=== bus_master_split ===
==> bus_master_split/m2.png <==
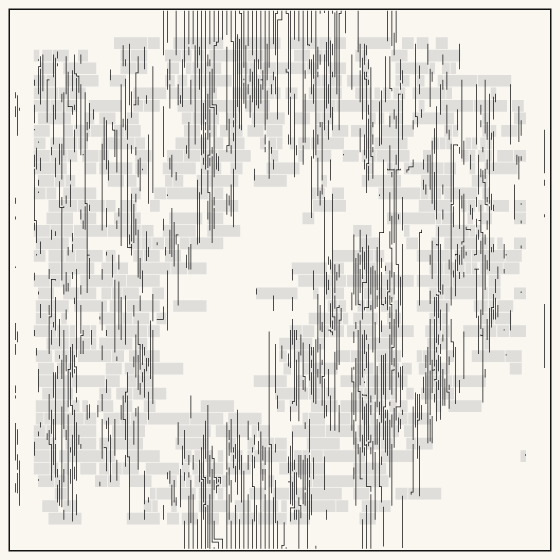
==> bus_master_split/m3.png <==
Bar = 20 um.
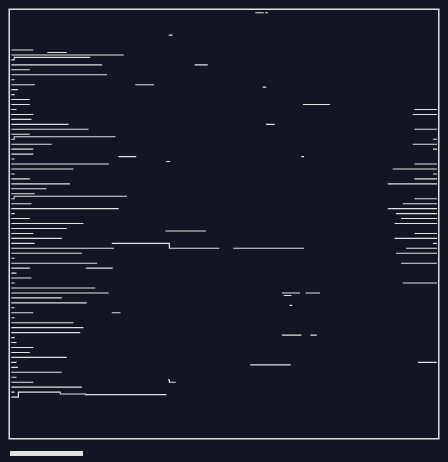
<file path="src/rtl/bus_pkg.sv">
// Shared bus definitions: response codes, HADDR field positions and the master state set.
package bus_pkg;

  localparam logic [1:0] HRESP_OKAY  = 2'b00;
  localparam logic [1:0] HRESP_ERROR = 2'b01;
  localparam logic [1:0] HRESP_RETRY = 2'b10;
  localparam logic [1:0] HRESP_SPLIT = 2'b11;

  localparam int HA_TRANS    = 15;
  localparam int HA_SLV_MSB  = 14;
  localparam int HA_SLV_LSB  = 13;
  localparam int HA_WR       = 12;
  localparam int HA_ADDR_MSB = 10;

  typedef enum logic [2:0] {
    ST_IDLE,
    ST_BUSREQ,
    ST_ADDR,
    ST_DATA,
    ST_SPLITW,
    ST_DONE
  } mst_state_t;

  function automatic logic [15:0] haddr_pack(input logic trans, input logic [1:0] slv,
                                             input logic wr, input logic [10:0] addr);
    logic [15:0] h;
    h = '0;
    h[HA_TRANS] = trans;
    h[HA_SLV_MSB:HA_SLV_LSB] = slv;
    h[HA_WR] = wr;
    h[HA_ADDR_MSB:0] = addr;
    return h;
  endfunction

endpackage

</file>
<file path="src/rtl/bus_master_split.sv">
// Single-transfer bus master: request, address, data with retry/split/timeout handling; U_DONE 1 cycle after the final response.
// HSPLIT release and the SPLITW state exist only when MASTER_SPLIT_EN is defined; otherwise SPLIT is reported as an error.
module bus_master_split
  import bus_pkg::*;
#(
  parameter logic [1:0] MASTER_ID = 2'd1,
  parameter int         RETRY_MAX = 4,
  parameter int         TIMEOUT   = 16
) (
  input  logic        CLK,
  input  logic        RST,
  input  logic        U_START,
  input  logic        U_WRITE,
  input  logic [1:0]  U_SLV,
  input  logic [10:0] U_ADDR,
  input  logic [31:0] U_WDATA,
  input  logic        U_LOCK,
  output logic [31:0] U_RDATA,
  output logic        U_DONE,
  output logic        U_ERR,
  output logic        U_BUSY,
  output logic        HBUSREQ,
  input  logic        HGRANT,
  output logic [15:0] HADDR,
  output logic [31:0] HWDATA,
  input  logic [31:0] HRDATA,
  input  logic [1:0]  HRESP,
  input  logic        HREADY,
  input  logic [1:0]  HSPLIT,
  output logic [1:0]  HMAS,
  output logic        MLOCK
);

  localparam int RW = $clog2(RETRY_MAX + 1);
  localparam int TW = $clog2(TIMEOUT + 1);

  mst_state_t     state;
  logic           lat_wr;
  logic [1:0]     lat_slv;
  logic [10:0]    lat_addr;
  logic           lat_lock;
  logic [RW-1:0]  retry_cnt;
  logic [TW-1:0]  to_cnt;
  logic           rsp_fin;
  logic           rsp_err;

  assign HMAS = MASTER_ID;

`ifndef MASTER_SPLIT_EN
  logic unused_hsplit;
  assign unused_hsplit = ^HSPLIT;
`endif

  // Decode of the DATA-cycle response: does it end the transfer, and with which status.
  // HREADY is compared against 1 so that an undriven line counts as a wait state.
  always_comb begin
    rsp_fin = 1'b0;
    rsp_err = 1'b0;
    if (HRESP == HRESP_ERROR) begin
      rsp_fin = 1'b1;
      rsp_err = 1'b1;
    end else if (HRESP == HRESP_RETRY) begin
      rsp_fin = (retry_cnt == RW'(RETRY_MAX - 1));
      rsp_err = 1'b1;
    end else if (HRESP == HRESP_SPLIT) begin
`ifndef MASTER_SPLIT_EN
      rsp_fin = 1'b1;
      rsp_err = 1'b1;
`endif
    end else if (HREADY == 1'b1) begin
      rsp_fin = 1'b1;
    end else if (to_cnt == TW'(TIMEOUT - 1)) begin
      rsp_fin = 1'b1;
      rsp_err = 1'b1;
    end
  end

  always_ff @(posedge CLK) begin
    if (RST) begin
      state     <= ST_IDLE;
      HBUSREQ   <= 1'b0;
      HADDR     <= '0;
      HWDATA    <= '0;
      MLOCK     <= 1'b0;
      U_RDATA   <= '0;
      U_DONE    <= 1'b0;
      U_ERR     <= 1'b0;
      U_BUSY    <= 1'b0;
      retry_cnt <= '0;
      to_cnt    <= '0;
      lat_wr    <= 1'b0;
      lat_slv   <= '0;
      lat_addr  <= '0;
      lat_lock  <= 1'b0;
    end else begin
      case (state)
        ST_IDLE: begin
          if (U_START) begin
            lat_wr    <= U_WRITE;
            lat_slv   <= U_SLV;
            lat_addr  <= U_ADDR;
            lat_lock  <= U_LOCK;
            HWDATA    <= U_WDATA;
            HBUSREQ   <= 1'b1;
            MLOCK     <= U_LOCK;
            U_BUSY    <= 1'b1;
            retry_cnt <= '0;
            to_cnt    <= '0;
            state     <= ST_BUSREQ;
          end
        end
        ST_BUSREQ: begin
          HBUSREQ <= 1'b1;
          MLOCK   <= lat_lock;
          if (HGRANT) begin
            HADDR <= haddr_pack(1'b1, lat_slv, lat_wr, lat_addr);
            state <= ST_ADDR;
          end
        end
        ST_ADDR: begin
          HADDR[HA_TRANS] <= 1'b0;
          to_cnt          <= '0;
          state           <= ST_DATA;
        end
        ST_DATA: begin
          to_cnt <= '0;
          if (rsp_fin) begin
            if (!lat_wr && !rsp_err) U_RDATA <= HRDATA;
            HBUSREQ <= 1'b0;
            MLOCK   <= 1'b0;
            U_DONE  <= 1'b1;
            U_ERR   <= rsp_err;
            state   <= ST_DONE;
          end else if (HRESP == HRESP_RETRY) begin
            retry_cnt       <= retry_cnt + 1'b1;
            HADDR[HA_TRANS] <= 1'b1;
            state           <= ST_ADDR;
          end else if (HRESP == HRESP_SPLIT) begin
`ifdef MASTER_SPLIT_EN
            HBUSREQ <= 1'b0;
            MLOCK   <= 1'b0;
            state   <= ST_SPLITW;
`endif
          end else begin
            to_cnt <= to_cnt + 1'b1;
          end
        end
        ST_SPLITW: begin
`ifdef MASTER_SPLIT_EN
          // The retry count survives the split so a slave cannot extend the retry budget.
          if ((HSPLIT == MASTER_ID) && (MASTER_ID != 2'd0)) begin
            HBUSREQ <= 1'b1;
            MLOCK   <= lat_lock;
            state   <= ST_BUSREQ;
          end
`else
          state <= ST_IDLE;
`endif
        end
        ST_DONE: begin
          U_DONE    <= 1'b0;
          U_BUSY    <= 1'b0;
          HBUSREQ   <= 1'b0;
          MLOCK     <= 1'b0;
          retry_cnt <= '0;
          to_cnt    <= '0;
          state     <= ST_IDLE;
        end
        default: state <= ST_IDLE;
      endcase
    end
  end

endmodule

</file>
<file path="config.mk">
export PLATFORM = sky130hd
export DESIGN_NAME = bus_master_split
export DESIGN_NICKNAME = d
export VERILOG_FILES = /design/src/rtl/bus_pkg.sv /design/src/rtl/bus_master_split.sv
export SDC_FILE = /design/constraint.sdc
export NUM_CORES = 1
export LEC_CHECK = 0
export CAP_MARGIN = 20
export CORE_MARGIN = 5
export CORE_UTILIZATION = 39
export CTS_CLUSTER_SIZE = 30
export DETAILED_ROUTE_END_ITERATION = 16
export PLACE_DENSITY = 0.76
export SLEW_MARGIN = 20
export SYNTH_ARGS = -nofsm -noshare
export SYNTH_HDL_FRONTEND = slang
export SYNTH_SLANG_ARGS = --single-unit
</file>
<file path="constraint.sdc">
create_clock -name CLK -period 2.1 [get_ports CLK]
set_input_delay 0.21 -clock CLK [delete_from_list [all_inputs] [get_ports CLK]]
set_output_delay 0.21 -clock CLK [all_outputs]
set_load 0.1 [all_outputs]
</file>
==> flow_summary.json <==
{
  "cts_setup_buffers": 0,
  "yosysUniqueCellTypes": 40,
  "logic_gates": 373,
  "met3_length_um": 1109,
  "yosys_warnings": 0,
  "clock_latency_ns": 0.35,
  "grt_pass1_vias": 4082,
  "dp.cells": 822,
  "switching_power_mw": 1.572,
  "grt_pass1_wl_um": 19790,
  "final_util_pct": 57.52,
  "htree_levels": 3,
  "ys_sh_adder_pct": 1.113,
  "yosysTopAreaCell": "dfxtp_1",
  "start_kind": "register",
  "maxSlewHeadroom_pct": 64.49,
  "syn_inst": 526,
  "slowest_stage": "or4_4",
  "crit_path_frequent_cell": "buf_12",
  "finalNetCount": 784,
  "hold_depth": 2,
  "final_cell_mix": "nand2_1 (126), dfxtp_1 (108), buf_4 (101)",
  "cts_resized": 1,
  "pre_cts_ws_ns": -0.04221,
  "initCoreUtil_pct": 39.55,
  "dp_hpwl_um": 8853,
  "coreArea_um2": 11370,
  "skew_ns": 0.006898,
  "power.density_nw_per_um2": 757.4,
  "cts_buffer_depth": 2,
  "worst_pin_slew_ns": 0.5244,
  "ys.flop_type": "dfxtp_1",
  "core.rowCount": 39,
  "pwr-share-clk_pct": 32.4,
  "comb_area_share_pct": 32.20,
  "powerSeq_mw": 2.23,
  "grt_start_max_net_pins": 53,
  "share_seq_of_total_power_pct": 44.9,
  "top_area_cell_class": "flip-flops and latches",
  "top_usage_layer": "met2",
  "drc": 0,
  "dr_wl_met2_um": 5783,
  "flop-count": 110,
  "ys_sh_simple_pct": 26.04,
  "dr.pass1.iters": 4,
  "top_regs": "HWDATA x32, U_RDATA x32, HADDR x15",
  "drt_iter0_markers": 189,
  "cap_violations": 0,
  "use_met1_pct": 19.32,
  "clk_share_pct": 4.228,
  "maxUsedRoutingLayer": "met4",
  "critPathMaxStageDelay_ns": 0.50,
  "hp-class": "input pin to register",
  "status": "complete, no violations",
  "top_power_group": "sequential cells",
  "yosysTopAreaCellShare_pct": 48.97
}
About bus_master_split/m2.png:
The layer carries 5,780 um of wire. The longest straight run is 38.9 um. 647 nets have wire on it.
GRT met2 Usage: 28.54%
final wirelength: 12,010 um
Vias: 4,042

About bus_master_split/m3.png:
107 nets have wire on it. The longest straight run is 30.8 um. The layer holds 9.2% of the routed length. The wires run mostly horizontal. The layer carries 1,110 um of wire.
met3 Track Usage GR: 7.122%


=== pc_fetch_ctrl ===
==> pc_fetch_ctrl/port_trees.png <==
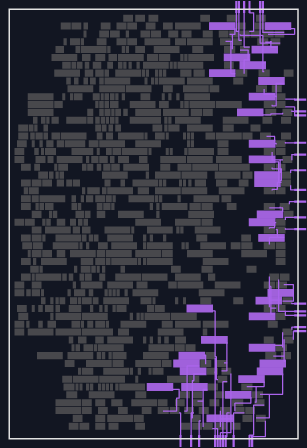
==> pc_fetch_ctrl/m2.png <==
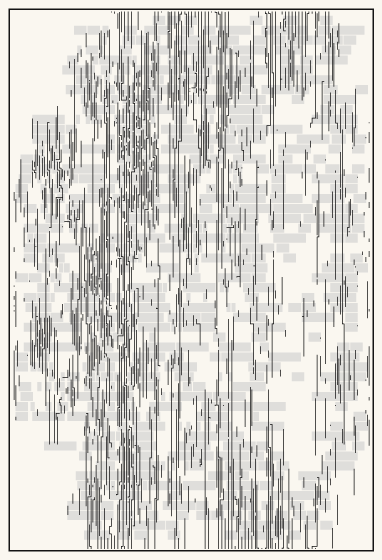
<file path="src/rtl/riscv_pkg.sv">
// Shared RV32 core types: datapath widths and the fetch-stage interface types.
package riscv_pkg;

    localparam int XLEN = 32;
    localparam int ILEN = 32;

    // Fetch sequencer states.
    typedef enum logic [1:0] {
        S_REQ   = 2'd0,
        S_WAIT  = 2'd1,
        S_HOLD  = 2'd2,
        S_FLUSH = 2'd3
    } fetch_state_e;

    // Instruction-memory request channel.
    typedef struct packed {
        logic            valid;
        logic [XLEN-1:0] addr;
    } imem_req_t;

    // Instruction-memory response channel.
    typedef struct packed {
        logic            valid;
        logic [ILEN-1:0] data;
    } imem_rsp_t;

    // Fetch-to-decode channel.
    typedef struct packed {
        logic            valid;
        logic [XLEN-1:0] pc;
        logic [ILEN-1:0] instr;
    } if_out_t;

endpackage

</file>
<file path="src/rtl/pc_fetch_ctrl.sv">
// Fetch sequencer: owns the fetch PC, keeps at most one imem request in
// flight, holds one returned instruction for decode, and applies execute-stage
// redirects while discarding wrong-path responses.
// Optional build macro FETCH_MISALIGN_TRAP_EN: misaligned redirect targets are
// replaced by TRAP_PC and reported with a one-cycle fetch_misalign_o pulse.
module pc_fetch_ctrl
    import riscv_pkg::*;
#(
    parameter logic [XLEN-1:0] RESET_PC = 32'h0000_0000
`ifdef FETCH_MISALIGN_TRAP_EN
    ,
    parameter logic [XLEN-1:0] TRAP_PC  = 32'h0000_0100
`endif
) (
    input  logic            clk_i,
    input  logic            rst_ni,
    input  logic            redirect_valid_i,
    input  logic [XLEN-1:0] redirect_pc_i,
    output logic            imem_req_valid_o,
    input  logic            imem_req_ready_i,
    output logic [XLEN-1:0] imem_req_addr_o,
    input  logic            imem_rsp_valid_i,
    input  logic [ILEN-1:0] imem_rsp_data_i,
    output logic            if_valid_o,
    input  logic            if_ready_i,
    output logic [XLEN-1:0] if_pc_o,
    output logic [ILEN-1:0] if_instr_o
`ifdef FETCH_MISALIGN_TRAP_EN
    ,
    output logic            fetch_misalign_o
`endif
);

    fetch_state_e    state_q;
    logic            req_valid_q;
    logic [XLEN-1:0] pc_q;
    logic [XLEN-1:0] inflight_pc_q;
    logic [XLEN-1:0] buf_pc_q;
    logic [ILEN-1:0] buf_instr_q;
    logic            buf_valid_q;

    imem_req_t       req;
    imem_rsp_t       rsp;
    if_out_t         if_out;
    logic            req_hs;
    logic [XLEN-1:0] redirect_tgt;

    // Bundle the channels so the rest of the logic reads in pipeline terms.
    assign req    = '{valid: req_valid_q, addr: pc_q};
    assign rsp    = '{valid: imem_rsp_valid_i, data: imem_rsp_data_i};
    assign if_out = '{valid: buf_valid_q, pc: buf_pc_q, instr: buf_instr_q};
    assign req_hs = req.valid && imem_req_ready_i;

    assign imem_req_valid_o = req.valid;
    assign imem_req_addr_o  = req.addr;
    assign if_valid_o       = if_out.valid;
    assign if_pc_o          = if_out.pc;
    assign if_instr_o       = if_out.instr;

`ifdef FETCH_MISALIGN_TRAP_EN
    logic redirect_misaligned;
    logic misalign_q;

    assign redirect_misaligned = redirect_pc_i[1:0] != 2'b00;
    assign redirect_tgt        = redirect_misaligned ? TRAP_PC : redirect_pc_i;
    assign fetch_misalign_o    = misalign_q;

    // One-cycle pulse in the cycle after a misaligned redirect is taken.
    always_ff @(posedge clk_i or negedge rst_ni) begin
        if (!rst_ni) begin
            misalign_q <= 1'b0;
        end else begin
            misalign_q <= redirect_valid_i && redirect_misaligned;
        end
    end
`else
    // Targets pass through untouched, low bits included.
    assign redirect_tgt = redirect_pc_i;
`endif

    // Fetch FSM: sequential PC advance, response capture, decode hand-off and
    // redirect handling. A redirect always overrides the sequential PC+4.
    // req_valid_q is registered so the request comes up one cycle after reset.
    always_ff @(posedge clk_i or negedge rst_ni) begin
        if (!rst_ni) begin
            state_q       <= S_REQ;
            req_valid_q   <= 1'b0;
            pc_q          <= RESET_PC;
            inflight_pc_q <= '0;
            buf_pc_q      <= '0;
            buf_instr_q   <= '0;
            buf_valid_q   <= 1'b0;
        end else begin
            unique case (state_q)
                S_REQ: begin
                    if (redirect_valid_i) begin
                        // Accepted request (if any) is wrong-path; retract or flush it.
                        pc_q <= redirect_tgt;
                        if (req_hs) begin
                            state_q     <= S_FLUSH;
                            req_valid_q <= 1'b0;
                        end else begin
                            req_valid_q <= 1'b1;
                        end
                    end else if (req_hs) begin
                        inflight_pc_q <= pc_q;
                        pc_q          <= pc_q + XLEN'(4);
                        state_q       <= S_WAIT;
                        req_valid_q   <= 1'b0;
                    end else begin
                        req_valid_q <= 1'b1;
                    end
                end
                S_WAIT: begin
                    if (redirect_valid_i) begin
                        pc_q <= redirect_tgt;
                        if (rsp.valid) begin
                            // Response arrives with the redirect: drop it now.
                            state_q     <= S_REQ;
                            req_valid_q <= 1'b1;
                        end else begin
                            state_q <= S_FLUSH;
                        end
                    end else if (rsp.valid) begin
                        buf_pc_q    <= inflight_pc_q;
                        buf_instr_q <= rsp.data;
                        buf_valid_q <= 1'b1;
                        state_q     <= S_HOLD;
                    end
                end
                S_HOLD: begin
                    // A hand-off coinciding with a redirect still counts;
                    // downstream squashes it.
                    if (redirect_valid_i || if_ready_i) begin
                        if (redirect_valid_i) begin
                            pc_q <= redirect_tgt;
                        end
                        buf_valid_q <= 1'b0;
                        state_q     <= S_REQ;
                        req_valid_q <= 1'b1;
                    end
                end
                S_FLUSH: begin
                    if (redirect_valid_i) begin
                        pc_q <= redirect_tgt;
                    end
                    if (rsp.valid) begin
                        state_q     <= S_REQ;
                        req_valid_q <= 1'b1;
                    end
                end
                default: begin
                    state_q     <= S_REQ;
                    req_valid_q <= 1'b0;
                end
            endcase
        end
    end

endmodule
</file>
<file path="config.mk">
export PLATFORM = sky130hd
export DESIGN_NAME = pc_fetch_ctrl
export DESIGN_NICKNAME = d
export VERILOG_FILES = /design/src/rtl/riscv_pkg.sv /design/src/rtl/pc_fetch_ctrl.sv
export SDC_FILE = /design/constraint.sdc
export NUM_CORES = 1
export LEC_CHECK = 0
export CAP_MARGIN = 5
export CORE_ASPECT_RATIO = 1.5
export CORE_UTILIZATION = 40
export DETAILED_ROUTE_END_ITERATION = 10
export GPL_TIMING_DRIVEN = 1
export HOLD_SLACK_MARGIN = 0.02
export PLACE_DENSITY = 0.68
export SKIP_CTS_REPAIR_TIMING = 1
export SLEW_MARGIN = 20
export SYNTH_ARGS = -nofsm -noshare
export SYNTH_HDL_FRONTEND = slang
export SYNTH_SLANG_ARGS = --single-unit
</file>
<file path="constraint.sdc">
create_clock -name clk_i -period 3.2 [get_ports clk_i]
set_clock_uncertainty 0.05 [all_clocks]
set_input_delay 0.32 -clock clk_i [delete_from_list [all_inputs] [get_ports clk_i]]
set_output_delay 0.32 -clock clk_i [all_outputs]
set_load 0.02 [all_outputs]
</file>
==> flow_summary.json <==
{
  "status": "complete, no violations",
  "regToRegSetupSlack_ns": 0.86,
  "period_used_pct": 73.17,
  "fin_ws_ns": 0.8586,
  "drc": 0,
  "topCellsByArea": "dfrtp_1 (58%), mux2_2 (13%), nand2_1 (8.3%)",
  "wl_met1_um": 5724,
  "buffer_area_share_pct": 21.54,
  "synth.mux.area_fraction_pct": 13.38,
  "seq_area_share_pct": 40.36,
  "comb_area_share_pct": 27.53,
  "die_h_um": 148.4,
  "setup_viol": 0,
  "power.density_nw_per_um2": 874.7,
  "yosys.stat.chipArea_um2": 5713,
  "ys_sh_adder_pct": 0.2190,
  "reg2reg_from": "state_q[1]",
  "edf_count": 0,
  "grt_start_max_net_pins": 71,
  "worstRegToRegCells": 5,
  "ys_seq_share_pct": 57.82,
  "final_cell_mix": "clkdlybuf4s50_1 (165), dfrtp_1 (132), nand2_1 (126)",
  "rsz0062_at_grt": "no",
  "antenna-diode-count": 0,
  "clk_pin_slew_worst_paths_ns": 0.06,
  "ys_top_logic_family": "simple AND/OR/NAND/NOR gates",
  "async_reset_ff_share_pct": 100.0,
  "post-synth-top-count-cell": "dfrtp_1",
  "nFillCells": 1190,
  "htree_levels": 4,
  "yosys-top-cells-count": "dfrtp_1 (132), nand2_1 (126), mux2_2 (67)"
}
## Picture notes: pc_fetch_ctrl/port_trees.png
if_instr_o: drawn in purple, bits 32, direction output, edge 15 east, 11 south, 6 north, end cells 32, buffers 32, wire 690 um.
port bufs: 167
# IOs: 168

## Picture notes: pc_fetch_ctrl/m2.png
The layer carries 7,560 um of wire. The layer holds 52% of the routed length. The longest straight run is 57.3 um. The wires run mostly vertical. 647 nets have wire on it.
Vias: 4,475
GRT met2 Usage: 35.97%
final wirelength: 14,470 um


=== gpio_ctrl ===
### src/rtl/gpio_ctrl_pkg.sv
// Shared constants and types for the GPIO bank controller: register map,
// access FSM states and the post-reset edge-detector priming length.
package gpio_ctrl_pkg;

    localparam int ADDR_DATA     = 0;
    localparam int ADDR_DIR      = 1;
    localparam int ADDR_INPUT    = 2;
    localparam int ADDR_IRQ_EN   = 3;
    localparam int ADDR_IRQ_STAT = 4;
    localparam int ADDR_SET      = 5;
    localparam int ADDR_CLR      = 6;

    typedef enum logic {
        IDLE = 1'b0,
        ACK  = 1'b1
    } state_t;

    // Cycles after reset release during which rise is suppressed.
    localparam logic [1:0] PRIME_COUNT = 2'd3;

endpackage

### src/rtl/gpio_sync_edge.sv
// Two-flop synchronizer for the asynchronous pin readback, plus a previous-
// sample flop for rising-edge detection, gated until the pipeline has primed.
module gpio_sync_edge
    import gpio_ctrl_pkg::*;
#(
    parameter int NPINS = 16
) (
    input  logic             clk,
    input  logic             reset,
    input  logic [NPINS-1:0] pins_in,
    output logic [NPINS-1:0] sync_out,
    output logic [NPINS-1:0] rise
);

    logic [NPINS-1:0] sync1;
    logic [NPINS-1:0] sync2;
    logic [NPINS-1:0] prev;
    logic [1:0]       prime_cnt;
    logic             primed;

    // NOTE: sequential state uses non-blocking assignments so every flop
    // samples pre-edge values; blocking here would collapse the pipeline.
    always_ff @(posedge clk or negedge reset) begin
        if (!reset) begin
            sync1     <= '0;
            sync2     <= '0;
            prev      <= '0;
            prime_cnt <= '0;
        end else begin
            sync1 <= pins_in;
            sync2 <= sync1;
            prev  <= sync2;
            if (prime_cnt != PRIME_COUNT) begin
                prime_cnt <= prime_cnt + 2'd1;
            end
        end
    end

    // Pins already high at reset look like edges until prev catches up.
    assign primed   = (prime_cnt == PRIME_COUNT);
    assign sync_out = sync2;
    assign rise     = primed ? (sync2 & ~prev) : '0;

endmodule

### src/rtl/gpio_ctrl.sv
// Register-mapped GPIO bank controller: single-outstanding req/ack access FSM,
// data/direction/interrupt registers and a maskable rising-edge interrupt.
module gpio_ctrl
    import gpio_ctrl_pkg::*;
#(
    parameter int NPINS = 16,
    parameter int AW    = 3
) (
    input  logic             clk,
    input  logic             reset,
    input  logic             req,
    input  logic             we,
    input  logic [AW-1:0]    addr,
    input  logic [NPINS-1:0] wdata,
    output logic             ack,
    output logic [NPINS-1:0] rdata,
    output logic [NPINS-1:0] data_out,
    output logic [NPINS-1:0] dir_out,
    input  logic [NPINS-1:0] pins_in,
    output logic             irq
);

    state_t           state;
    state_t           next_state;
    logic             access;
    logic             wr;
    logic             rd;
    logic [NPINS-1:0] data_r;
    logic [NPINS-1:0] dir_r;
    logic [NPINS-1:0] irq_en_r;
    logic [NPINS-1:0] irq_stat_r;
    logic [NPINS-1:0] rdata_r;
    logic [NPINS-1:0] read_value;
    logic [NPINS-1:0] w1c_mask;
    logic [NPINS-1:0] pins_sync;
    logic [NPINS-1:0] rise;

    gpio_sync_edge #(
        .NPINS(NPINS)
    ) u_sync_edge (
        .clk     (clk),
        .reset   (reset),
        .pins_in (pins_in),
        .sync_out(pins_sync),
        .rise    (rise)
    );

    always_ff @(posedge clk or negedge reset) begin
        if (!reset) begin
            state <= IDLE;
        end else begin
            state <= next_state;
        end
    end

    // NOTE: every always_comb output gets a default first, so no path can
    // leave a value unassigned and infer a latch.
    always_comb begin
        next_state = state;
        ack        = 1'b0;
        case (state)
            IDLE: if (req) next_state = ACK;
            ACK: begin
                ack        = 1'b1;
                next_state = IDLE;
            end
            default: next_state = IDLE;
        endcase
    end

    assign access = (state == IDLE) && req;
    assign wr     = access && we;
    assign rd     = access && !we;

    // Write-only and reserved addresses read back as zero.
    always_comb begin
        read_value = '0;
        case (addr)
            AW'(ADDR_DATA):     read_value = data_r;
            AW'(ADDR_DIR):      read_value = dir_r;
            AW'(ADDR_INPUT):    read_value = pins_sync;
            AW'(ADDR_IRQ_EN):   read_value = irq_en_r;
            AW'(ADDR_IRQ_STAT): read_value = irq_stat_r;
            default:            read_value = '0;
        endcase
    end

    assign w1c_mask = (wr && (addr == AW'(ADDR_IRQ_STAT))) ? wdata : '0;

    always_ff @(posedge clk or negedge reset) begin
        if (!reset) begin
            data_r   <= '0;
            dir_r    <= '0;
            irq_en_r <= '0;
            rdata_r  <= '0;
        end else begin
            if (rd) begin
                rdata_r <= read_value;
            end
            if (wr) begin
                case (addr)
                    AW'(ADDR_DATA):   data_r   <= wdata;
                    AW'(ADDR_DIR):    dir_r    <= wdata;
                    AW'(ADDR_IRQ_EN): irq_en_r <= wdata;
                    AW'(ADDR_SET):    data_r   <= data_r | wdata;
                    AW'(ADDR_CLR):    data_r   <= data_r & ~wdata;
                    default: ;
                endcase
            end
        end
    end

    // A rise in the same cycle as a clear keeps the bit set.
    always_ff @(posedge clk or negedge reset) begin
        if (!reset) begin
            irq_stat_r <= '0;
        end else begin
            irq_stat_r <= (irq_stat_r & ~w1c_mask) | rise;
        end
    end

    assign rdata    = rdata_r;
    assign data_out = data_r;
    assign dir_out  = dir_r;
    assign irq      = |(irq_stat_r & irq_en_r);

endmodule
### config.mk
export PLATFORM = sky130hd
export DESIGN_NAME = gpio_ctrl
export DESIGN_NICKNAME = d
export VERILOG_FILES = /design/src/rtl/gpio_ctrl_pkg.sv /design/src/rtl/gpio_sync_edge.sv /design/src/rtl/gpio_ctrl.sv
export SDC_FILE = /design/constraint.sdc
export NUM_CORES = 1
export LEC_CHECK = 0
export ABC_AREA = 1
export CORE_MARGIN = 4
export CORE_UTILIZATION = 57
export DETAILED_ROUTE_END_ITERATION = 12
export MAX_ROUTING_LAYER = met4
export PLACE_DENSITY = 0.84
export SLEW_MARGIN = 30
export SYNTH_ARGS = -nofsm -noshare
export SYNTH_HDL_FRONTEND = slang
export SYNTH_HIERARCHICAL = 1
export SYNTH_SLANG_ARGS = --single-unit
### constraint.sdc
create_clock -name clk -period 2.1 [get_ports clk]
set_input_delay 0.42 -clock clk [delete_from_list [all_inputs] [get_ports clk]]
set_output_delay 0.42 -clock clk [all_outputs]
set_load 0.01 [all_outputs]
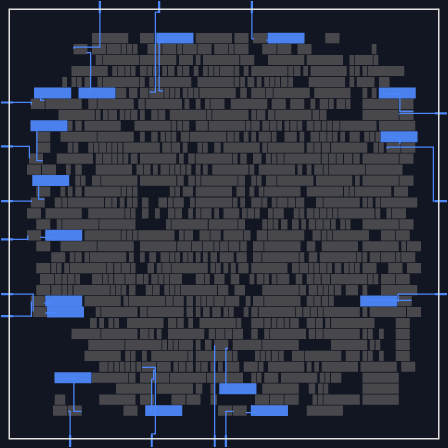
(gpio_ctrl/port_trees.png)
pins_in: drawn in blue, bits 16, direction input, edge 6 west, 4 south, 3 east, 3 north, end cells 16, buffers 16, wire 309 um.
port bufs: 88
# IOs: 89

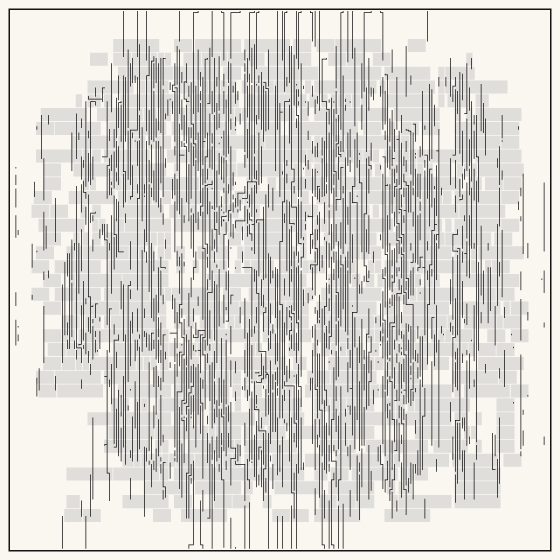
(gpio_ctrl/m2.png)
The longest straight run is 51.3 um. The layer holds 51% of the routed length.
Vias: 4,961
final wirelength: 15,060 um
GRT met2 Usage: 48.01%

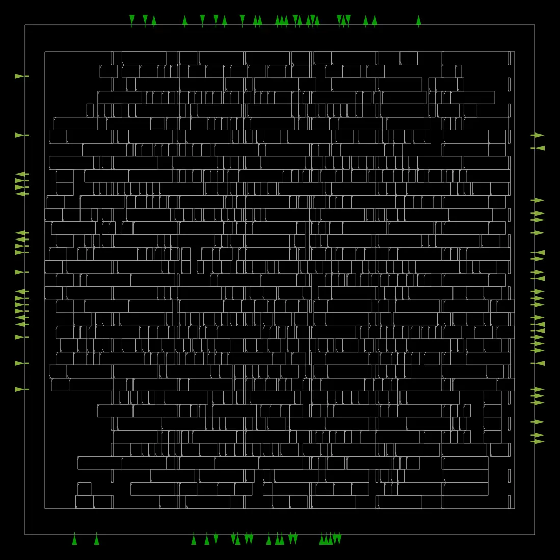
(gpio_ctrl/placed.png)
Layout Utilization: 77.53%
Tap Cells: 129
Layout Cells excl Fill: 883

==> flow_summary.json <==
{
  "status": "complete, no violations",
  "cp.depth": 4,
  "start_kind": "register",
  "coreArea_um2": 9328,
  "clk_pin_slew_worst_paths_ns": 0.06,
  "cts_hold_buf": 1,
  "yosysTopAreaCell": "dfrtp_1",
  "powerClk_mw": 2.71,
  "synthXorXnorAreaFrac_pct": 0,
  "async_reset_ff_share_pct": 100.0,
  "ant_nets": 0,
  "arrival_ns": 1.63,
  "grt_start_max_net_pins": 64,
  "power.density_nw_per_um2": 979.1,
  "worst_hold_slack_ns": 0.2564,
  "flop-count": 131,
  "cap_violations": 0,
  "hp-class": "input pin to async pin",
  "dieArea_um2": 11290,
  "edf_count": 0,
  "overflow": 0,
  "tritoncts": "built",
  "maxUsedRoutingLayer": "met4",
  "die_w_um": 106.3,
  "worstPathRequired_ns": 1.68,
  "signal_buffers": 122,
  "cp_top_family": "flip-flops",
  "drc": 0,
  "syn_inst": 632,
  "comb_area_um2": 1862,
  "final_cell_mix": "nand2_1 (199), dfrtp_1 (131), clkdlybuf4s50_1 (86)",
  "yosys-top-cells-count": "nand2_1 (199), dfrtp_1 (131), o21ai_0 (72)",
  "cts_resized": 4,
  "switching_power_mw": 2.017,
  "clock-sinks": 131,
  "comb_power_mw": 1.27,
  "internal_power_mw": 5.063
}

=== fifo_read_core ===
==> src/rtl/fifo_read_core.sv <==
// fifo_read_core: read side of a FIFO with local storage; the writer owns and advances wrt_ptr.
// Ports:
//   rclk      - clock, all state updates on the rising edge
//   arst_n    - asynchronous active-low reset (read_ptr, data_out)
//   rd_en     - read request, accepted when not empty
//   wr_en     - write request, accepted when not full
//   data_in   - write data stored at wrt_ptr's address
//   wrt_ptr   - writer's binary pointer, MSB is the wrap bit
//   read_ptr  - binary read pointer, MSB is the wrap bit
//   data_out  - registered read data, holds between accepted reads
//   empty     - pointers identical
//   full      - addresses equal, wrap bits differ
module fifo_read_core #(
  parameter int SIZE    = 8,
  parameter int WIDTH   = 8,
  parameter int PTR_LEN = $clog2(SIZE)
) (
  input  logic               rclk,
  input  logic               arst_n,
  input  logic               rd_en,
  input  logic               wr_en,
  input  logic [WIDTH-1:0]   data_in,
  input  logic [PTR_LEN:0]   wrt_ptr,
  output logic [PTR_LEN:0]   read_ptr,
  output logic [WIDTH-1:0]   data_out,
  output logic               empty,
  output logic               full
);
  logic [WIDTH-1:0] r_mem [SIZE];
  logic [PTR_LEN:0] r_read_ptr;
  logic [WIDTH-1:0] r_data_out;
  logic             w_rd;
  logic             w_wr;
  assign empty    = r_read_ptr == wrt_ptr;
  assign full     = (r_read_ptr[PTR_LEN] != wrt_ptr[PTR_LEN]) &&
                    (r_read_ptr[PTR_LEN-1:0] == wrt_ptr[PTR_LEN-1:0]);
  assign w_rd     = rd_en && !empty;
  // storage has no reset, so writes are masked explicitly while reset is held
  assign w_wr     = wr_en && !full && arst_n;
  assign read_ptr = r_read_ptr;
  assign data_out = r_data_out;
  always_ff @(posedge rclk)
    if (w_wr) r_mem[wrt_ptr[PTR_LEN-1:0]] <= data_in;
  // a same-address read and write in one cycle returns the old word
  always_ff @(posedge rclk or negedge arst_n)
    if (!arst_n) begin
      r_read_ptr <= '0;
      r_data_out <= '0;
    end else if (w_rd) begin
      r_data_out <= r_mem[r_read_ptr[PTR_LEN-1:0]];
      r_read_ptr <= r_read_ptr + 1'b1;
    end
endmodule

==> config.mk <==
export PLATFORM = sky130hd
export DESIGN_NAME = fifo_read_core
export DESIGN_NICKNAME = d
export VERILOG_FILES = /design/src/rtl/fifo_read_core.sv
export SDC_FILE = /design/constraint.sdc
export NUM_CORES = 1
export LEC_CHECK = 0
export ABC_AREA = 1
export CAP_MARGIN = 15
export CORE_UTILIZATION = 35
export CTS_CLUSTER_SIZE = 12
export DETAILED_ROUTE_END_ITERATION = 10
export PLACE_DENSITY = 0.51
export SLEW_MARGIN = 0
export SYNTH_ARGS = -nofsm -noshare
export SYNTH_HDL_FRONTEND = slang
export SYNTH_SLANG_ARGS = --single-unit
==> constraint.sdc <==
create_clock -name rclk -period 2.62 [get_ports rclk]
set_clock_uncertainty 0.05 [all_clocks]
set_input_delay 0.262 -clock rclk [delete_from_list [all_inputs] [get_ports rclk]]
set_output_delay 0.262 -clock rclk [all_outputs]
set_load 0.02 [all_outputs]
==> flow_summary.json <==
{
  "status": "complete, no violations",
  "critPathMaxStageDelay_ns": 0.65,
  "core.rowCount": 36,
  "setup_viol": 0,
  "coreArea_um2": 9729,
  "ys_sh_simple_pct": 25.04,
  "worst_hold_slack_ns": 0.2046,
  "die_w_um": 102.0,
  "dieArea_um2": 10400,
  "clock-sinks": 76,
  "start_kind": "input pin",
  "power.density_nw_per_um2": 913.9,
  "yosysTopAreaCell": "edfxtp_1",
  "flop-count": 76,
  "critPathMaxFanout": 8,
  "ant_nets": 0,
  "taps": 133,
  "synthXorXnorAreaFrac_pct": 0.7511,
  "dr_wl_met2_um": 3801,
  "use_met1_pct": 24.25,
  "irDropWorstVdd_mv": 0.4329,
  "clk_share_pct": 5.682,
  "overflow": 0,
  "placed_area_um2": 3988
}
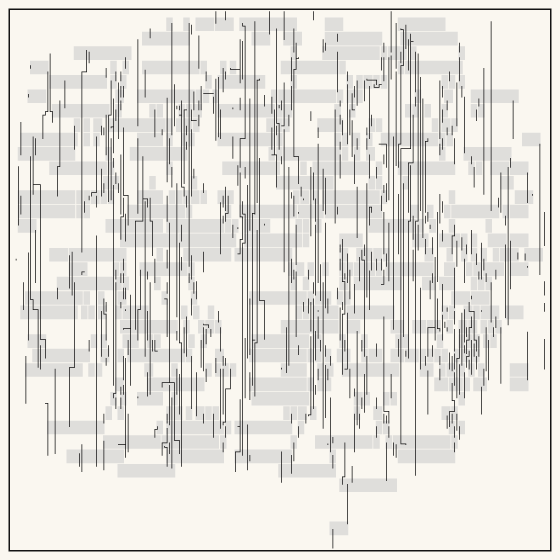
(fifo_read_core/m2.png)
The layer holds 47% of the routed length. 310 nets have wire on it.
final wirelength: 8098 um
GRT met2 Usage: 27.88%
Vias: 2,486

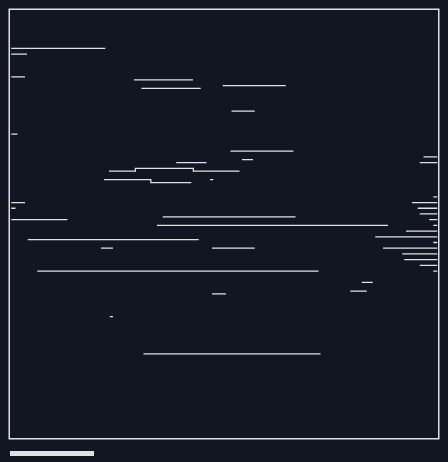
(fifo_read_core/m3.png)
Bar = 20 um.
35 nets have wire on it. The longest straight run is 66.7 um. The layer holds 6.3% of the routed length. The layer carries 507 um of wire.
met3 Track Usage GR: 2.941%

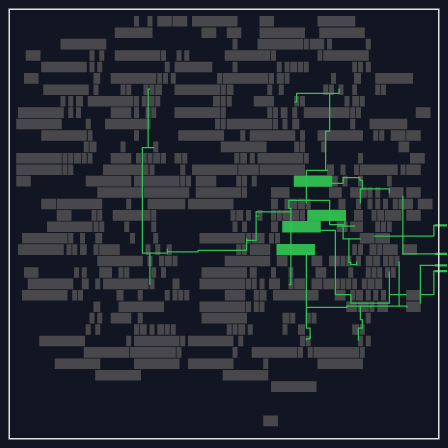
(fifo_read_core/port_trees.png)
read_ptr: drawn in green, bits 4, direction output, edge east, end cells 4, buffers 5, wire 404 um.
# IOs: 30
port bufs: 29


=== pipe_reg ===
`src/rtl/pipe_reg.sv`:
```
// Elastic register pipeline with valid/ready handshake, bubble collapsing,
// synchronous flush and a registered occupancy count.
module pipe_reg #(
  parameter int unsigned      WIDTH     = 32,
  parameter int unsigned      DEPTH     = 2,
  parameter logic [WIDTH-1:0] RESET_VAL = '0
) (
  input  logic                       clk,
  input  logic                       rst,
  input  logic                       flush,
  input  logic                       in_valid,
  output logic                       in_ready,
  input  logic [WIDTH-1:0]           in_data,
  output logic                       out_valid,
  input  logic                       out_ready,
  output logic [WIDTH-1:0]           out_data,
  output logic [$clog2(DEPTH+1)-1:0] occupancy
);

  localparam int unsigned OCC_W = $clog2(DEPTH+1);

  logic [DEPTH-1:0] v_q;
  logic [DEPTH-1:0] v_d;
  logic [WIDTH-1:0] d_q [DEPTH];
  logic [WIDTH-1:0] d_d [DEPTH];
  logic [OCC_W-1:0] occ_q;
  logic [OCC_W-1:0] occ_d;

  logic [DEPTH:0]   r;
  logic             up_v [DEPTH];
  logic [WIDTH-1:0] up_d [DEPTH];
  logic             in_xfer;
  logic             out_xfer;

  // Each stage is fed by the stage before it; stage 0 is fed by the input port.
  for (genvar gi = 0; gi < DEPTH; gi++) begin : g_up
    if (gi == 0) begin : g_first
      assign up_v[gi] = in_valid;
      assign up_d[gi] = in_data;
    end else begin : g_inner
      assign up_v[gi] = v_q[gi-1];
      assign up_d[gi] = d_q[gi-1];
    end
  end

  // A stage can take a new word if it is empty or its own word moves on.
  always_comb begin
    r        = '0;
    r[DEPTH] = out_ready;
    for (int k = int'(DEPTH) - 1; k >= 0; k--) begin
      r[k] = !v_q[k] | r[k+1];
    end
  end

  assign in_ready  = r[0] & ~flush;
  assign out_valid = v_q[DEPTH-1] & ~flush;
  assign out_data  = d_q[DEPTH-1];
  assign occupancy = occ_q;
  assign in_xfer   = in_valid & in_ready;
  assign out_xfer  = out_valid & out_ready;

  always_comb begin
    v_d   = v_q;
    occ_d = occ_q + OCC_W'(in_xfer) - OCC_W'(out_xfer);
    for (int k = 0; k < int'(DEPTH); k++) begin
      d_d[k] = d_q[k];
      if (r[k]) begin
        v_d[k] = up_v[k];
      end
      // Data only moves with a valid word, so empty stages keep their old contents.
      if (r[k] && up_v[k] && !flush) begin
        d_d[k] = up_d[k];
      end
    end
    if (flush) begin
      v_d   = '0;
      occ_d = '0;
    end
  end

  always_ff @(posedge clk) begin
    if (rst) begin
      v_q   <= '0;
      occ_q <= '0;
      for (int k = 0; k < int'(DEPTH); k++) begin
        d_q[k] <= RESET_VAL;
      end
    end else begin
      v_q   <= v_d;
      occ_q <= occ_d;
      for (int k = 0; k < int'(DEPTH); k++) begin
        d_q[k] <= d_d[k];
      end
    end
  end

endmodule

```
`config.mk`:
```
export PLATFORM = sky130hd
export DESIGN_NAME = pipe_reg
export DESIGN_NICKNAME = d
export VERILOG_FILES = /design/src/rtl/pipe_reg.sv
export SDC_FILE = /design/constraint.sdc
export NUM_CORES = 1
export LEC_CHECK = 0
export ABC_CLOCK_PERIOD_IN_PS = 2800
export CAP_MARGIN = 20
export CORE_MARGIN = 3
export CORE_UTILIZATION = 45
export CTS_CLUSTER_SIZE = 20
export DETAILED_ROUTE_END_ITERATION = 6
export PLACE_DENSITY = 0.73
export SETUP_SLACK_MARGIN = 0.2
export SKIP_LAST_GASP = 1
export SLEW_MARGIN = 20
export SYNTH_ARGS = -nofsm -noshare
export SYNTH_HDL_FRONTEND = slang
export SYNTH_SLANG_ARGS = --single-unit
```
`constraint.sdc`:
```
create_clock -name clk -period 2.8 [get_ports clk]
set_input_delay 0.56 -clock clk [delete_from_list [all_inputs] [get_ports clk]]
set_output_delay 0.56 -clock clk [all_outputs]
set_load 0.01 [all_outputs]
```
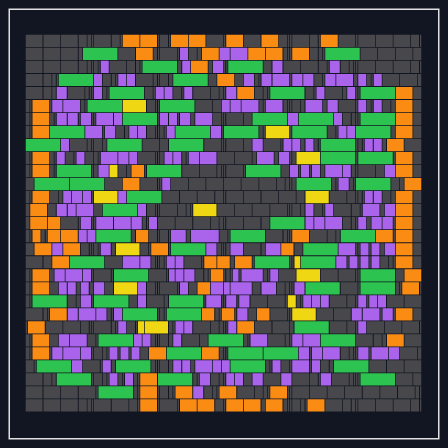
(pipe_reg/class_map.png)
Fill, decap, tap and diode cells in grey.
remaining buffers and delay cells: drawn in orange, cells 84, share of their area 22%. registers: drawn in green, cells 68, share of their area 37%. clock drivers and dummy loads: drawn in yellow, cells 15, share of their area 4.6%. remaining logic cells: drawn in purple, cells 213, share of their area 37%.
fraction of area in registers: 35.96%
Layout Utilization: 57.97%
Design Area, Final: 3786 um^2
Core Footprint: 6531 um^2

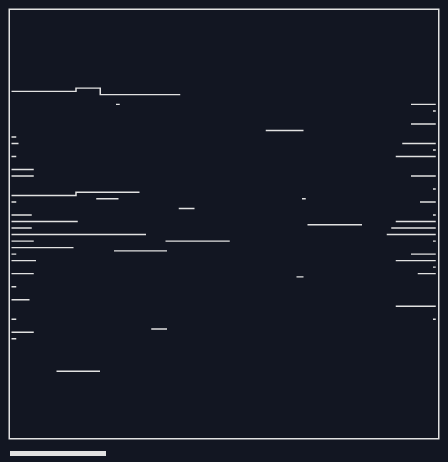
(pipe_reg/m3.png)
Bar = 20 um.
The layer carries 310 um of wire. 45 nets have wire on it. The longest straight run is 27.8 um. The layer holds 5.0% of the routed length. The wires run mostly horizontal.
Vias: 2,312
met3 Track Usage GR: 4.332%

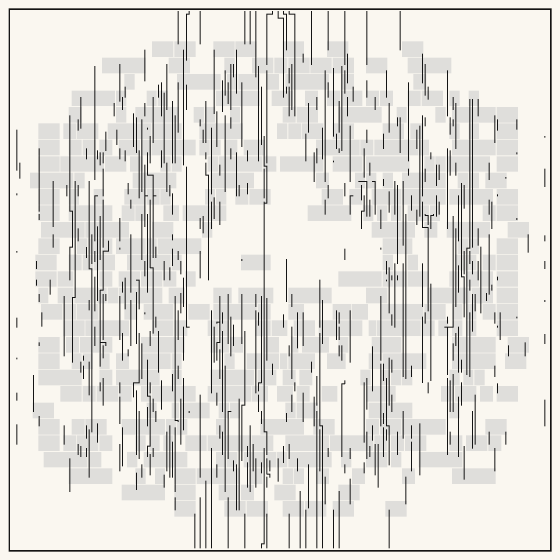
(pipe_reg/m2.png)
The longest straight run is 38.1 um. The wires run mostly vertical. The layer holds 45% of the routed length. 327 nets have wire on it.
final wirelength: 6153 um
GRT met2 Usage: 24.85%

==> flow_summary.json <==
{
  "clk_pin_slew_worst_paths_ns": 0.06,
  "synthToLayoutAreaGrowth_pct": 20.89,
  "top_power_group": "sequential cells",
  "cts_buffer_depth": 2,
  "ys_sh_aoi_pct": 11.07,
  "drt_iter0_markers": 84,
  "dr_wl_met2_um": 2767,
  "worst_hold_slack_ns": 0.4665,
  "clk_share_pct": 4.461,
  "cp-end-kind": "output pin",
  "ys_seq_share_pct": 43.47,
  "wl_met1_um": 2972,
  "critPathMaxFanout": 4,
  "nFillCells": 610,
  "start_kind": "input pin",
  "clockRootBuffer": "clkbuf_8",
  "syn_nets": 381,
  "ys_sh_adder_pct": 0.7990,
  "clockBufferCount": 13,
  "finalNetCount": 415,
  "cp.depth": 4,
  "ant_nets": 0,
  "comb_area_um2": 1346,
  "pre_cts_ws_ns": 0.3340,
  "cts_resized": 0,
  "max_freq_mhz": 408.1,
  "synth_flops": 68,
  "status": "complete, no violations",
  "tns_ns": 0,
  "yosys-top-cells-count": "dfxtp_1 (68), nand2b_1 (67), a21oi_1 (34)",
  "yosys_warnings": 0,
  "synth_area_per_cell_um2": 9.157,
  "drc": 0,
  "worstPathRequired_ns": 2.24,
  "yosysTopAreaCell": "dfxtp_1",
  "maxUsedRoutingLayer": "met4",
  "internal_power_mw": 1.460,
  "leakage_nw": 1.339,
  "drive_gt1_share_pct": 7.632,
  "slowest_stage": "clkdlybuf4s50_1",
  "initCoreUtil_pct": 47.95,
  "synthXorXnorAreaFrac_pct": 0.5593,
  "instances_no_fill": 457,
  "swShare_pct": 22.44,
  "ys.flop_type": "dfxtp_1",
  "antenna-diode-count": 0,
  "synth_area_um2": 3132
}

=== inst_loader ===
[src/rtl/inst_loader.sv]
// Byte-stream program loader: parses a length/words/XOR-checksum frame, writes
// each 16-bit word to instruction memory from address 0, and gates cpu_reset.
module inst_loader #(
  parameter int ADDR_W    = 11,
  parameter int DATA_W    = 16,
  parameter int MAX_WORDS = 2048,
  parameter bit BOOT_HOLD = 1'b1
) (
  input  logic              clk,
  input  logic              reset,
  input  logic              load_start,
  input  logic              byte_valid,
  input  logic [7:0]        byte_data,
  output logic              byte_ready,
  output logic              wr_en,
  output logic [ADDR_W-1:0] wr_addr,
  output logic [DATA_W-1:0] wr_data,
  output logic              cpu_reset,
  output logic              busy,
  output logic              done,
  output logic              error
);

  typedef enum logic [2:0] {
    S_IDLE, S_LEN_HI, S_LEN_LO, S_DATA_HI, S_DATA_LO, S_CHECK, S_DONE, S_ERROR
  } state_e;

  state_e              state_q, state_d;
  logic                rx_q, rx_d;
  logic                wr_en_q, wr_en_d;
  logic [ADDR_W-1:0]   wr_addr_q, wr_addr_d;
  logic [DATA_W-1:0]   wr_data_q, wr_data_d;
  logic                cpu_reset_q, cpu_reset_d;
  logic                done_q, done_d;
  logic                error_q, error_d;
  logic [7:0]          hi_q, hi_d;
  logic [7:0]          chk_q, chk_d;
  logic [15:0]         len_q, len_d;
  logic [15:0]         count_q, count_d;
  logic                xfer;
  logic [15:0]         len_w;
  logic [15:0]         count_inc;

  // byte_ready is registered, so a transfer is judged against the current rx_q
  assign xfer      = byte_valid & rx_q;
  assign len_w     = {hi_q, byte_data};
  assign count_inc = count_q + 16'd1;

  always_comb begin
    state_d     = state_q;
    wr_en_d     = 1'b0;
    wr_addr_d   = wr_en_q ? wr_addr_q + ADDR_W'(1) : wr_addr_q;
    wr_data_d   = wr_data_q;
    cpu_reset_d = cpu_reset_q;
    done_d      = done_q;
    error_d     = error_q;
    hi_d        = hi_q;
    chk_d       = chk_q;
    len_d       = len_q;
    count_d     = count_q;
    case (state_q)
      S_IDLE, S_DONE, S_ERROR: begin
        if (load_start) begin
          state_d     = S_LEN_HI;
          done_d      = 1'b0;
          error_d     = 1'b0;
          chk_d       = 8'h00;
          count_d     = 16'd0;
          wr_addr_d   = '0;
          cpu_reset_d = 1'b1;
        end
      end
      S_LEN_HI: if (xfer) begin
        state_d = S_LEN_LO;
        hi_d    = byte_data;
        chk_d   = chk_q ^ byte_data;
      end
      S_LEN_LO: if (xfer) begin
        len_d = len_w;
        chk_d = chk_q ^ byte_data;
        if (len_w == 16'd0) begin
          state_d = S_CHECK;
        end else if (len_w > 16'(MAX_WORDS)) begin
          state_d     = S_ERROR;
          error_d     = 1'b1;
          cpu_reset_d = 1'b1;
        end else begin
          state_d = S_DATA_HI;
        end
      end
      S_DATA_HI: if (xfer) begin
        state_d = S_DATA_LO;
        hi_d    = byte_data;
        chk_d   = chk_q ^ byte_data;
      end
      S_DATA_LO: if (xfer) begin
        wr_en_d   = 1'b1;
        wr_data_d = DATA_W'({hi_q, byte_data});
        chk_d     = chk_q ^ byte_data;
        count_d   = count_inc;
        state_d   = (count_inc == len_q) ? S_CHECK : S_DATA_HI;
      end
      S_CHECK: if (xfer) begin
        if (byte_data == chk_q) begin
          state_d     = S_DONE;
          done_d      = 1'b1;
          cpu_reset_d = 1'b0;
        end else begin
          state_d     = S_ERROR;
          error_d     = 1'b1;
          cpu_reset_d = 1'b1;
        end
      end
      default: state_d = S_IDLE;
    endcase
    rx_d = (state_d == S_LEN_HI) || (state_d == S_LEN_LO) || (state_d == S_DATA_HI) ||
           (state_d == S_DATA_LO) || (state_d == S_CHECK);
  end

  always_ff @(posedge clk) begin
    if (reset) begin
      state_q     <= S_IDLE;
      rx_q        <= 1'b0;
      wr_en_q     <= 1'b0;
      wr_addr_q   <= '0;
      wr_data_q   <= '0;
      cpu_reset_q <= BOOT_HOLD;
      done_q      <= 1'b0;
      error_q     <= 1'b0;
      hi_q        <= 8'h00;
      chk_q       <= 8'h00;
      len_q       <= 16'd0;
      count_q     <= 16'd0;
    end else begin
      state_q     <= state_d;
      rx_q        <= rx_d;
      wr_en_q     <= wr_en_d;
      wr_addr_q   <= wr_addr_d;
      wr_data_q   <= wr_data_d;
      cpu_reset_q <= cpu_reset_d;
      done_q      <= done_d;
      error_q     <= error_d;
      hi_q        <= hi_d;
      chk_q       <= chk_d;
      len_q       <= len_d;
      count_q     <= count_d;
    end
  end

  assign byte_ready = rx_q;
  assign busy       = rx_q;
  assign wr_en      = wr_en_q;
  assign wr_addr    = wr_addr_q;
  assign wr_data    = wr_data_q;
  assign cpu_reset  = cpu_reset_q;
  assign done       = done_q;
  assign error      = error_q;

endmodule

[config.mk]
export PLATFORM = sky130hd
export DESIGN_NAME = inst_loader
export DESIGN_NICKNAME = d
export VERILOG_FILES = /design/src/rtl/inst_loader.sv
export SDC_FILE = /design/constraint.sdc
export NUM_CORES = 1
export LEC_CHECK = 0
export CAP_MARGIN = 15
export CORE_UTILIZATION = 51
export DETAILED_ROUTE_END_ITERATION = 16
export GPL_TIMING_DRIVEN = 1
export PLACE_DENSITY_LB_ADDON = 0.1
export SYNTH_ARGS = -nofsm -noshare
export SYNTH_HDL_FRONTEND = slang
export SYNTH_SLANG_ARGS = --single-unit
[constraint.sdc]
create_clock -name clk -period 2.2 [get_ports clk]
set_clock_uncertainty 0.1 [all_clocks]
set_input_delay 0.33 -clock clk [delete_from_list [all_inputs] [get_ports clk]]
set_output_delay 0.33 -clock clk [all_outputs]
set_load 0.01 [all_outputs]
==> flow_summary.json <==
{
  "rr_endpoint": "state_q[1]",
  "maxSlewHeadroom_pct": 52.24,
  "ys_sh_simple_pct": 26.06,
  "powerClk_mw": 1.14,
  "fin_ws_ns": -0.009482,
  "hp-start": "reset",
  "dp.cells": 698,
  "status": "complete, but fails checks",
  "period_used_pct": 100.4,
  "power.total_mw": 2.946,
  "dr.pass1.iters": 4,
  "synthToLayoutAreaGrowth_pct": 29.54,
  "synth_area_um2": 4172,
  "violations": "setup timing",
  "wl_per_cell_um": 15.88,
  "edf_count": 0,
  "worstSetupPathType": "register to register",
  "topCellsByArea": "dfxtp_1 (40%), a21oi_1 (7.2%), nand2_1 (6.7%)",
  "setup_viol": 1,
  "syn_inst": 521
}
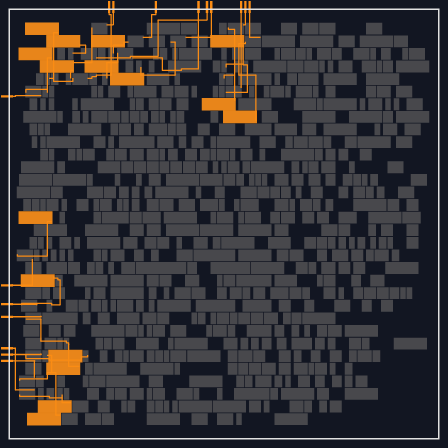
(inst_loader/port_trees.png)
wr_data: drawn in orange, bits 16, direction output, edge 9 north, 7 west, end cells 16, buffers 16, wire 442 um.
# IOs: 45
port bufs: 44

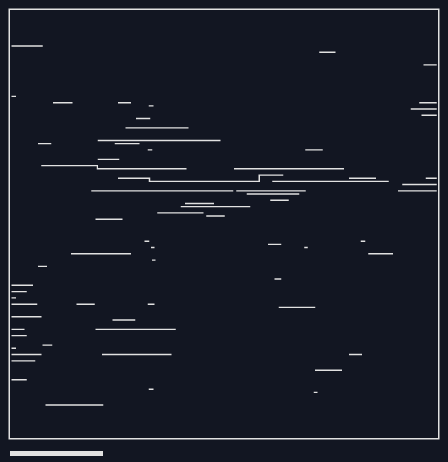
(inst_loader/m3.png)
Bar = 20 um.
The wires run mostly horizontal. The layer holds 4.1% of the routed length. The layer carries 466 um of wire. The longest straight run is 30.4 um.
met3 Track Usage GR: 2.956%
Vias: 4,041
final wirelength: 11,370 um


=== seg_display_scheduler ===
==> seg_display_scheduler/m2.png <==
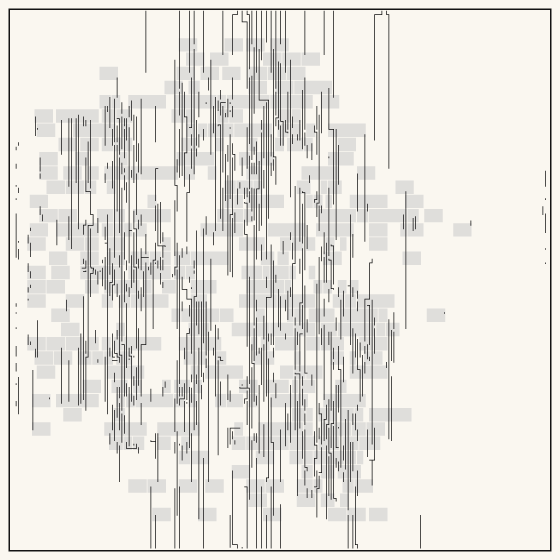
## src/rtl/seg_display_scheduler.sv

```systemverilog
// seg_display_scheduler
//   Round-robin owner of a shared two-digit seven-segment display. Each
//   requester offers a 14-bit two-digit pattern; the scheduler picks an owner,
//   keeps it for DWELL frames and feeds its pattern to the SEVEN multiplexer.
//   All decisions happen on frame boundaries (every second SEVEN `sig` pulse),
//   so the visible pattern never changes between the two digits of a frame.
//
// Ports
//   clk        : sole clock
//   rst        : synchronous active-high reset (shared with SEVEN)
//   req        : per-requester level request
//   data       : requester i pattern at data[14*i+13 : 14*i]
//   sig        : SEVEN digit-swap pulse, one count per cycle high
//   both7seg   : registered pattern to SEVEN
//   grant      : one-hot owner, zero when idle
//   owner      : index of current or most recent owner
//   busy       : an owner is granted
//   frame_done : one-cycle pulse after each frame boundary
module seg_display_scheduler #(
    parameter int unsigned NREQ         = 4,
    parameter int unsigned DWELL        = 8,
    parameter logic [13:0] IDLE_PATTERN = 14'h0000
) (
    input  logic                      clk,
    input  logic                      rst,
    input  logic [NREQ-1:0]           req,
    input  logic [14*NREQ-1:0]        data,
    input  logic                      sig,
    output logic [13:0]               both7seg,
    output logic [NREQ-1:0]           grant,
    output logic [$clog2(NREQ)-1:0]   owner,
    output logic                      busy,
    output logic                      frame_done
);

    localparam int unsigned OW = $clog2(NREQ);
    localparam int unsigned DW = (DWELL > 1) ? $clog2(DWELL) : 1;
    localparam logic [DW-1:0] DWELL_LAST = DW'(DWELL - 1);
    localparam logic [NREQ-1:0] ONE_HOT0 = {{(NREQ-1){1'b0}}, 1'b1};

    typedef enum logic {
        IDLE,
        HOLD
    } state_t;

    state_t          state;
    logic            phase;
    logic [DW-1:0]   dwell;
    logic [OW-1:0]   last;
    logic            fb;

    logic [13:0]     pat [NREQ];
    logic [OW-1:0]   base;
    logic [OW-1:0]   cand;
    logic [OW-1:0]   sel;
    logic            found;

    // Frame boundary: second digit-swap of the pair.
    assign fb = sig & phase;

    always_comb begin
        for (int unsigned i = 0; i < NREQ; i++) begin
            pat[i] = data[14*i +: 14];
        end
    end

    // Round-robin search starting one past the base index. From IDLE the
    // base itself is eligible (offset NREQ); in HOLD the owner is excluded.
    always_comb begin
        base  = (state == IDLE) ? last : owner;
        found = 1'b0;
        sel   = '0;
        cand  = '0;
        for (int unsigned k = 1; k <= NREQ; k++) begin
            cand = OW'((32'(base) + k) % NREQ);
            if (!found && req[cand] && ((k < NREQ) || (state == IDLE))) begin
                found = 1'b1;
                sel   = cand;
            end
        end
    end

    always_ff @(posedge clk) begin
        if (rst) begin
            phase <= 1'b0;
        end else if (sig) begin
            phase <= ~phase;
        end
    end

    always_ff @(posedge clk) begin
        if (rst) begin
            state      <= IDLE;
            dwell      <= '0;
            last       <= OW'(NREQ - 1);
            both7seg   <= IDLE_PATTERN;
            grant      <= '0;
            owner      <= '0;
            busy       <= 1'b0;
            frame_done <= 1'b0;
        end else begin
            frame_done <= fb;
            if (fb) begin
                case (state)
                    IDLE: begin
                        if (found) begin
                            state    <= HOLD;
                            dwell    <= '0;
                            last     <= sel;
                            owner    <= sel;
                            grant    <= ONE_HOT0 << sel;
                            busy     <= 1'b1;
                            both7seg <= pat[sel];
                        end
                    end
                    HOLD: begin
                        if (!req[owner] || (dwell == DWELL_LAST)) begin
                            if (found) begin
                                dwell    <= '0;
                                last     <= sel;
                                owner    <= sel;
                                grant    <= ONE_HOT0 << sel;
                                both7seg <= pat[sel];
                            end else if (req[owner]) begin
                                // Sole requester re-arms without dropping grant.
                                dwell    <= '0;
                                both7seg <= pat[owner];
                            end else begin
                                state    <= IDLE;
                                dwell    <= '0;
                                grant    <= '0;
                                busy     <= 1'b0;
                                both7seg <= IDLE_PATTERN;
                            end
                        end else begin
                            dwell    <= dwell + 1'b1;
                            both7seg <= pat[owner];
                        end
                    end
                    default: begin
                        state <= IDLE;
                    end
                endcase
            end
        end
    end

endmodule

```

## config.mk

```make
export PLATFORM = sky130hd
export DESIGN_NAME = seg_display_scheduler
export DESIGN_NICKNAME = d
export VERILOG_FILES = /design/src/rtl/seg_display_scheduler.sv
export SDC_FILE = /design/constraint.sdc
export NUM_CORES = 1
export LEC_CHECK = 0
export CORE_MARGIN = 3
export CORE_UTILIZATION = 25
export CTS_BUF_LIST = sky130_fd_sc_hd__clkbuf_2 sky130_fd_sc_hd__clkbuf_4 sky130_fd_sc_hd__clkbuf_8
export DETAILED_ROUTE_END_ITERATION = 10
export MAX_ROUTING_LAYER = met4
export PLACE_DENSITY = 0.61
export SLEW_MARGIN = 10
export SYNTH_ARGS = -nofsm -noshare
export SYNTH_HDL_FRONTEND = slang
export SYNTH_SLANG_ARGS = --single-unit
```

## constraint.sdc

```tcl
create_clock -name clk -period 3.8 [get_ports clk]
set_input_delay 0.57 -clock clk [delete_from_list [all_inputs] [get_ports clk]]
set_output_delay 0.57 -clock clk [all_outputs]
set_load 0.01 [all_outputs]
```

==> flow_summary.json <==
{
  "worst_hold_slack_ns": 0.4498,
  "hold_depth": 2,
  "ys_sh_adder_pct": 1.059,
  "dr_wl_met2_um": 3869,
  "max_freq_mhz": 334.1,
  "ys_sh_simple_pct": 18.95,
  "status": "complete, no violations",
  "power.density_nw_per_um2": 311.1,
  "die_w_um": 103.2,
  "clock-sinks": 29,
  "critPathMaxFanout": 43,
  "tritoncts": "built",
  "cts_hold_buf": 0,
  "holdPathEnd": "grant[1]",
  "cp.depth": 7,
  "worst-path-buf-inv": 0,
  "critPathLaunch": "state",
  "initCoreUtil_pct": 26.46,
  "clk_share_pct": 2.594,
  "die_h_um": 103.2,
  "comb_area_share_pct": 48.95,
  "ios": 85,
  "taps": 108,
  "coreArea_um2": 8934,
  "top_regs": "both7seg x14, grant x4, dwell x3",
  "final_cell_mix": "clkdlybuf4s50_1 (84), dfxtp_1 (29), o21ai_0 (20), a21oi_1 (20), nand3_1 (17)",
  "regToRegSetupSlack_ns": 0.81,
  "worst_pin_slew_ns": 0.7308,
  "comb_power_share_pct": 42.3,
  "clk_pin_slew_worst_paths_ns": 0.06,
  "syn_inst": 267,
  "setup_viol": 0,
  "edf_count": 0,
  "clockBufferCount": 6,
  "skew_ns": 0.006792,
  "logic_gates": 212,
  "ant_nets": 0,
  "placed_area_um2": 3242,
  "nNonClkInverters": 1,
  "powerClk_mw": 0.252
}
## Picture notes: seg_display_scheduler/m2.png
The wires run mostly vertical. The layer carries 3,870 um of wire. The longest straight run is 38.1 um.
GRT met2 Usage: 24.57%
Vias: 2,520
final wirelength: 7849 um


=== read_square_flat ===
==> read_square_flat/m2.png <==
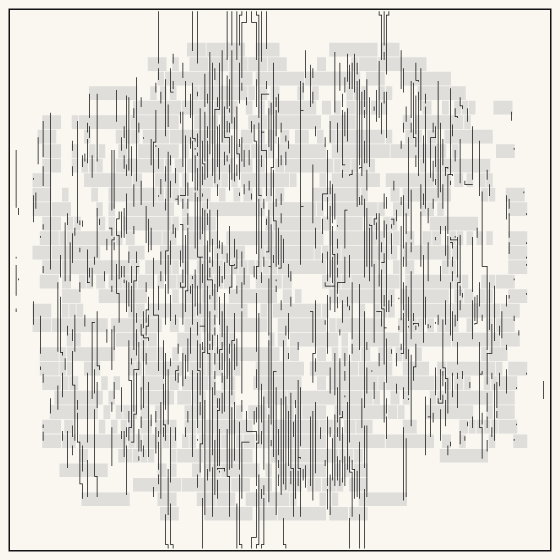
==> read_square_flat/class_map.png <==
Fill, decap, tap and diode cells in grey.
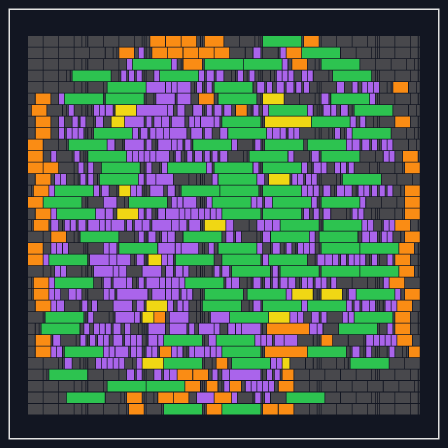
--- src/rtl/paint_pkg.sv ---
// Shared canvas definitions for the paint plot/read paths: default widths,
// reader FSM encoding and the packed pixel tuple.
package paint_pkg;

    localparam int PAINT_X_W      = 8;
    localparam int PAINT_Y_W      = 7;
    localparam int PAINT_COLOUR_W = 3;
    localparam int PAINT_SIZE_W   = 4;

    typedef enum logic [1:0] {
        IDLE  = 2'd0,
        SCAN  = 2'd1,
        DRAIN = 2'd2
    } rs_state_t;

    typedef struct packed {
        logic [PAINT_X_W-1:0]      x;
        logic [PAINT_Y_W-1:0]      y;
        logic [PAINT_COLOUR_W-1:0] colour;
        logic                      last;
    } pix_t;

endpackage

--- src/rtl/read_square_if.sv ---
// Canvas RAM read port plus the pixel-tuple stream towards the consumer.
interface read_square_if #(
    parameter int X_W      = 8,
    parameter int Y_W      = 7,
    parameter int COLOUR_W = 3
);
    logic                 mem_rd_en;
    logic [X_W+Y_W-1:0]   mem_addr;
    logic [COLOUR_W-1:0]  mem_rdata;

    logic                 pix_valid;
    logic                 pix_ready;
    logic [X_W-1:0]       pix_x;
    logic [Y_W-1:0]       pix_y;
    logic [COLOUR_W-1:0]  pix_colour;
    logic                 pix_last;

    modport master (
        output mem_rd_en, mem_addr,
        input  mem_rdata,
        output pix_valid, pix_x, pix_y, pix_colour, pix_last,
        input  pix_ready
    );

    modport slave (
        input  mem_rd_en, mem_addr,
        output mem_rdata,
        input  pix_valid, pix_x, pix_y, pix_colour, pix_last,
        output pix_ready
    );
endinterface

--- src/rtl/pixel_fifo2.sv ---
// Two-entry synchronous FIFO: push side reports occupancy, pop side is valid/ready.
module pixel_fifo2 #(
    parameter int W = 19
)(
    input  logic         clk,
    input  logic         resetn,
    input  logic         push,
    input  logic [W-1:0] push_data,
    output logic [1:0]   occ,
    output logic         out_valid,
    input  logic         out_ready,
    output logic [W-1:0] out_data
);
    logic [W-1:0] slot [2];
    logic         wptr;
    logic         rptr;
    logic         pop;

    assign out_valid = (occ != 2'd0);
    assign out_data  = slot[rptr];
    assign pop       = out_valid & out_ready;

    always_ff @(posedge clk or negedge resetn) begin
        if (!resetn) begin
            slot[0] <= '0;
            slot[1] <= '0;
            wptr    <= 1'b0;
            rptr    <= 1'b0;
            occ     <= 2'd0;
        end else begin
            if (push) begin
                slot[wptr] <= push_data;
                wptr       <= ~wptr;
            end
            if (pop) begin
                rptr <= ~rptr;
            end
            occ <= occ + 2'(push) - 2'(pop);
        end
    end
endmodule

--- src/rtl/read_square.sv ---
// Raster-scans a rectangular canvas region through a synchronous RAM and streams
// (x, y, colour, last) tuples out. States: IDLE | waiting for start,
// SCAN | issuing reads, DRAIN | all reads issued, waiting for the last tuple.
module read_square
    import paint_pkg::*;
#(
    parameter int X_W      = PAINT_X_W,
    parameter int Y_W      = PAINT_Y_W,
    parameter int SIZE_W   = PAINT_SIZE_W,
    parameter int COLOUR_W = PAINT_COLOUR_W
)(
    input  logic              clk,
    input  logic              resetn,
    input  logic              start,
    input  logic [X_W-1:0]    base_x,
    input  logic [Y_W-1:0]    base_y,
    input  logic [SIZE_W-1:0] size_x,
    input  logic [SIZE_W-1:0] size_y,
    output logic              busy,
    output logic              done,
    read_square_if.master     bus
);
    localparam int TW = X_W + Y_W + COLOUR_W + 1;

    rs_state_t          state;
    logic [X_W-1:0]     bx;
    logic [Y_W-1:0]     by;
    logic [SIZE_W-1:0]  sx;
    logic [SIZE_W-1:0]  sy;
    logic [SIZE_W-1:0]  ox;
    logic [SIZE_W-1:0]  oy;

    logic               inflight;
    logic [X_W-1:0]     tag_x;
    logic [Y_W-1:0]     tag_y;
    logic               tag_last;

    logic [X_W-1:0]     rd_x;
    logic [Y_W-1:0]     rd_y;
    logic               at_end;
    logic               issue;
    logic               pop;
    logic [1:0]         occ;
    logic [2:0]         outstanding;
    logic               fifo_valid;
    logic               head_last;
    logic [TW-1:0]      head;

    assign rd_x   = bx + X_W'(ox);
    assign rd_y   = by + Y_W'(oy);
    assign at_end = (ox == sx) && (oy == sy);
    assign pop    = fifo_valid & bus.pix_ready;

    // Queued entries plus the read in flight, less the one leaving this cycle,
    // must leave room so the FIFO can never overflow.
    assign outstanding = 3'(occ) + 3'(inflight) - 3'(pop);
    assign issue       = (state == SCAN) && (outstanding < 3'd2);

    assign bus.mem_rd_en = issue;
    assign bus.mem_addr  = {rd_y, rd_x};

    always_ff @(posedge clk or negedge resetn) begin
        if (!resetn) begin
            state    <= IDLE;
            bx       <= '0;
            by       <= '0;
            sx       <= '0;
            sy       <= '0;
            ox       <= '0;
            oy       <= '0;
            busy     <= 1'b0;
            done     <= 1'b0;
            inflight <= 1'b0;
            tag_x    <= '0;
            tag_y    <= '0;
            tag_last <= 1'b0;
        end else begin
            done     <= 1'b0;
            inflight <= issue;
            if (issue) begin
                tag_x    <= rd_x;
                tag_y    <= rd_y;
                tag_last <= at_end;
            end
            case (state)
                IDLE: begin
                    if (start) begin
                        bx    <= base_x;
                        by    <= base_y;
                        sx    <= size_x;
                        sy    <= size_y;
                        ox    <= '0;
                        oy    <= '0;
                        busy  <= 1'b1;
                        state <= SCAN;
                    end
                end
                SCAN: begin
                    if (issue) begin
                        if (at_end) begin
                            state <= DRAIN;
                        end else if (ox == sx) begin
                            ox <= '0;
                            oy <= oy + SIZE_W'(1);
                        end else begin
                            ox <= ox + SIZE_W'(1);
                        end
                    end
                end
                DRAIN: begin
                    if (pop && head_last) begin
                        busy  <= 1'b0;
                        done  <= 1'b1;
                        state <= IDLE;
                    end
                end
                default: state <= IDLE;
            endcase
        end
    end

    pixel_fifo2 #(.W(TW)) u_fifo (
        .clk       (clk),
        .resetn    (resetn),
        .push      (inflight),
        .push_data ({tag_x, tag_y, bus.mem_rdata, tag_last}),
        .occ       (occ),
        .out_valid (fifo_valid),
        .out_ready (bus.pix_ready),
        .out_data  (head)
    );

    assign {bus.pix_x, bus.pix_y, bus.pix_colour, head_last} = head;
    assign bus.pix_valid = fifo_valid;
    assign bus.pix_last  = fifo_valid & head_last;
endmodule

--- src/flat_wrapper.sv ---
// flat-port wrapper written by rule: the top's interface ports become plain ports
module read_square_flat import paint_pkg::*;
#(
    parameter int X_W      = PAINT_X_W,
    parameter int Y_W      = PAINT_Y_W,
    parameter int SIZE_W   = PAINT_SIZE_W,
    parameter int COLOUR_W = PAINT_COLOUR_W
)
  (clk, resetn, start, base_x, base_y, size_x, size_y, busy, done, bus_mem_rd_en, bus_mem_addr, bus_mem_rdata, bus_pix_valid, bus_pix_x, bus_pix_y, bus_pix_colour, bus_pix_last, bus_pix_ready);
  read_square_if #(.X_W(X_W), .Y_W(Y_W), .COLOUR_W(COLOUR_W)) bus_i ();
  input  logic clk;
  input  logic resetn;
  input  logic start;
  input  logic [X_W-1:0] base_x;
  input  logic [Y_W-1:0] base_y;
  input  logic [SIZE_W-1:0] size_x;
  input  logic [SIZE_W-1:0] size_y;
  output logic busy;
  output logic done;
  output wire logic [$bits(bus_i.mem_rd_en)-1:0] bus_mem_rd_en;
  output wire logic [$bits(bus_i.mem_addr)-1:0] bus_mem_addr;
  input wire logic [$bits(bus_i.mem_rdata)-1:0] bus_mem_rdata;
  output wire logic [$bits(bus_i.pix_valid)-1:0] bus_pix_valid;
  output wire logic [$bits(bus_i.pix_x)-1:0] bus_pix_x;
  output wire logic [$bits(bus_i.pix_y)-1:0] bus_pix_y;
  output wire logic [$bits(bus_i.pix_colour)-1:0] bus_pix_colour;
  output wire logic [$bits(bus_i.pix_last)-1:0] bus_pix_last;
  input wire logic [$bits(bus_i.pix_ready)-1:0] bus_pix_ready;
  assign bus_mem_rd_en = bus_i.mem_rd_en;
  assign bus_mem_addr = bus_i.mem_addr;
  assign bus_i.mem_rdata = bus_mem_rdata;
  assign bus_pix_valid = bus_i.pix_valid;
  assign bus_pix_x = bus_i.pix_x;
  assign bus_pix_y = bus_i.pix_y;
  assign bus_pix_colour = bus_i.pix_colour;
  assign bus_pix_last = bus_i.pix_last;
  assign bus_i.pix_ready = bus_pix_ready;
  read_square #(.X_W(X_W), .Y_W(Y_W), .SIZE_W(SIZE_W), .COLOUR_W(COLOUR_W)) u_core (.clk(clk), .resetn(resetn), .start(start), .base_x(base_x), .base_y(base_y), .size_x(size_x), .size_y(size_y), .busy(busy), .done(done), .bus(bus_i));
endmodule
--- config.mk ---
export PLATFORM = sky130hd
export DESIGN_NAME = read_square_flat
export DESIGN_NICKNAME = d
export VERILOG_FILES = /design/src/rtl/paint_pkg.sv /design/src/rtl/read_square_if.sv /design/src/rtl/pixel_fifo2.sv /design/src/rtl/read_square.sv /design/src/flat_wrapper.sv
export SDC_FILE = /design/constraint.sdc
export NUM_CORES = 1
export LEC_CHECK = 0
export ABC_AREA = 1
export CAP_MARGIN = 30
export CORE_MARGIN = 4
export CORE_UTILIZATION = 52
export CTS_CLUSTER_SIZE = 10
export DETAILED_ROUTE_END_ITERATION = 7
export PLACE_DENSITY = 0.83
export SYNTH_ARGS = -nofsm -noshare
export SYNTH_HDL_FRONTEND = slang
export SYNTH_SLANG_ARGS = --single-unit
--- constraint.sdc ---
create_clock -name clk -period 3.72 [get_ports clk]
set_clock_uncertainty 0.15 [all_clocks]
set_input_delay 0.744 -clock clk [delete_from_list [all_inputs] [get_ports clk]]
set_output_delay 0.744 -clock clk [all_outputs]
set_load 0.02 [all_outputs]
==> flow_summary.json <==
{
  "worst_hold_slack_ns": 0.2336,
  "nNonClkInverters": 59,
  "cts_hold_buf": 0,
  "vias_per_cell": 5.047,
  "pwr-share-clk_pct": 17.2,
  "clock_latency_ns": 0.36,
  "synth_area_per_cell_um2": 8.302,
  "placed_area_um2": 5329,
  "instances_no_fill": 723,
  "synth.mux.area_fraction_pct": 0,
  "warnings": 27,
  "worstRegToRegCells": 16,
  "ys.flop_type": "dfrtp_1",
  "worstPathRequired_ns": 2.83,
  "ys_sh_aoi_pct": 9.098,
  "ys_seq_share_pct": 51.99,
  "yosys-top-cells-count": "nand2_1 (214), dfrtp_1 (94), o21ai_0 (57)",
  "leakage_nw": 2.791,
  "overflow": 0,
  "synthToLayoutAreaGrowth_pct": 22.62,
  "nFillCells": 691,
  "worst-path-buf-inv": 4,
  "met3_length_um": 423,
  "taps": 105,
  "reg2reg_from": "u_core.u_fifo.occ[0]",
  "largest_reg_flops": 38,
  "dp_hpwl_um": 6724,
  "ys_cells": 545,
  "cp-endpoint": "bus_mem_rd_en",
  "cts_setup_buffers": 0,
  "post-route-min-period_ns": 3.689,
  "powerSeq_mw": 1.44,
  "yosysTopAreaCell": "dfrtp_1",
  "start_kind": "input pin",
  "maxUsedRoutingLayer": "met4",
  "slowest_stage": "fa_1",
  "fin_ws_ns": 0.03132,
  "tns_ns": 0,
  "cap_violations": 0,
  "power.density_nw_per_um2": 726.4,
  "maxSlewViolCount": 0,
  "top_area_cell_class": "flip-flops and latches",
  "grt_start_max_net_pins": 50,
  "comb_power_share_pct": 47.0,
  "switching_power_mw": 1.648,
  "stdcell_area_um2": 5548,
  "worst_pin_slew_ns": 0.6853,
  "regMostFlops": "u_core.u_fifo.slot",
  "rsz0062_at_grt": "yes",
  "syn_nets": 590,
  "share_seq_of_total_power_pct": 35.8,
  "drive_gt1_share_pct": 7.443,
  "ant_nets": 0,
  "yosysUniqueCellTypes": 30,
  "drc": 0,
  "worstSetupPathType": "input pin to output pin",
  "post-synth-top-count-cell": "nand2_1",
  "regToRegSetupSlack_ns": 0.66,
  "edf_count": 0,
  "initCoreUtil_pct": 54.25,
  "status": "complete, no violations",
  "clk_pin_slew_worst_paths_ns": 0.09
}
## Picture notes: read_square_flat/m2.png
The layer carries 4,620 um of wire. The layer holds 50% of the routed length. 526 nets have wire on it.
GRT met2 Usage: 31.29%
final wirelength: 9333 um
Vias: 3,649

## Picture notes: read_square_flat/class_map.png
remaining buffers and delay cells: drawn in orange, cells 77, share of their area 15%. registers: drawn in green, cells 94, share of their area 43%. remaining logic cells: drawn in purple, cells 431, share of their area 38%. clock drivers and dummy loads: drawn in yellow, cells 16, share of their area 3.8%.
Layout Utilization: 66.52%
fraction of area in registers: 42.40%
Core Footprint: 8341 um^2


=== arbiter ===
==> arbiter/port_trees.png <==
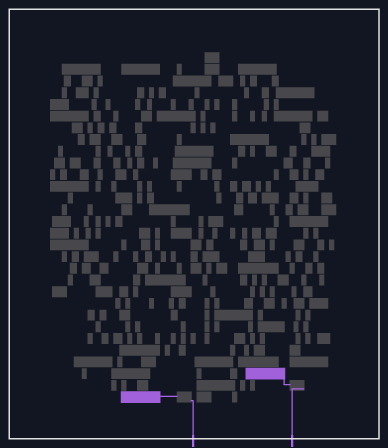
## src/rtl/arbiter.sv

```systemverilog
// Central bus arbiter: decodes the serial frames from each master, grants the bus by
// fixed priority, preempts/splits transactions and reports the owner on bus_state.
module arbiter #(
  parameter int NO_MASTERS = 2,
  parameter int NO_SLAVES  = 3,
  parameter int S_ID_WIDTH = $clog2(NO_SLAVES + 1),
  parameter int M_ID_WIDTH = $clog2(NO_MASTERS)
) (
  input  logic                             clk,
  input  logic                             rstN,
  input  logic                             port_in  [0:NO_MASTERS-1],
  output logic                             port_out [0:NO_MASTERS-1],
  input  logic                             ready,
  output logic [S_ID_WIDTH+M_ID_WIDTH-1:0] bus_state
);

  // state        | meaning
  // IDLE         | no activity, waiting for the first REQUEST bit
  // RX_REQ       | receiving REQUEST frame (1,1,1,slave id)
  // PENDING      | valid request recorded, waiting for arbitration
  // GRANTED      | GRANT sent, waiting for START (1,0,1)
  // COMM         | owns the bus, line held 1
  // PREEMPTED    | owns the bus, PREEMPT sent, waiting for HOLD or END
  // HELD         | split transaction parked, slave id kept, re-queued
  typedef enum logic [2:0] {
    ST_IDLE,
    ST_RX_REQ,
    ST_PENDING,
    ST_GRANTED,
    ST_COMM,
    ST_PREEMPTED,
    ST_HELD
  } mst_state_e;

  localparam int              CW            = $clog2(S_ID_WIDTH + 4);
  localparam logic [CW-1:0]   REQ_LAST      = CW'(2 + S_ID_WIDTH);
  localparam logic [CW-1:0]   REQ_SID_FIRST = CW'(3);
  localparam logic [2:0]      FRAME_GRANT   = 3'b110;
  localparam logic [2:0]      FRAME_PREEMPT = 3'b101;

  mst_state_e                  state_q [NO_MASTERS];
  mst_state_e                  state_d [NO_MASTERS];
  logic [CW-1:0]               cnt_q   [NO_MASTERS];
  logic [CW-1:0]               cnt_d   [NO_MASTERS];
  logic                        rx_q    [NO_MASTERS];
  logic                        rx_d    [NO_MASTERS];
  logic [S_ID_WIDTH-1:0]       sid_q   [NO_MASTERS];
  logic [S_ID_WIDTH-1:0]       sid_d   [NO_MASTERS];
  logic [1:0]                  tx_q    [NO_MASTERS];
  logic [1:0]                  tx_d    [NO_MASTERS];
  logic                        po_q    [NO_MASTERS];
  logic                        po_d    [NO_MASTERS];
  logic [S_ID_WIDTH+M_ID_WIDTH-1:0] bus_q, bus_d;

  logic                  bus_busy;
  logic [M_ID_WIDTH-1:0] owner_idx;
  logic                  any_pend, any_held, hi_pend, other_wait;
  logic [M_ID_WIDTH-1:0] pend_idx, held_idx, grant_idx;
  logic                  grant_vld, preempt_vld;
  logic [S_ID_WIDTH-1:0] sid_nx;

  // Pending masters are served before held ones so a split actually lets the waiter in.
  always_comb begin
    bus_busy   = 1'b0;
    owner_idx  = '0;
    any_pend   = 1'b0;
    pend_idx   = '0;
    any_held   = 1'b0;
    held_idx   = '0;
    hi_pend    = 1'b0;
    other_wait = 1'b0;
    for (int i = NO_MASTERS - 1; i >= 0; i--) begin
      if (state_q[i] inside {ST_GRANTED, ST_COMM, ST_PREEMPTED}) begin
        bus_busy  = 1'b1;
        owner_idx = M_ID_WIDTH'(i);
      end
      if (state_q[i] == ST_PENDING) begin
        any_pend = 1'b1;
        pend_idx = M_ID_WIDTH'(i);
      end
      if (state_q[i] == ST_HELD) begin
        any_held = 1'b1;
        held_idx = M_ID_WIDTH'(i);
      end
    end
    for (int i = 0; i < NO_MASTERS; i++) begin
      if (i != int'(owner_idx) && state_q[i] inside {ST_PENDING, ST_HELD})
        other_wait = 1'b1;
      if (i < int'(owner_idx) && state_q[i] == ST_PENDING)
        hi_pend = 1'b1;
    end
    grant_vld   = !bus_busy && (any_pend || any_held);
    grant_idx   = any_pend ? pend_idx : held_idx;
    preempt_vld = bus_busy && (state_q[owner_idx] == ST_COMM) &&
                  (hi_pend || (!ready && other_wait));
  end

  always_comb begin
    bus_d  = bus_q;
    sid_nx = '0;
    for (int i = 0; i < NO_MASTERS; i++) begin
      state_d[i] = state_q[i];
      cnt_d[i]   = cnt_q[i];
      rx_d[i]    = rx_q[i];
      sid_d[i]   = sid_q[i];
      tx_d[i]    = {tx_q[i][0], 1'b0};
      po_d[i]    = tx_q[i][1];
      sid_nx     = S_ID_WIDTH'({sid_q[i], port_in[i]});

      case (state_q[i])
        ST_IDLE: begin
          if (port_in[i]) begin
            state_d[i] = ST_RX_REQ;
            cnt_d[i]   = CW'(1);
          end
        end

        ST_RX_REQ: begin
          cnt_d[i] = cnt_q[i] + CW'(1);
          if (cnt_q[i] < REQ_SID_FIRST) begin
            if (!port_in[i]) begin
              state_d[i] = ST_IDLE;
              cnt_d[i]   = '0;
            end
          end else begin
            sid_d[i] = sid_nx;
            if (cnt_q[i] == REQ_LAST) begin
              cnt_d[i] = '0;
              if (sid_nx != '0 && int'(sid_nx) <= NO_SLAVES)
                state_d[i] = ST_PENDING;
              else
                state_d[i] = ST_IDLE;
            end
          end
        end

        ST_PENDING, ST_HELD: begin
          if (grant_vld && grant_idx == M_ID_WIDTH'(i)) begin
            state_d[i] = ST_GRANTED;
            cnt_d[i]   = '0;
            po_d[i]    = FRAME_GRANT[2];
            tx_d[i]    = FRAME_GRANT[1:0];
          end
        end

        ST_GRANTED: begin
          if (cnt_q[i] == '0) begin
            if (port_in[i]) cnt_d[i] = CW'(1);
          end else if (cnt_q[i] == CW'(1)) begin
            rx_d[i]  = port_in[i];
            cnt_d[i] = CW'(2);
          end else begin
            cnt_d[i] = '0;
            if ({rx_q[i], port_in[i]} == 2'b01) begin
              state_d[i] = ST_COMM;
              bus_d      = {sid_q[i], M_ID_WIDTH'(i)};
            end
          end
        end

        ST_COMM, ST_PREEMPTED: begin
          // A 0 on the held-high line opens an END (0,1,1) or HOLD (0,1,0) frame.
          if (cnt_q[i] == '0) begin
            if (!port_in[i]) cnt_d[i] = CW'(1);
          end else if (cnt_q[i] == CW'(1)) begin
            rx_d[i]  = port_in[i];
            cnt_d[i] = CW'(2);
          end else begin
            cnt_d[i] = '0;
            if ({rx_q[i], port_in[i]} == 2'b11) begin
              state_d[i] = ST_IDLE;
              bus_d      = '0;
            end else if ({rx_q[i], port_in[i]} == 2'b10) begin
              state_d[i] = ST_HELD;
              bus_d      = '0;
            end
          end
          if (state_q[i] == ST_COMM && state_d[i] == ST_COMM && preempt_vld &&
              owner_idx == M_ID_WIDTH'(i)) begin
            state_d[i] = ST_PREEMPTED;
            po_d[i]    = FRAME_PREEMPT[2];
            tx_d[i]    = FRAME_PREEMPT[1:0];
          end
        end

        default: begin
          state_d[i] = ST_IDLE;
          cnt_d[i]   = '0;
        end
      endcase
    end
  end

  always_ff @(posedge clk or posedge rstN) begin
    if (rstN) begin
      for (int i = 0; i < NO_MASTERS; i++) begin
        state_q[i] <= ST_IDLE;
        cnt_q[i]   <= '0;
        rx_q[i]    <= 1'b0;
        sid_q[i]   <= '0;
        tx_q[i]    <= '0;
        po_q[i]    <= 1'b0;
      end
      bus_q <= '0;
    end else begin
      for (int i = 0; i < NO_MASTERS; i++) begin
        state_q[i] <= state_d[i];
        cnt_q[i]   <= cnt_d[i];
        rx_q[i]    <= rx_d[i];
        sid_q[i]   <= sid_d[i];
        tx_q[i]    <= tx_d[i];
        po_q[i]    <= po_d[i];
      end
      bus_q <= bus_d;
    end
  end

  always_comb begin
    for (int i = 0; i < NO_MASTERS; i++) port_out[i] = po_q[i];
  end

  assign bus_state = bus_q;

endmodule

```

## config.mk

```make
export PLATFORM = sky130hd
export DESIGN_NAME = arbiter
export DESIGN_NICKNAME = d
export VERILOG_FILES = /design/src/rtl/arbiter.sv
export SDC_FILE = /design/constraint.sdc
export NUM_CORES = 1
export LEC_CHECK = 0
export ABC_AREA = 1
export CAP_MARGIN = 40
export CELL_PAD_IN_SITES_DETAIL_PLACEMENT = 1
export CELL_PAD_IN_SITES_GLOBAL_PLACEMENT = 2
export CORE_ASPECT_RATIO = 1.2
export CORE_MARGIN = 8
export CORE_UTILIZATION = 30
export DETAILED_ROUTE_END_ITERATION = 12
export GPL_ROUTABILITY_DRIVEN = 0
export HOLD_SLACK_MARGIN = 0.1
export PLACE_DENSITY_LB_ADDON = 0.1
export RECOVER_POWER = 50
export SLEW_MARGIN = 20
export SYNTH_ARGS = -nofsm -noshare
export SYNTH_HDL_FRONTEND = slang
export SYNTH_SLANG_ARGS = --single-unit
```

## constraint.sdc

```tcl
create_clock -name clk -period 1.7 [get_ports clk]
set_input_delay 0.17 -clock clk [delete_from_list [all_inputs] [get_ports clk]]
set_output_delay 0.17 -clock clk [all_outputs]
set_load 0.01 [all_outputs]
```

==> flow_summary.json <==
{
  "internal_power_mw": 1.908,
  "worst_hold_slack_ns": 0.4483,
  "ys_sh_adder_pct": 4.310,
  "ys_sh_simple_pct": 38.79,
  "top_power_group": "combinational cells",
  "synth_area_um2": 1742,
  "path_cells": "inv_1 > ha_2 > buf_4 > nand2_1 > nand4_1 > nand2_1 > inv_2 > nand3_4 > inv_2 > nand2_1 > nand2_1",
  "comb_area_share_pct": 43.79,
  "irDropWorstVdd_mv": 0.5065,
  "buffer_area_share_pct": 13.84,
  "cts_resized": 1,
  "cp-end-kind": "register",
  "swShare_pct": 46.63,
  "overflow": 0,
  "worst-path-buf-inv": 4,
  "yosys.stat.chipArea_um2": 1742,
  "status": "complete, no violations",
  "maxUsedRoutingLayer": "met4",
  "dieArea_um2": 8510,
  "yosysUniqueCellTypes": 25,
  "worstSetupPathType": "register to register",
  "rr_endpoint": "state_q[3]",
  "die_w_um": 85.56,
  "clk_share_pct": 2.042,
  "cts_buffer_depth": 2,
  "power.total_mw": 3.575,
  "ys_cells": 256,
  "powerSeq_mw": 1.11,
  "wl_per_cell_um": 14.05,
  "hold_violations": 0,
  "hp-class": "register to register",
  "core.rowCount": 30,
  "yosys_warnings": 0,
  "top_usage_layer": "met2",
  "logic_gates": 192,
  "post-route-min-period_ns": 1.585,
  "syn_inst": 256,
  "instances_no_fill": 359,
  "cap_violations": 0,
  "use_met1_pct": 13.73,
  "skew_ns": 0.001918,
  "async_reset_ff_share_pct": 100.0
}
About arbiter/port_trees.png:
port_out: drawn in purple, bits 2, direction output, edge south, end cells 2, buffers 2, wire 29.8 um.
# IOs: 10
port bufs: 9


=== out_buf_drain ===
==> out_buf_drain/port_trees.png <==
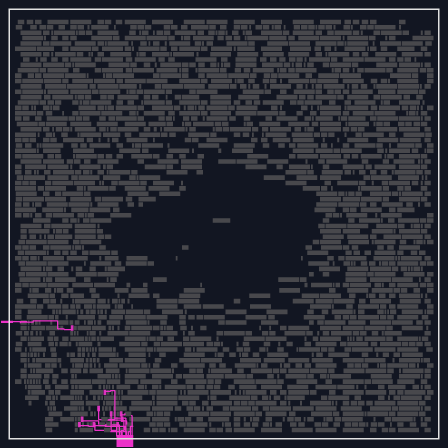
==> out_buf_drain/m2.png <==
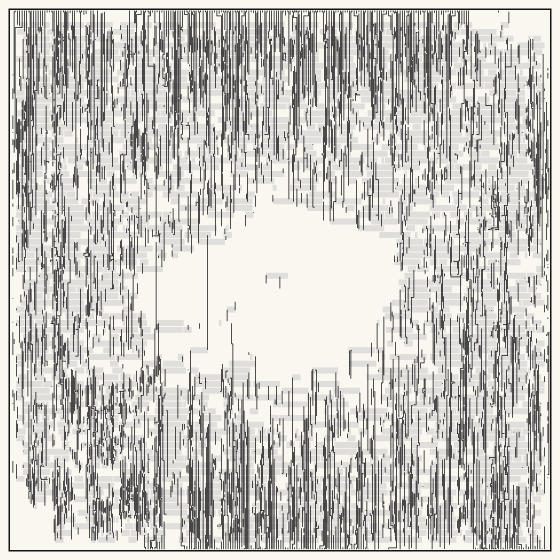
File: config.mk
export PLATFORM = sky130hd
export DESIGN_NAME = out_buf_drain
export DESIGN_NICKNAME = d
export VERILOG_FILES = /design/src/rtl/out_buf_drain.sv
export SDC_FILE = /design/constraint.sdc
export NUM_CORES = 1
export LEC_CHECK = 0
export ABC_AREA = 0
export CAP_MARGIN = 20
export CORE_MARGIN = 2
export CORE_UTILIZATION = 49
export CTS_CLUSTER_SIZE = 25
export DETAILED_ROUTE_END_ITERATION = 10
export PLACE_DENSITY_LB_ADDON = 0.3
export RECOVER_POWER = 25
export SLEW_MARGIN = 10
export SYNTH_ARGS = -nofsm -noshare
export SYNTH_HDL_FRONTEND = slang
export SYNTH_SLANG_ARGS = --single-unit
File: constraint.sdc
create_clock -name clk -period 16.45 [get_ports clk]
set_clock_uncertainty 0.1 [all_clocks]
set_input_delay 3.29 -clock clk [delete_from_list [all_inputs] [get_ports clk]]
set_output_delay 3.29 -clock clk [all_outputs]
set_load 0.02 [all_outputs]
File: src/rtl/out_buf_drain.sv
// Output-buffer drain: sweeps the tile read address, captures the 1-cycle-late read
// data into a small FWFT skid FIFO and streams it out with valid/ready and end-of-tile.
module out_buf_drain #(
   parameter  int OUT_DATA_WIDTH  = 16,
   parameter  int OC_UNROLL_WIDTH = 4,
   parameter  int TILE_SIZE_WIDTH = 5,
   parameter  int FIFO_DEPTH      = 2,
   localparam int OC_UNROLL_NUM   = 2**OC_UNROLL_WIDTH,
   localparam int OUT_ADDR_WIDTH  = 2*TILE_SIZE_WIDTH,
   localparam int DATA_WIDTH      = OUT_DATA_WIDTH*OC_UNROLL_NUM
) (
   input  logic                       clk,
   input  logic                       rst,
   input  logic                       tile_done,
   input  logic [TILE_SIZE_WIDTH-1:0] oh_last,
   input  logic [TILE_SIZE_WIDTH-1:0] ow_last,
   output logic [OUT_ADDR_WIDTH-1:0]  after_check_addr,
   input  logic [DATA_WIDTH-1:0]      check_data,
   output logic                       m_valid,
   input  logic                       m_ready,
   output logic [DATA_WIDTH-1:0]      m_data,
   output logic [OUT_ADDR_WIDTH-1:0]  m_addr,
   output logic                       m_last,
   output logic                       drain_done
);

   localparam int PW = $clog2(FIFO_DEPTH);
   localparam int CW = $clog2(FIFO_DEPTH + 1);

   typedef enum logic [1:0] {IDLE, READ, FLUSH, DONE} state_t;

   state_t                      state_q, state_d;
   logic                        tile_done_q;
   logic [TILE_SIZE_WIDTH-1:0]  oh, ow, oh_last_q, ow_last_q;
   logic [OUT_ADDR_WIDTH-1:0]   addr_hold, inflight_addr;
   logic                        inflight, inflight_last;

   logic [DATA_WIDTH-1:0]       fifo_data [FIFO_DEPTH];
   logic [OUT_ADDR_WIDTH-1:0]   fifo_addr [FIFO_DEPTH];
   logic                        fifo_last [FIFO_DEPTH];
   logic [PW-1:0]               rd_ptr, wr_ptr;
   logic [CW-1:0]               count;

   logic                        start, issue, is_last_rd, push, pop;
   logic [CW:0]                 occ;

   assign start      = tile_done & ~tile_done_q;
   assign is_last_rd = (oh == oh_last_q) && (ow == ow_last_q);
   assign push       = inflight;
   assign pop        = m_valid & m_ready;

   // Occupancy counts the word leaving this cycle as gone, so a read can issue every
   // cycle under full throughput; the pushed word still always finds a free slot.
   assign occ = {1'b0, count} - {{CW{1'b0}}, pop} + {{CW{1'b0}}, inflight};

   // NOTE: every signal written here gets a default first, so no latch is inferred.
   always_comb begin
      state_d = state_q;
      issue   = 1'b0;
      case (state_q)
         IDLE:  if (start) state_d = READ;
         READ: begin
            if (occ < (CW+1)'(FIFO_DEPTH)) begin
               issue = 1'b1;
               if (is_last_rd) state_d = FLUSH;
            end
         end
         FLUSH: if (pop && m_last) state_d = DONE;
         DONE:  state_d = IDLE;
         default: state_d = IDLE;
      endcase
   end

   assign drain_done       = (state_q == DONE);
   assign after_check_addr = issue ? {oh, ow} : addr_hold;
   assign m_valid          = (count != '0);
   assign m_data           = m_valid ? fifo_data[rd_ptr] : '0;
   assign m_addr           = m_valid ? fifo_addr[rd_ptr] : '0;
   assign m_last           = m_valid ? fifo_last[rd_ptr] : 1'b0;

   // NOTE: sequential state uses non-blocking assignments so every register samples
   // pre-edge values regardless of statement order.
   always_ff @(posedge clk) begin
      if (rst) begin
         state_q       <= IDLE;
         tile_done_q   <= 1'b0;
         oh            <= '0;
         ow            <= '0;
         oh_last_q     <= '0;
         ow_last_q     <= '0;
         addr_hold     <= '0;
         inflight      <= 1'b0;
         inflight_addr <= '0;
         inflight_last <= 1'b0;
         rd_ptr        <= '0;
         wr_ptr        <= '0;
         count         <= '0;
      end else begin
         state_q     <= state_d;
         tile_done_q <= tile_done;
         inflight    <= issue;
         if (state_q == IDLE && start) begin
            oh_last_q <= oh_last;
            ow_last_q <= ow_last;
            oh        <= '0;
            ow        <= '0;
         end
         if (issue) begin
            addr_hold     <= {oh, ow};
            inflight_addr <= {oh, ow};
            inflight_last <= is_last_rd;
            if (ow == ow_last_q) begin
               ow <= '0;
               oh <= oh + 1'b1;
            end else begin
               ow <= ow + 1'b1;
            end
         end
         if (push) wr_ptr <= wr_ptr + 1'b1;
         if (pop)  rd_ptr <= rd_ptr + 1'b1;
         case ({push, pop})
            2'b10:   count <= count + 1'b1;
            2'b01:   count <= count - 1'b1;
            default: count <= count;
         endcase
      end
   end

   // NOTE: FIFO storage is not reset; outputs are masked while empty, so stale
   // entries are never visible.
   always_ff @(posedge clk) begin
      if (push) begin
         fifo_data[wr_ptr] <= check_data;
         fifo_addr[wr_ptr] <= inflight_addr;
         fifo_last[wr_ptr] <= inflight_last;
      end
   end

   always_ff @(posedge clk) begin
      if (!rst) assert (!(push && count == CW'(FIFO_DEPTH)));
   end

endmodule
==> flow_summary.json <==
{
  "share_seq_of_total_power_pct": 48.6,
  "dp.cells": 2474,
  "antenna-diode-count": 16,
  "status": "complete, but fails checks",
  "pwr-share-clk_pct": 33.6,
  "pre_cts_ws_ns": 6.742,
  "critPathLaunch": "inflight",
  "post-route-min-period_ns": 10.25,
  "yosys_warnings": 0,
  "ys_top_logic_family": "multiplexers",
  "top_regs": "fifo_data x512, fifo_addr x20",
  "critPathMaxStageDelay_ns": 6.30,
  "wl_met1_um": 19400,
  "grtUsageTotal_pct": 22.12,
  "clk_share_pct": 6.116,
  "dr_wl_met2_um": 27150,
  "worst-path-buf-inv": 1,
  "final_cell_mix": "clkdlybuf4s50_1 (548), edfxtp_1 (534), nor2_1 (278)",
  "worst_hold_slack_ns": 0.3632,
  "maxSlewViolCount": 405,
  "overflow": 0,
  "syn_inst": 1395,
  "final_util_pct": 67.56,
  "ys_seq_share_pct": 76.74,
  "top_usage_layer": "met2",
  "switching_power_mw": 0.9714,
  "coreArea_um2": 44510,
  "met3_usage_pct": 7.435,
  "internal_power_mw": 2.856,
  "synth_area_per_cell_um2": 15.91,
  "violations": "capacitance limit, slew limit",
  "slowest_stage": "clkbuf_1",
  "ys_sh_aoi_pct": 1.533,
  "maxUsedRoutingLayer": "met5",
  "drive_gt1_share_pct": 4.791,
  "path_cells": "and2_0 > clkbuf_1",
  "cp-end-kind": "register",
  "fin_ws_ns": 6.196,
  "cap_violations": 4,
  "cts_setup_buffers": 0
}
About out_buf_drain/port_trees.png:
after_check_addr: drawn in magenta, bits 10, direction output, edge 9 south, 1 west, end cells 10, buffers 10, wire 218 um.
# IOs: 549
port bufs: 548

About out_buf_drain/m2.png:
The longest straight run is 79.0 um. The layer holds 51% of the routed length. The layer carries 27.1 mm of wire. The wires run mostly vertical. 1,938 nets have wire on it.
final wirelength: 53,540 um
Vias: 13,410
GRT met2 Usage: 37.77%


=== mem_port_arbiter ===
===== src/rtl/mem_port_arbiter.sv =====
// mem_port_arbiter: shares one memory bus between the fetch port and the data port, with data priority and a bounded fetch-starvation guard.
// Define MEM_ARB_PERF_EN to add the perf_conflicts / perf_starve_grants counters.
module mem_port_arbiter #(
    parameter int ADDR_W       = 32,
    parameter int DATA_W       = 32,
    parameter int STARVE_LIMIT = 4
) (
    input  logic              clk,
    input  logic              rst,
    input  logic              inst_ren,
    input  logic [ADDR_W-1:0] inst_addr,
    output logic [DATA_W-1:0] inst_data,
    output logic              inst_ack,
    output logic              inst_stall,
    input  logic              mem_ren,
    input  logic              mem_wen,
    input  logic [ADDR_W-1:0] mem_addr,
    input  logic [DATA_W-1:0] mem_dout,
    output logic [DATA_W-1:0] mem_din,
    output logic              mem_ack,
    output logic              mem_stall,
    output logic              bus_req,
    output logic              bus_we,
    output logic [ADDR_W-1:0] bus_addr,
    output logic [DATA_W-1:0] bus_wdata,
    input  logic [DATA_W-1:0] bus_rdata,
`ifdef MEM_ARB_PERF_EN
    output logic [31:0]       perf_conflicts,
    output logic [31:0]       perf_starve_grants,
`endif
    input  logic              bus_ack
);
    localparam int CNT_W = $clog2(STARVE_LIMIT + 1);
    typedef enum logic [1:0] {IDLE, BUSY_I, BUSY_D} state_t;
    state_t            r_state, w_state_nxt;
    logic              r_bus_req, w_req_nxt, r_bus_we, w_we_nxt;
    logic [ADDR_W-1:0] r_bus_addr, w_addr_nxt;
    logic [DATA_W-1:0] r_bus_wdata, w_wdata_nxt, r_inst_data, w_idata_nxt, r_mem_din, w_ddata_nxt;
    logic              r_inst_ack, w_iack_nxt, r_mem_ack, w_mack_nxt;
    logic [CNT_W-1:0]  r_cnt, w_cnt_nxt;
    logic              w_mem_req, w_guard, w_sel_d, w_sel_i;
    assign w_mem_req  = mem_ren | mem_wen;
    assign w_guard    = inst_ren && (r_cnt == CNT_W'(STARVE_LIMIT));
    assign w_sel_d    = (r_state == IDLE) && w_mem_req && !w_guard;
    assign w_sel_i    = (r_state == IDLE) && inst_ren && !w_sel_d;
    assign w_cnt_nxt  = (!inst_ren || w_sel_i) ? '0 : (w_sel_d && r_cnt != CNT_W'(STARVE_LIMIT)) ? r_cnt + 1'b1 : r_cnt;
    assign bus_req    = r_bus_req;
    assign bus_we     = r_bus_we;
    assign bus_addr   = r_bus_addr;
    assign bus_wdata  = r_bus_wdata;
    assign inst_data  = r_inst_data;
    assign inst_ack   = r_inst_ack;
    assign mem_din    = r_mem_din;
    assign mem_ack    = r_mem_ack;
    assign inst_stall = rst & inst_ren & ~r_inst_ack;
    assign mem_stall  = rst & w_mem_req & ~r_mem_ack;
    // Next-state and next-output decode: grant from IDLE, hold bus signals until bus_ack, then return the result
    always_comb begin
        w_state_nxt = r_state;
        w_req_nxt   = r_bus_req;
        w_we_nxt    = r_bus_we;
        w_addr_nxt  = r_bus_addr;
        w_wdata_nxt = r_bus_wdata;
        w_idata_nxt = r_inst_data;
        w_ddata_nxt = r_mem_din;
        w_iack_nxt  = 1'b0;
        w_mack_nxt  = 1'b0;
        case (r_state)
            IDLE: begin
                if (w_sel_d) begin
                    w_state_nxt = BUSY_D;
                    w_req_nxt   = 1'b1;
                    w_we_nxt    = mem_wen;
                    w_addr_nxt  = mem_addr;
                    w_wdata_nxt = mem_dout;
                end else if (w_sel_i) begin
                    w_state_nxt = BUSY_I;
                    w_req_nxt   = 1'b1;
                    w_we_nxt    = 1'b0;
                    w_addr_nxt  = inst_addr;
                end
            end
            BUSY_D: begin
                if (bus_ack) begin
                    w_state_nxt = IDLE;
                    w_req_nxt   = 1'b0;
                    w_mack_nxt  = 1'b1;
                    w_ddata_nxt = r_bus_we ? r_mem_din : bus_rdata;
                end
            end
            BUSY_I: begin
                if (bus_ack) begin
                    w_state_nxt = IDLE;
                    w_req_nxt   = 1'b0;
                    w_iack_nxt  = 1'b1;
                    w_idata_nxt = bus_rdata;
                end
            end
            default: w_state_nxt = IDLE;
        endcase
    end
    // State and registered bus/port outputs; reset abandons any access in flight
    always_ff @(posedge clk or negedge rst) begin
        if (!rst) begin
            r_state     <= IDLE;
            r_bus_req   <= 1'b0;
            r_bus_we    <= 1'b0;
            r_bus_addr  <= '0;
            r_bus_wdata <= '0;
            r_inst_data <= '0;
            r_mem_din   <= '0;
            r_inst_ack  <= 1'b0;
            r_mem_ack   <= 1'b0;
            r_cnt       <= '0;
        end else begin
            r_state     <= w_state_nxt;
            r_bus_req   <= w_req_nxt;
            r_bus_we    <= w_we_nxt;
            r_bus_addr  <= w_addr_nxt;
            r_bus_wdata <= w_wdata_nxt;
            r_inst_data <= w_idata_nxt;
            r_mem_din   <= w_ddata_nxt;
            r_inst_ack  <= w_iack_nxt;
            r_mem_ack   <= w_mack_nxt;
            r_cnt       <= w_cnt_nxt;
        end
    end
`ifdef MEM_ARB_PERF_EN
    logic [31:0] r_perf_conf, r_perf_starve;
    assign perf_conflicts     = r_perf_conf;
    assign perf_starve_grants = r_perf_starve;
    // Count IDLE cycles with both ports requesting, and fetch grants won only because of the guard
    always_ff @(posedge clk or negedge rst) begin
        if (!rst) begin
            r_perf_conf   <= '0;
            r_perf_starve <= '0;
        end else begin
            r_perf_conf   <= r_perf_conf + 32'((r_state == IDLE) && inst_ren && w_mem_req);
            r_perf_starve <= r_perf_starve + 32'(w_sel_i && w_mem_req);
        end
    end
`endif
endmodule


===== config.mk =====
export PLATFORM = sky130hd
export DESIGN_NAME = mem_port_arbiter
export DESIGN_NICKNAME = d
export VERILOG_FILES = /design/src/rtl/mem_port_arbiter.sv
export SDC_FILE = /design/constraint.sdc
export NUM_CORES = 1
export LEC_CHECK = 0
export CAP_MARGIN = 20
export CORE_ASPECT_RATIO = 0.6
export CORE_MARGIN = 2
export CORE_UTILIZATION = 41
export CTS_BUF_LIST = sky130_fd_sc_hd__clkbuf_4 sky130_fd_sc_hd__clkbuf_8 sky130_fd_sc_hd__clkbuf_16
export DETAILED_ROUTE_END_ITERATION = 10
export GPL_TIMING_DRIVEN = 0
export PLACE_DENSITY = 0.89
export SLEW_MARGIN = 20
export SYNTH_ARGS = -nofsm -noshare
export SYNTH_HDL_FRONTEND = slang
export SYNTH_SLANG_ARGS = --single-unit

===== constraint.sdc =====
create_clock -name clk -period 1.92 [get_ports clk]
set_clock_uncertainty 0.05 [all_clocks]
set_input_delay 0.384 -clock clk [delete_from_list [all_inputs] [get_ports clk]]
set_output_delay 0.384 -clock clk [all_outputs]
set_load 0.02 [all_outputs]

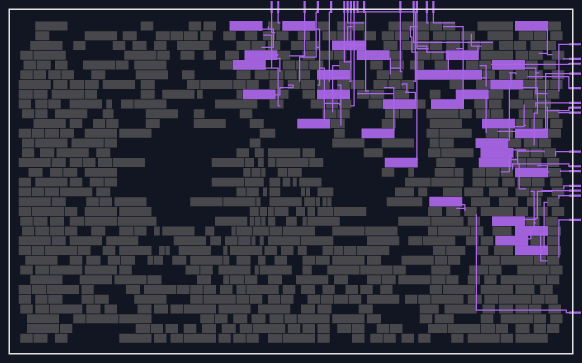
(mem_port_arbiter/port_trees.png)
bus_addr: drawn in purple, bits 32, direction output, edge 16 north, 16 east, end cells 32, buffers 32, wire 978 um.
port bufs: 267
# IOs: 268

==> flow_summary.json <==
{
  "cp-end-kind": "register",
  "period_used_pct": 96.57,
  "flop-count": 137,
  "placed_area_um2": 8675,
  "pwr-share-clk_pct": 18.8,
  "yosys_warnings": 0,
  "critPathLaunch": "r_state[0]",
  "power.total_mw": 16.68,
  "top_power_group": "combinational cells",
  "buffer_area_share_pct": 32.09,
  "cp.depth": 8,
  "taps": 192,
  "status": "complete, no violations",
  "comb_area_share_pct": 22.70,
  "cp-endpoint": "bus_wdata[4]",
  "ys_sh_adder_pct": 1.092,
  "dp_hpwl_um": 11720,
  "comb_power_share_pct": 50.8,
  "ys.flop_type": "dfrtp_1",
  "switching_power_mw": 5.831,
  "edf_count": 0,
  "ys_top_logic_family": "multiplexers",
  "cts_hold_buf": 4,
  "htree_levels": 4,
  "clk_share_pct": 5.997,
  "topCellsByArea": "dfrtp_1 (60%), mux2_2 (28%), mux2_4 (4.2%)",
  "comb_area_um2": 2141,
  "worstRegToRegCells": 8
}
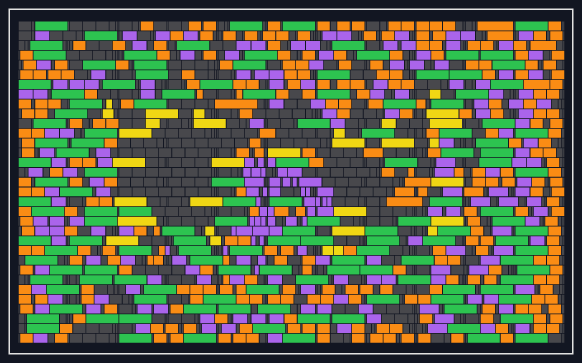
(mem_port_arbiter/class_map.png)
Fill, decap, tap and diode cells in grey.
remaining buffers and delay cells: drawn in orange, cells 297, share of their area 33%. registers: drawn in green, cells 137, share of their area 37%. clock drivers and dummy loads: drawn in yellow, cells 31, share of their area 6.2%. remaining logic cells: drawn in purple, cells 205, share of their area 24%.
Row Count: 33
Design Area, Final: 9430 um^2
Core Footprint: 13,670 um^2
fraction of area in registers: 36.35%


=== mips_register_file ===
==> mips_register_file/class_map.png <==
Fill, decap, tap and diode cells in grey.
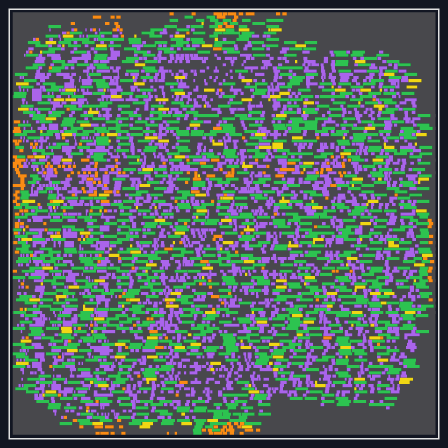
**src/rtl/mips_pkg.sv**
```systemverilog
// Shared types and constants for the MIPS register file slice.
package mips_pkg;

   localparam int DEFAULT_DATA_WIDTH = 32;
   localparam int DEFAULT_ADDR_WIDTH = 5;
   localparam int REG_ZERO           = 0;

   typedef enum logic {
      CLEAR,
      READY
   } regfile_state_t;

endpackage

```
**src/rtl/mips_regfile_clear_ctrl.sv**
```systemverilog
// Sweep controller: walks every register address once after reset or a clear
// request, then raises ready.
module mips_regfile_clear_ctrl
   import mips_pkg::*;
#(
   parameter int ADDR_WIDTH = DEFAULT_ADDR_WIDTH
) (
   input  logic                  clk,
   input  logic                  rst,
   input  logic                  signal_clear,
   output logic                  ready,
   output logic                  clr_we,
   output logic [ADDR_WIDTH-1:0] clr_addr
);

   localparam logic [ADDR_WIDTH-1:0] LAST_IDX = {ADDR_WIDTH{1'b1}};

   regfile_state_t        state_q;
   logic [ADDR_WIDTH-1:0] clr_idx_q;
   logic                  ready_q;

   always_ff @(posedge clk) begin
      if (rst) begin
         state_q   <= CLEAR;
         clr_idx_q <= '0;
         ready_q   <= 1'b0;
      end else begin
         case (state_q)
            CLEAR: begin
               clr_idx_q <= clr_idx_q + 1'b1;
               if (clr_idx_q == LAST_IDX) begin
                  state_q <= READY;
                  ready_q <= 1'b1;
               end
            end
            READY: begin
               if (signal_clear) begin
                  state_q   <= CLEAR;
                  clr_idx_q <= '0;
                  ready_q   <= 1'b0;
               end
            end
            default: begin
               state_q   <= CLEAR;
               clr_idx_q <= '0;
               ready_q   <= 1'b0;
            end
         endcase
      end
   end

   assign ready    = ready_q;
   assign clr_we   = (state_q == CLEAR) && !rst;
   assign clr_addr = clr_idx_q;

endmodule

```
**src/rtl/mips_register_file.sv**
```systemverilog
// Two-read/one-write register file with hardwired r0 and a self-clearing sweep.
// Define MIPS_REGFILE_BYPASS_EN for write-first forwarding on same-address access.
module mips_register_file
   import mips_pkg::*;
#(
   parameter int DATA_WIDTH = DEFAULT_DATA_WIDTH,
   parameter int ADDR_WIDTH = DEFAULT_ADDR_WIDTH
) (
   input  logic                  clk,
   input  logic                  rst,
   input  logic                  signal_clear,
   input  logic                  signal_reg_write,
   input  logic [ADDR_WIDTH-1:0] write_reg,
   input  logic [DATA_WIDTH-1:0] write_data,
   input  logic [ADDR_WIDTH-1:0] read_reg_1,
   input  logic [ADDR_WIDTH-1:0] read_reg_2,
   output logic [DATA_WIDTH-1:0] read_data_1,
   output logic [DATA_WIDTH-1:0] read_data_2,
   output logic                  ready
);

   localparam int DEPTH = 2 ** ADDR_WIDTH;
   localparam logic [ADDR_WIDTH-1:0] ZERO_ADDR = ADDR_WIDTH'(REG_ZERO);

   logic                  clr_we;
   logic [ADDR_WIDTH-1:0] clr_addr;
   logic                  user_we;

   logic [DATA_WIDTH-1:0] regs_q [DEPTH];
   logic [DATA_WIDTH-1:0] regs_d [DEPTH];
   logic [DATA_WIDTH-1:0] read_data_1_q, read_data_1_d;
   logic [DATA_WIDTH-1:0] read_data_2_q, read_data_2_d;

   mips_regfile_clear_ctrl #(
      .ADDR_WIDTH(ADDR_WIDTH)
   ) u_clear_ctrl (
      .clk         (clk),
      .rst         (rst),
      .signal_clear(signal_clear),
      .ready       (ready),
      .clr_we      (clr_we),
      .clr_addr    (clr_addr)
   );

   // A clear request in READY takes priority over a write in the same cycle.
   assign user_we = ready && !rst && !signal_clear && signal_reg_write &&
                    (write_reg != ZERO_ADDR);

   always_comb begin
      regs_d = regs_q;
      if (clr_we) begin
         regs_d[clr_addr] = '0;
      end else if (user_we) begin
         regs_d[write_reg] = write_data;
      end
   end

   always_comb begin
      read_data_1_d = '0;
      read_data_2_d = '0;
      if (ready) begin
         if (read_reg_1 != ZERO_ADDR) begin
            read_data_1_d = regs_q[read_reg_1];
         end
         if (read_reg_2 != ZERO_ADDR) begin
            read_data_2_d = regs_q[read_reg_2];
         end
`ifdef MIPS_REGFILE_BYPASS_EN
         if (user_we && (read_reg_1 == write_reg)) begin
            read_data_1_d = write_data;
         end
         if (user_we && (read_reg_2 == write_reg)) begin
            read_data_2_d = write_data;
         end
`endif
      end
   end

   always_ff @(posedge clk) begin
      regs_q <= regs_d;
   end

   always_ff @(posedge clk) begin
      if (rst) begin
         read_data_1_q <= '0;
         read_data_2_q <= '0;
      end else begin
         read_data_1_q <= read_data_1_d;
         read_data_2_q <= read_data_2_d;
      end
   end

   assign read_data_1 = read_data_1_q;
   assign read_data_2 = read_data_2_q;

endmodule

```
**config.mk**
```make
export PLATFORM = sky130hd
export DESIGN_NAME = mips_register_file
export DESIGN_NICKNAME = d
export VERILOG_FILES = /design/src/rtl/mips_pkg.sv /design/src/rtl/mips_regfile_clear_ctrl.sv /design/src/rtl/mips_register_file.sv
export SDC_FILE = /design/constraint.sdc
export NUM_CORES = 2
export LEC_CHECK = 0
export ABC_CLOCK_PERIOD_IN_PS = 5300
export CAP_MARGIN = 5
export CORE_MARGIN = 2
export CORE_UTILIZATION = 47
export DETAILED_ROUTE_END_ITERATION = 8
export SETUP_SLACK_MARGIN = 0.02
export SLEW_MARGIN = 5
export SYNTH_ARGS = -nofsm -noshare
export SYNTH_HDL_FRONTEND = slang
export SYNTH_SLANG_ARGS = --single-unit
```
**constraint.sdc**
```tcl
create_clock -name clk -period 5.3 [get_ports clk]
set_input_delay 1.06 -clock clk [delete_from_list [all_inputs] [get_ports clk]]
set_output_delay 1.06 -clock clk [all_outputs]
set_load 0.05 [all_outputs]
```
==> flow_summary.json <==
{
  "core.rowCount": 133,
  "ys_seq_share_pct": 52.09,
  "cp-endpoint": "regs_q[670]",
  "nNonClkInverters": 4,
  "regMostFlops": "regs_q",
  "status": "complete, no violations",
  "skew_ns": 0.02432,
  "async_reset_ff_share_pct": 0,
  "crit_path_frequent_cell": "buf_4",
  "dp.cells": 6174,
  "hp-start": "u_clear_ctrl.ready",
  "worstPathRequired_ns": 5.69,
  "layout_top_cell": "edfxtp_1",
  "clk_share_pct": 6.133,
  "slowest_stage": "or2_2",
  "ff_latch_area_um2": 32170,
  "post-route-min-period_ns": 3.753,
  "ant_nets": 0,
  "dr_wl_met2_um": 101100,
  "vias": 46010,
  "ys_sh_adder_pct": 0.1013,
  "powerSeq_mw": 10.5,
  "overflow": 0,
  "instances_no_fill": 6409,
  "critPathLaunch": "rst",
  "maxUsedRoutingLayer": "met5",
  "clock-sinks": 1095,
  "stdcell_area_um2": 68710,
  "worst_hold_slack_ns": 0.5096,
  "regToRegSetupSlack_ns": 2.00,
  "antenna-diode-count": 1,
  "pwr-share-clk_pct": 40.6,
  "ys_top_logic_family": "AND-OR/OR-AND gates",
  "grt_pass1_vias": 43860,
  "topCellsByArea": "edfxtp_1 (50%), a22o_1 (13%), mux2i_1 (12%)",
  "fin_ws_ns": 1.547,
  "drc": 0,
  "comb_power_mw": 2.77,
  "start_kind": "input pin",
  "yosysTopAreaCellShare_pct": 49.79,
  "dieArea_um2": 134300,
  "ys.flop_type": "edfxtp_1",
  "drt_iter0_markers": 6895,
  "met3_length_um": 28320,
  "pre_cts_ws_ns": 0.8270,
  "maxSlewHeadroom_pct": 11.61,
  "finalNetCount": 4607
}
Notes on mips_register_file/class_map.png above:
registers: drawn in green, cells 1,095, share of their area 48%. clock drivers and dummy loads: drawn in yellow, cells 234, share of their area 6.3%. remaining logic cells: drawn in purple, cells 3,030, share of their area 41%. remaining buffers and delay cells: drawn in orange, cells 294, share of their area 4.2%.
Layout Utilization: 52.46%
Core Footprint: 131,000 um^2


=== pwm_demodulator ===
==> pwm_demodulator/m2.png <==
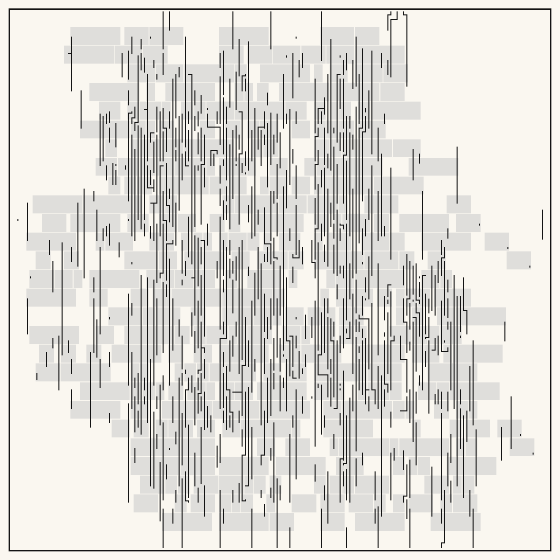
==> pwm_demodulator/class_map.png <==
Fill, decap, tap and diode cells in grey.
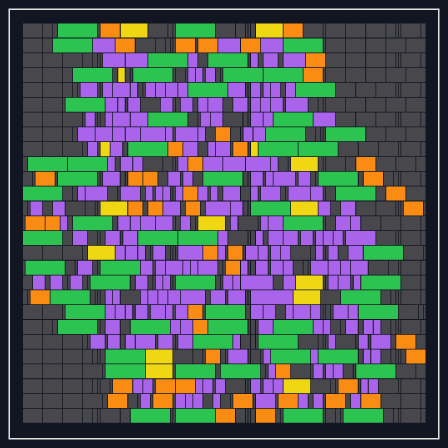
==> pwm_demodulator/port_trees.png <==
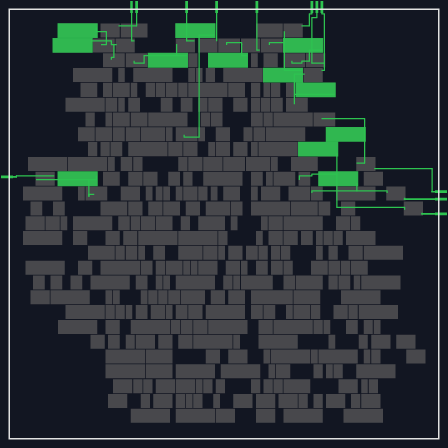
===== src/rtl/pwm_demodulator_pkg.sv =====
// Shared definitions for the PWM receive path: FSM state encoding and the default counter width.
package pwm_demodulator_pkg;

  localparam int DEFAULT_CNT_W = 12;

  typedef enum logic [1:0] {
    ST_WAIT_RISE = 2'd0,
    ST_HIGH      = 2'd1,
    ST_LOW       = 2'd2
  } pwm_state_t;

endpackage


===== src/rtl/pwm_edge_sync.sv =====
// Synchronises an asynchronous pin and reports its settled level plus registered rise/fall pulses.
// Edges are masked until the pipeline has refilled after reset, so reset zeros never read as an edge.
module pwm_edge_sync #(
  parameter int SYNC_STAGES = 2
) (
  input  logic CLOCK_50,
  input  logic RST_N,
  input  logic async_in,
  output logic s,
  output logic rise,
  output logic fall
);

  logic [SYNC_STAGES-1:0] sync_q;
  logic                   d_q;
  logic [SYNC_STAGES:0]   warm_q;
  logic                   sync_lvl;

  assign sync_lvl = sync_q[SYNC_STAGES-1];
  // The delayed level lines up in time with the registered rise/fall pulses.
  assign s        = d_q;

  always_ff @(posedge CLOCK_50) begin
    if (!RST_N) begin
      sync_q <= '0;
      d_q    <= 1'b0;
      warm_q <= '0;
      rise   <= 1'b0;
      fall   <= 1'b0;
    end else begin
      sync_q <= {sync_q[SYNC_STAGES-2:0], async_in};
      d_q    <= sync_lvl;
      warm_q <= {warm_q[SYNC_STAGES-1:0], 1'b1};
      rise   <= warm_q[SYNC_STAGES] & sync_lvl & ~d_q;
      fall   <= warm_q[SYNC_STAGES] & ~sync_lvl & d_q;
    end
  end

endmodule


===== src/rtl/pwm_demodulator.sv =====
// Measures high time and rise-to-rise period of an asynchronous PWM input, publishing one
// width/period pair per completed period and flagging inputs stuck at either level.
module pwm_demodulator
  import pwm_demodulator_pkg::*;
#(
  parameter int CNT_W       = DEFAULT_CNT_W,
  parameter int SYNC_STAGES = 2
) (
  input  logic             CLOCK_50,
  input  logic             RST_N,
  input  logic             pwm_in,
  output logic [CNT_W-1:0] meas_width,
  output logic [CNT_W-1:0] meas_period,
  output logic             meas_valid,
  output logic             stuck_high,
  output logic             stuck_low
);

  localparam logic [CNT_W-1:0] CNT_MAX = '1;
  localparam logic [CNT_W-1:0] CNT_ONE = {{(CNT_W-1){1'b0}}, 1'b1};

  logic             s;
  logic             rise;
  logic             fall;

  pwm_state_t       state_q, state_d;
  logic [CNT_W-1:0] hi_q, hi_d;
  logic [CNT_W-1:0] per_q, per_d;
  logic [CNT_W-1:0] hi_inc, per_inc;
  logic             per_sat;
  logic [CNT_W-1:0] width_d, period_d;
  logic             valid_d, stuck_high_d, stuck_low_d;
  logic             timeout, timeout_high;

  pwm_edge_sync #(
    .SYNC_STAGES(SYNC_STAGES)
  ) u_edge_sync (
    .CLOCK_50(CLOCK_50),
    .RST_N   (RST_N),
    .async_in(pwm_in),
    .s       (s),
    .rise    (rise),
    .fall    (fall)
  );

  assign per_sat = (per_q == CNT_MAX);
  assign per_inc = per_sat ? CNT_MAX : per_q + CNT_ONE;
  assign hi_inc  = (hi_q == CNT_MAX) ? CNT_MAX : hi_q + CNT_ONE;

  always_ff @(posedge CLOCK_50) begin
    if (!RST_N) begin
      state_q     <= ST_WAIT_RISE;
      hi_q        <= '0;
      per_q       <= '0;
      meas_width  <= '0;
      meas_period <= '0;
      meas_valid  <= 1'b0;
      stuck_high  <= 1'b0;
      stuck_low   <= 1'b0;
    end else begin
      state_q     <= state_d;
      hi_q        <= hi_d;
      per_q       <= per_d;
      meas_width  <= width_d;
      meas_period <= period_d;
      meas_valid  <= valid_d;
      stuck_high  <= stuck_high_d;
      stuck_low   <= stuck_low_d;
    end
  end

  always_comb begin
    state_d      = state_q;
    hi_d         = hi_q;
    per_d        = per_q;
    width_d      = meas_width;
    period_d     = meas_period;
    valid_d      = 1'b0;
    stuck_high_d = stuck_high;
    stuck_low_d  = stuck_low;
    timeout      = 1'b0;
    timeout_high = 1'b0;

    case (state_q)
      ST_WAIT_RISE: begin
        if (rise) begin
          hi_d    = CNT_ONE;
          per_d   = CNT_ONE;
          state_d = ST_HIGH;
        end else if (per_sat) begin
          timeout      = 1'b1;
          timeout_high = s;
        end else begin
          per_d = per_inc;
        end
      end

      ST_HIGH: begin
        if (fall) begin
          per_d   = per_inc;
          state_d = ST_LOW;
        end else if (per_sat) begin
          timeout      = 1'b1;
          timeout_high = 1'b1;
        end else begin
          hi_d  = hi_inc;
          per_d = per_inc;
        end
      end

      ST_LOW: begin
        // A rise on the saturating cycle is still a real period, so it outranks the timeout.
        if (rise) begin
          width_d      = hi_q;
          period_d     = per_q;
          valid_d      = 1'b1;
          stuck_high_d = 1'b0;
          stuck_low_d  = 1'b0;
          hi_d         = CNT_ONE;
          per_d        = CNT_ONE;
          state_d      = ST_HIGH;
        end else if (per_sat) begin
          timeout = 1'b1;
        end else begin
          per_d = per_inc;
        end
      end

      default: state_d = ST_WAIT_RISE;
    endcase

    // A timeout restarts the period count at 1 so a constant level strobes every CNT_MAX cycles.
    if (timeout) begin
      state_d      = ST_WAIT_RISE;
      per_d        = CNT_ONE;
      width_d      = timeout_high ? CNT_MAX : '0;
      period_d     = CNT_MAX;
      valid_d      = 1'b1;
      stuck_high_d = timeout_high;
      stuck_low_d  = ~timeout_high;
    end
  end

endmodule


===== config.mk =====
export PLATFORM = sky130hd
export DESIGN_NAME = pwm_demodulator
export DESIGN_NICKNAME = d
export VERILOG_FILES = /design/src/rtl/pwm_demodulator_pkg.sv /design/src/rtl/pwm_edge_sync.sv /design/src/rtl/pwm_demodulator.sv
export SDC_FILE = /design/constraint.sdc
export NUM_CORES = 1
export LEC_CHECK = 0
export CORE_MARGIN = 2
export CORE_UTILIZATION = 50
export CTS_CLUSTER_DIAMETER = 200
export DETAILED_ROUTE_END_ITERATION = 10
export PLACE_DENSITY = 0.87
export SYNTH_ARGS = -nofsm -noshare
export SYNTH_HDL_FRONTEND = slang
export SYNTH_SLANG_ARGS = --single-unit

===== constraint.sdc =====
create_clock -name CLOCK_50 -period 2.1 [get_ports CLOCK_50]
set_clock_uncertainty 0.05 [all_clocks]
set_input_delay 0.42 -clock CLOCK_50 [delete_from_list [all_inputs] [get_ports CLOCK_50]]
set_output_delay 0.42 -clock CLOCK_50 [all_outputs]
set_load 0.01 [all_outputs]

==> flow_summary.json <==
{
  "status": "complete, no violations",
  "post-route-min-period_ns": 2.015,
  "edf_count": 0,
  "ant_nets": 0,
  "ys_sh_simple_pct": 20.92,
  "synth_area_um2": 2781,
  "syn_nets": 319,
  "clockBufferCount": 14,
  "cap_violations": 0,
  "numCtsBuffers": 9,
  "setup_viol": 0,
  "place.gp.congestion": 0.8513,
  "hold_violations": 0,
  "synth_flops": 61,
  "dieArea_um2": 6176,
  "synthXorXnorAreaFrac_pct": 0,
  "synthToLayoutAreaGrowth_pct": 21.55,
  "dp.cells": 412,
  "ys_cells": 313,
  "overflow": 0,
  "leakage_nw": 1.177,
  "comb_area_share_pct": 41.71,
  "grtUsageTotal_pct": 23.17,
  "worstSetupPathType": "register to register",
  "powerClk_mw": 0.947,
  "cp-endpoint": "per_q[0]",
  "hp-start": "u_edge_sync.sync_q[0]",
  "top_usage_layer": "met2",
  "antenna-diode-count": 0,
  "warnings": 26,
  "dr.pass1.iters": 5,
  "swShare_pct": 21.91,
  "pwr-share-clk_pct": 43.1,
  "yosys_warnings": 0,
  "wl_met1_um": 2946,
  "cp.depth": 7,
  "path_cells": "ha_1 > nand2_1 > nor4_4 > inv_2 > ha_1 > o311ai_0 > a31oi_1",
  "cp_top_family": "AND-OR/OR-AND gates",
  "taps": 72,
  "htree_levels": 3,
  "grt_pass1_vias": 2420,
  "finalNetCount": 357,
  "topCellsByArea": "dfxtp_1 (44%), a21oi_1 (5.6%), o221a_1 (3.6%)",
  "flop-count": 61,
  "reg2reg_from": "per_q[1]",
  "maxSlewHeadroom_pct": 65.36
}
About pwm_demodulator/m2.png:
312 nets have wire on it. The wires run mostly vertical. The layer holds 47% of the routed length.
Vias: 2,607
GRT met2 Usage: 35.56%

About pwm_demodulator/class_map.png:
remaining buffers and delay cells: drawn in orange, cells 47, share of their area 13%. remaining logic cells: drawn in purple, cells 232, share of their area 45%. clock drivers and dummy loads: drawn in yellow, cells 15, share of their area 5.4%. registers: drawn in green, cells 61, share of their area 37%.
Design Area, Final: 3381 um^2
Layout Utilization: 62.16%
Row Count: 27
Core Footprint: 5439 um^2
fraction of area in registers: 36.12%

About pwm_demodulator/port_trees.png:
meas_width: drawn in green, bits 12, direction output, edge 8 north, 3 east, 1 west, end cells 12, buffers 12, wire 267 um.
# IOs: 30
port bufs: 29



==> layout pictures side by side <==
Signal wires on met2.
image #1
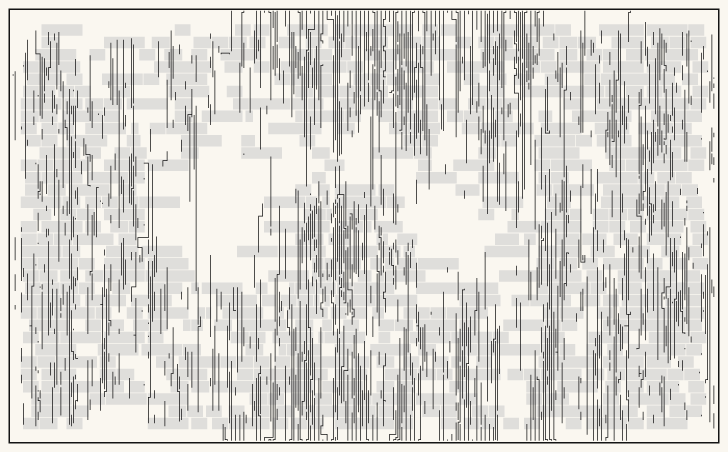
image #2
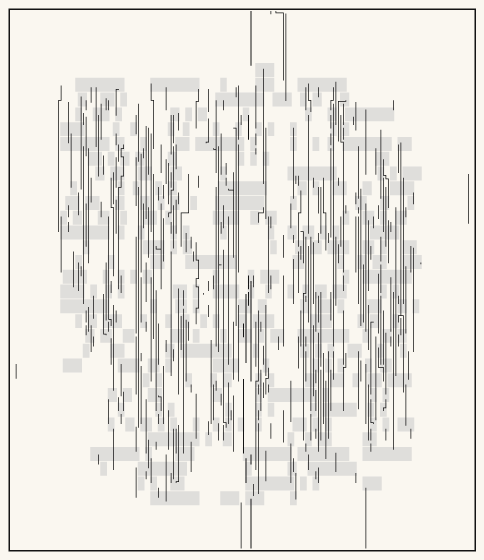
image #3
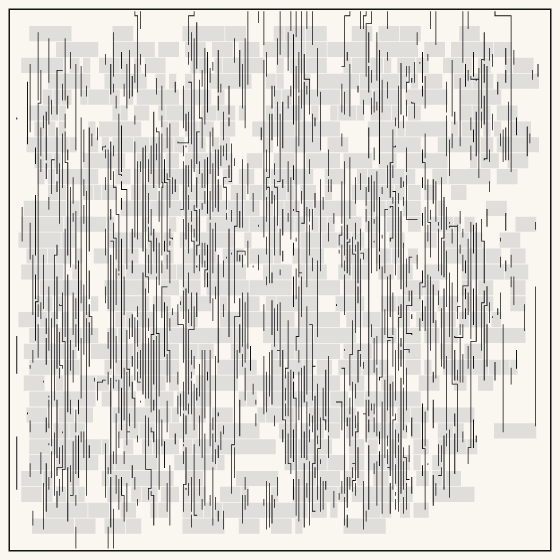
image #4
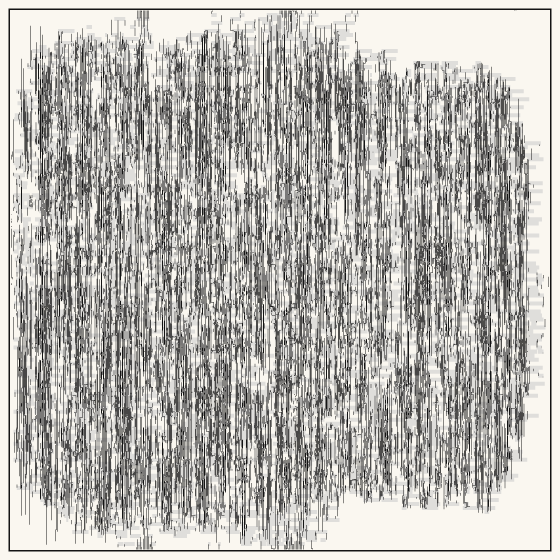
mips_register_file -> image #4
inst_loader -> image #3
mem_port_arbiter -> image #1
arbiter -> image #2


==> notes/layouts.md <==
Pictures saved along the way, in no particular order.

Cell placement.
(a)
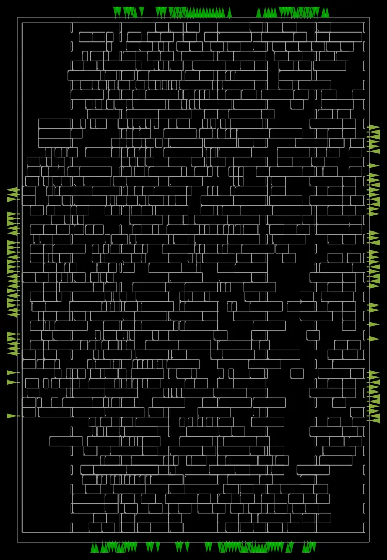
(b)
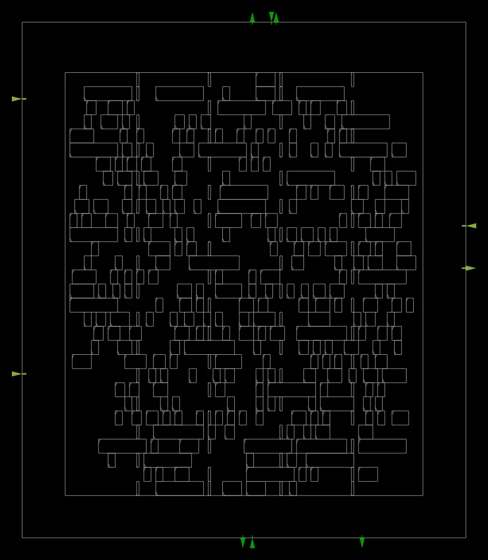
(c)
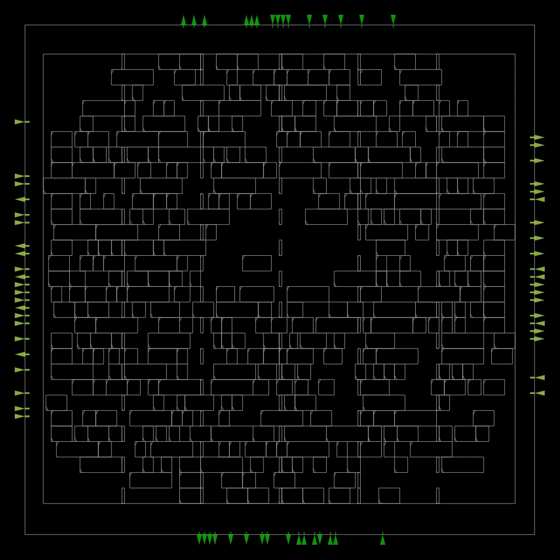
(d)
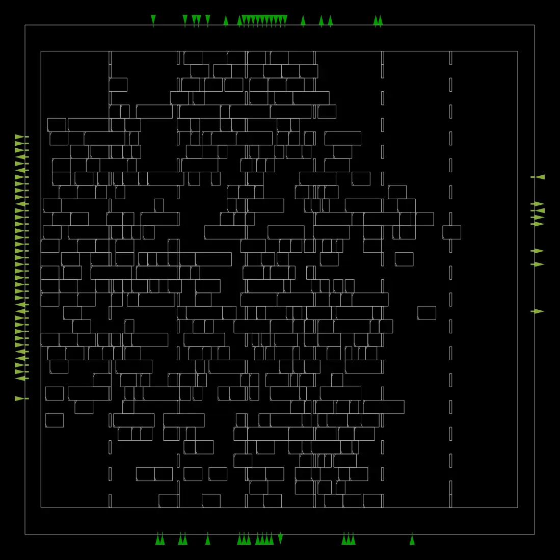
(e)
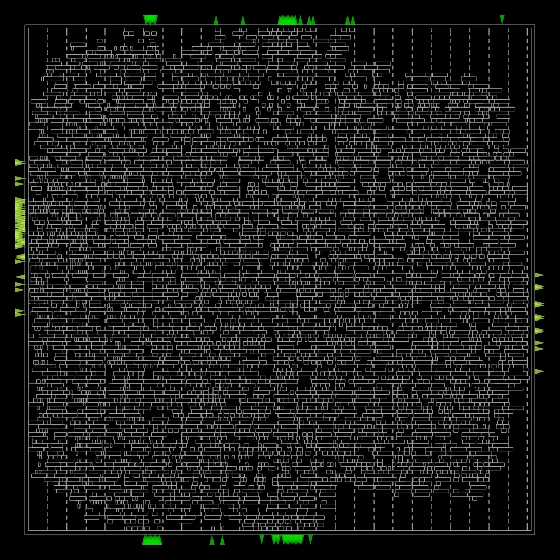
(f)
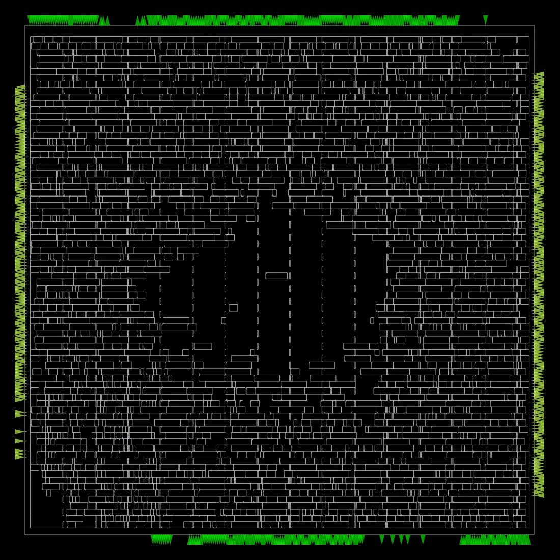
(a) -> pc_fetch_ctrl
(b) -> arbiter
(c) -> pipe_reg
(e) -> mips_register_file
(f) -> out_buf_drain
(d) -> seg_display_scheduler
The one with the highest utilization is (f).
The one with the most sequential cells is (e).

Power figures rest on the tool's default switching activity, not on a simulated workload.
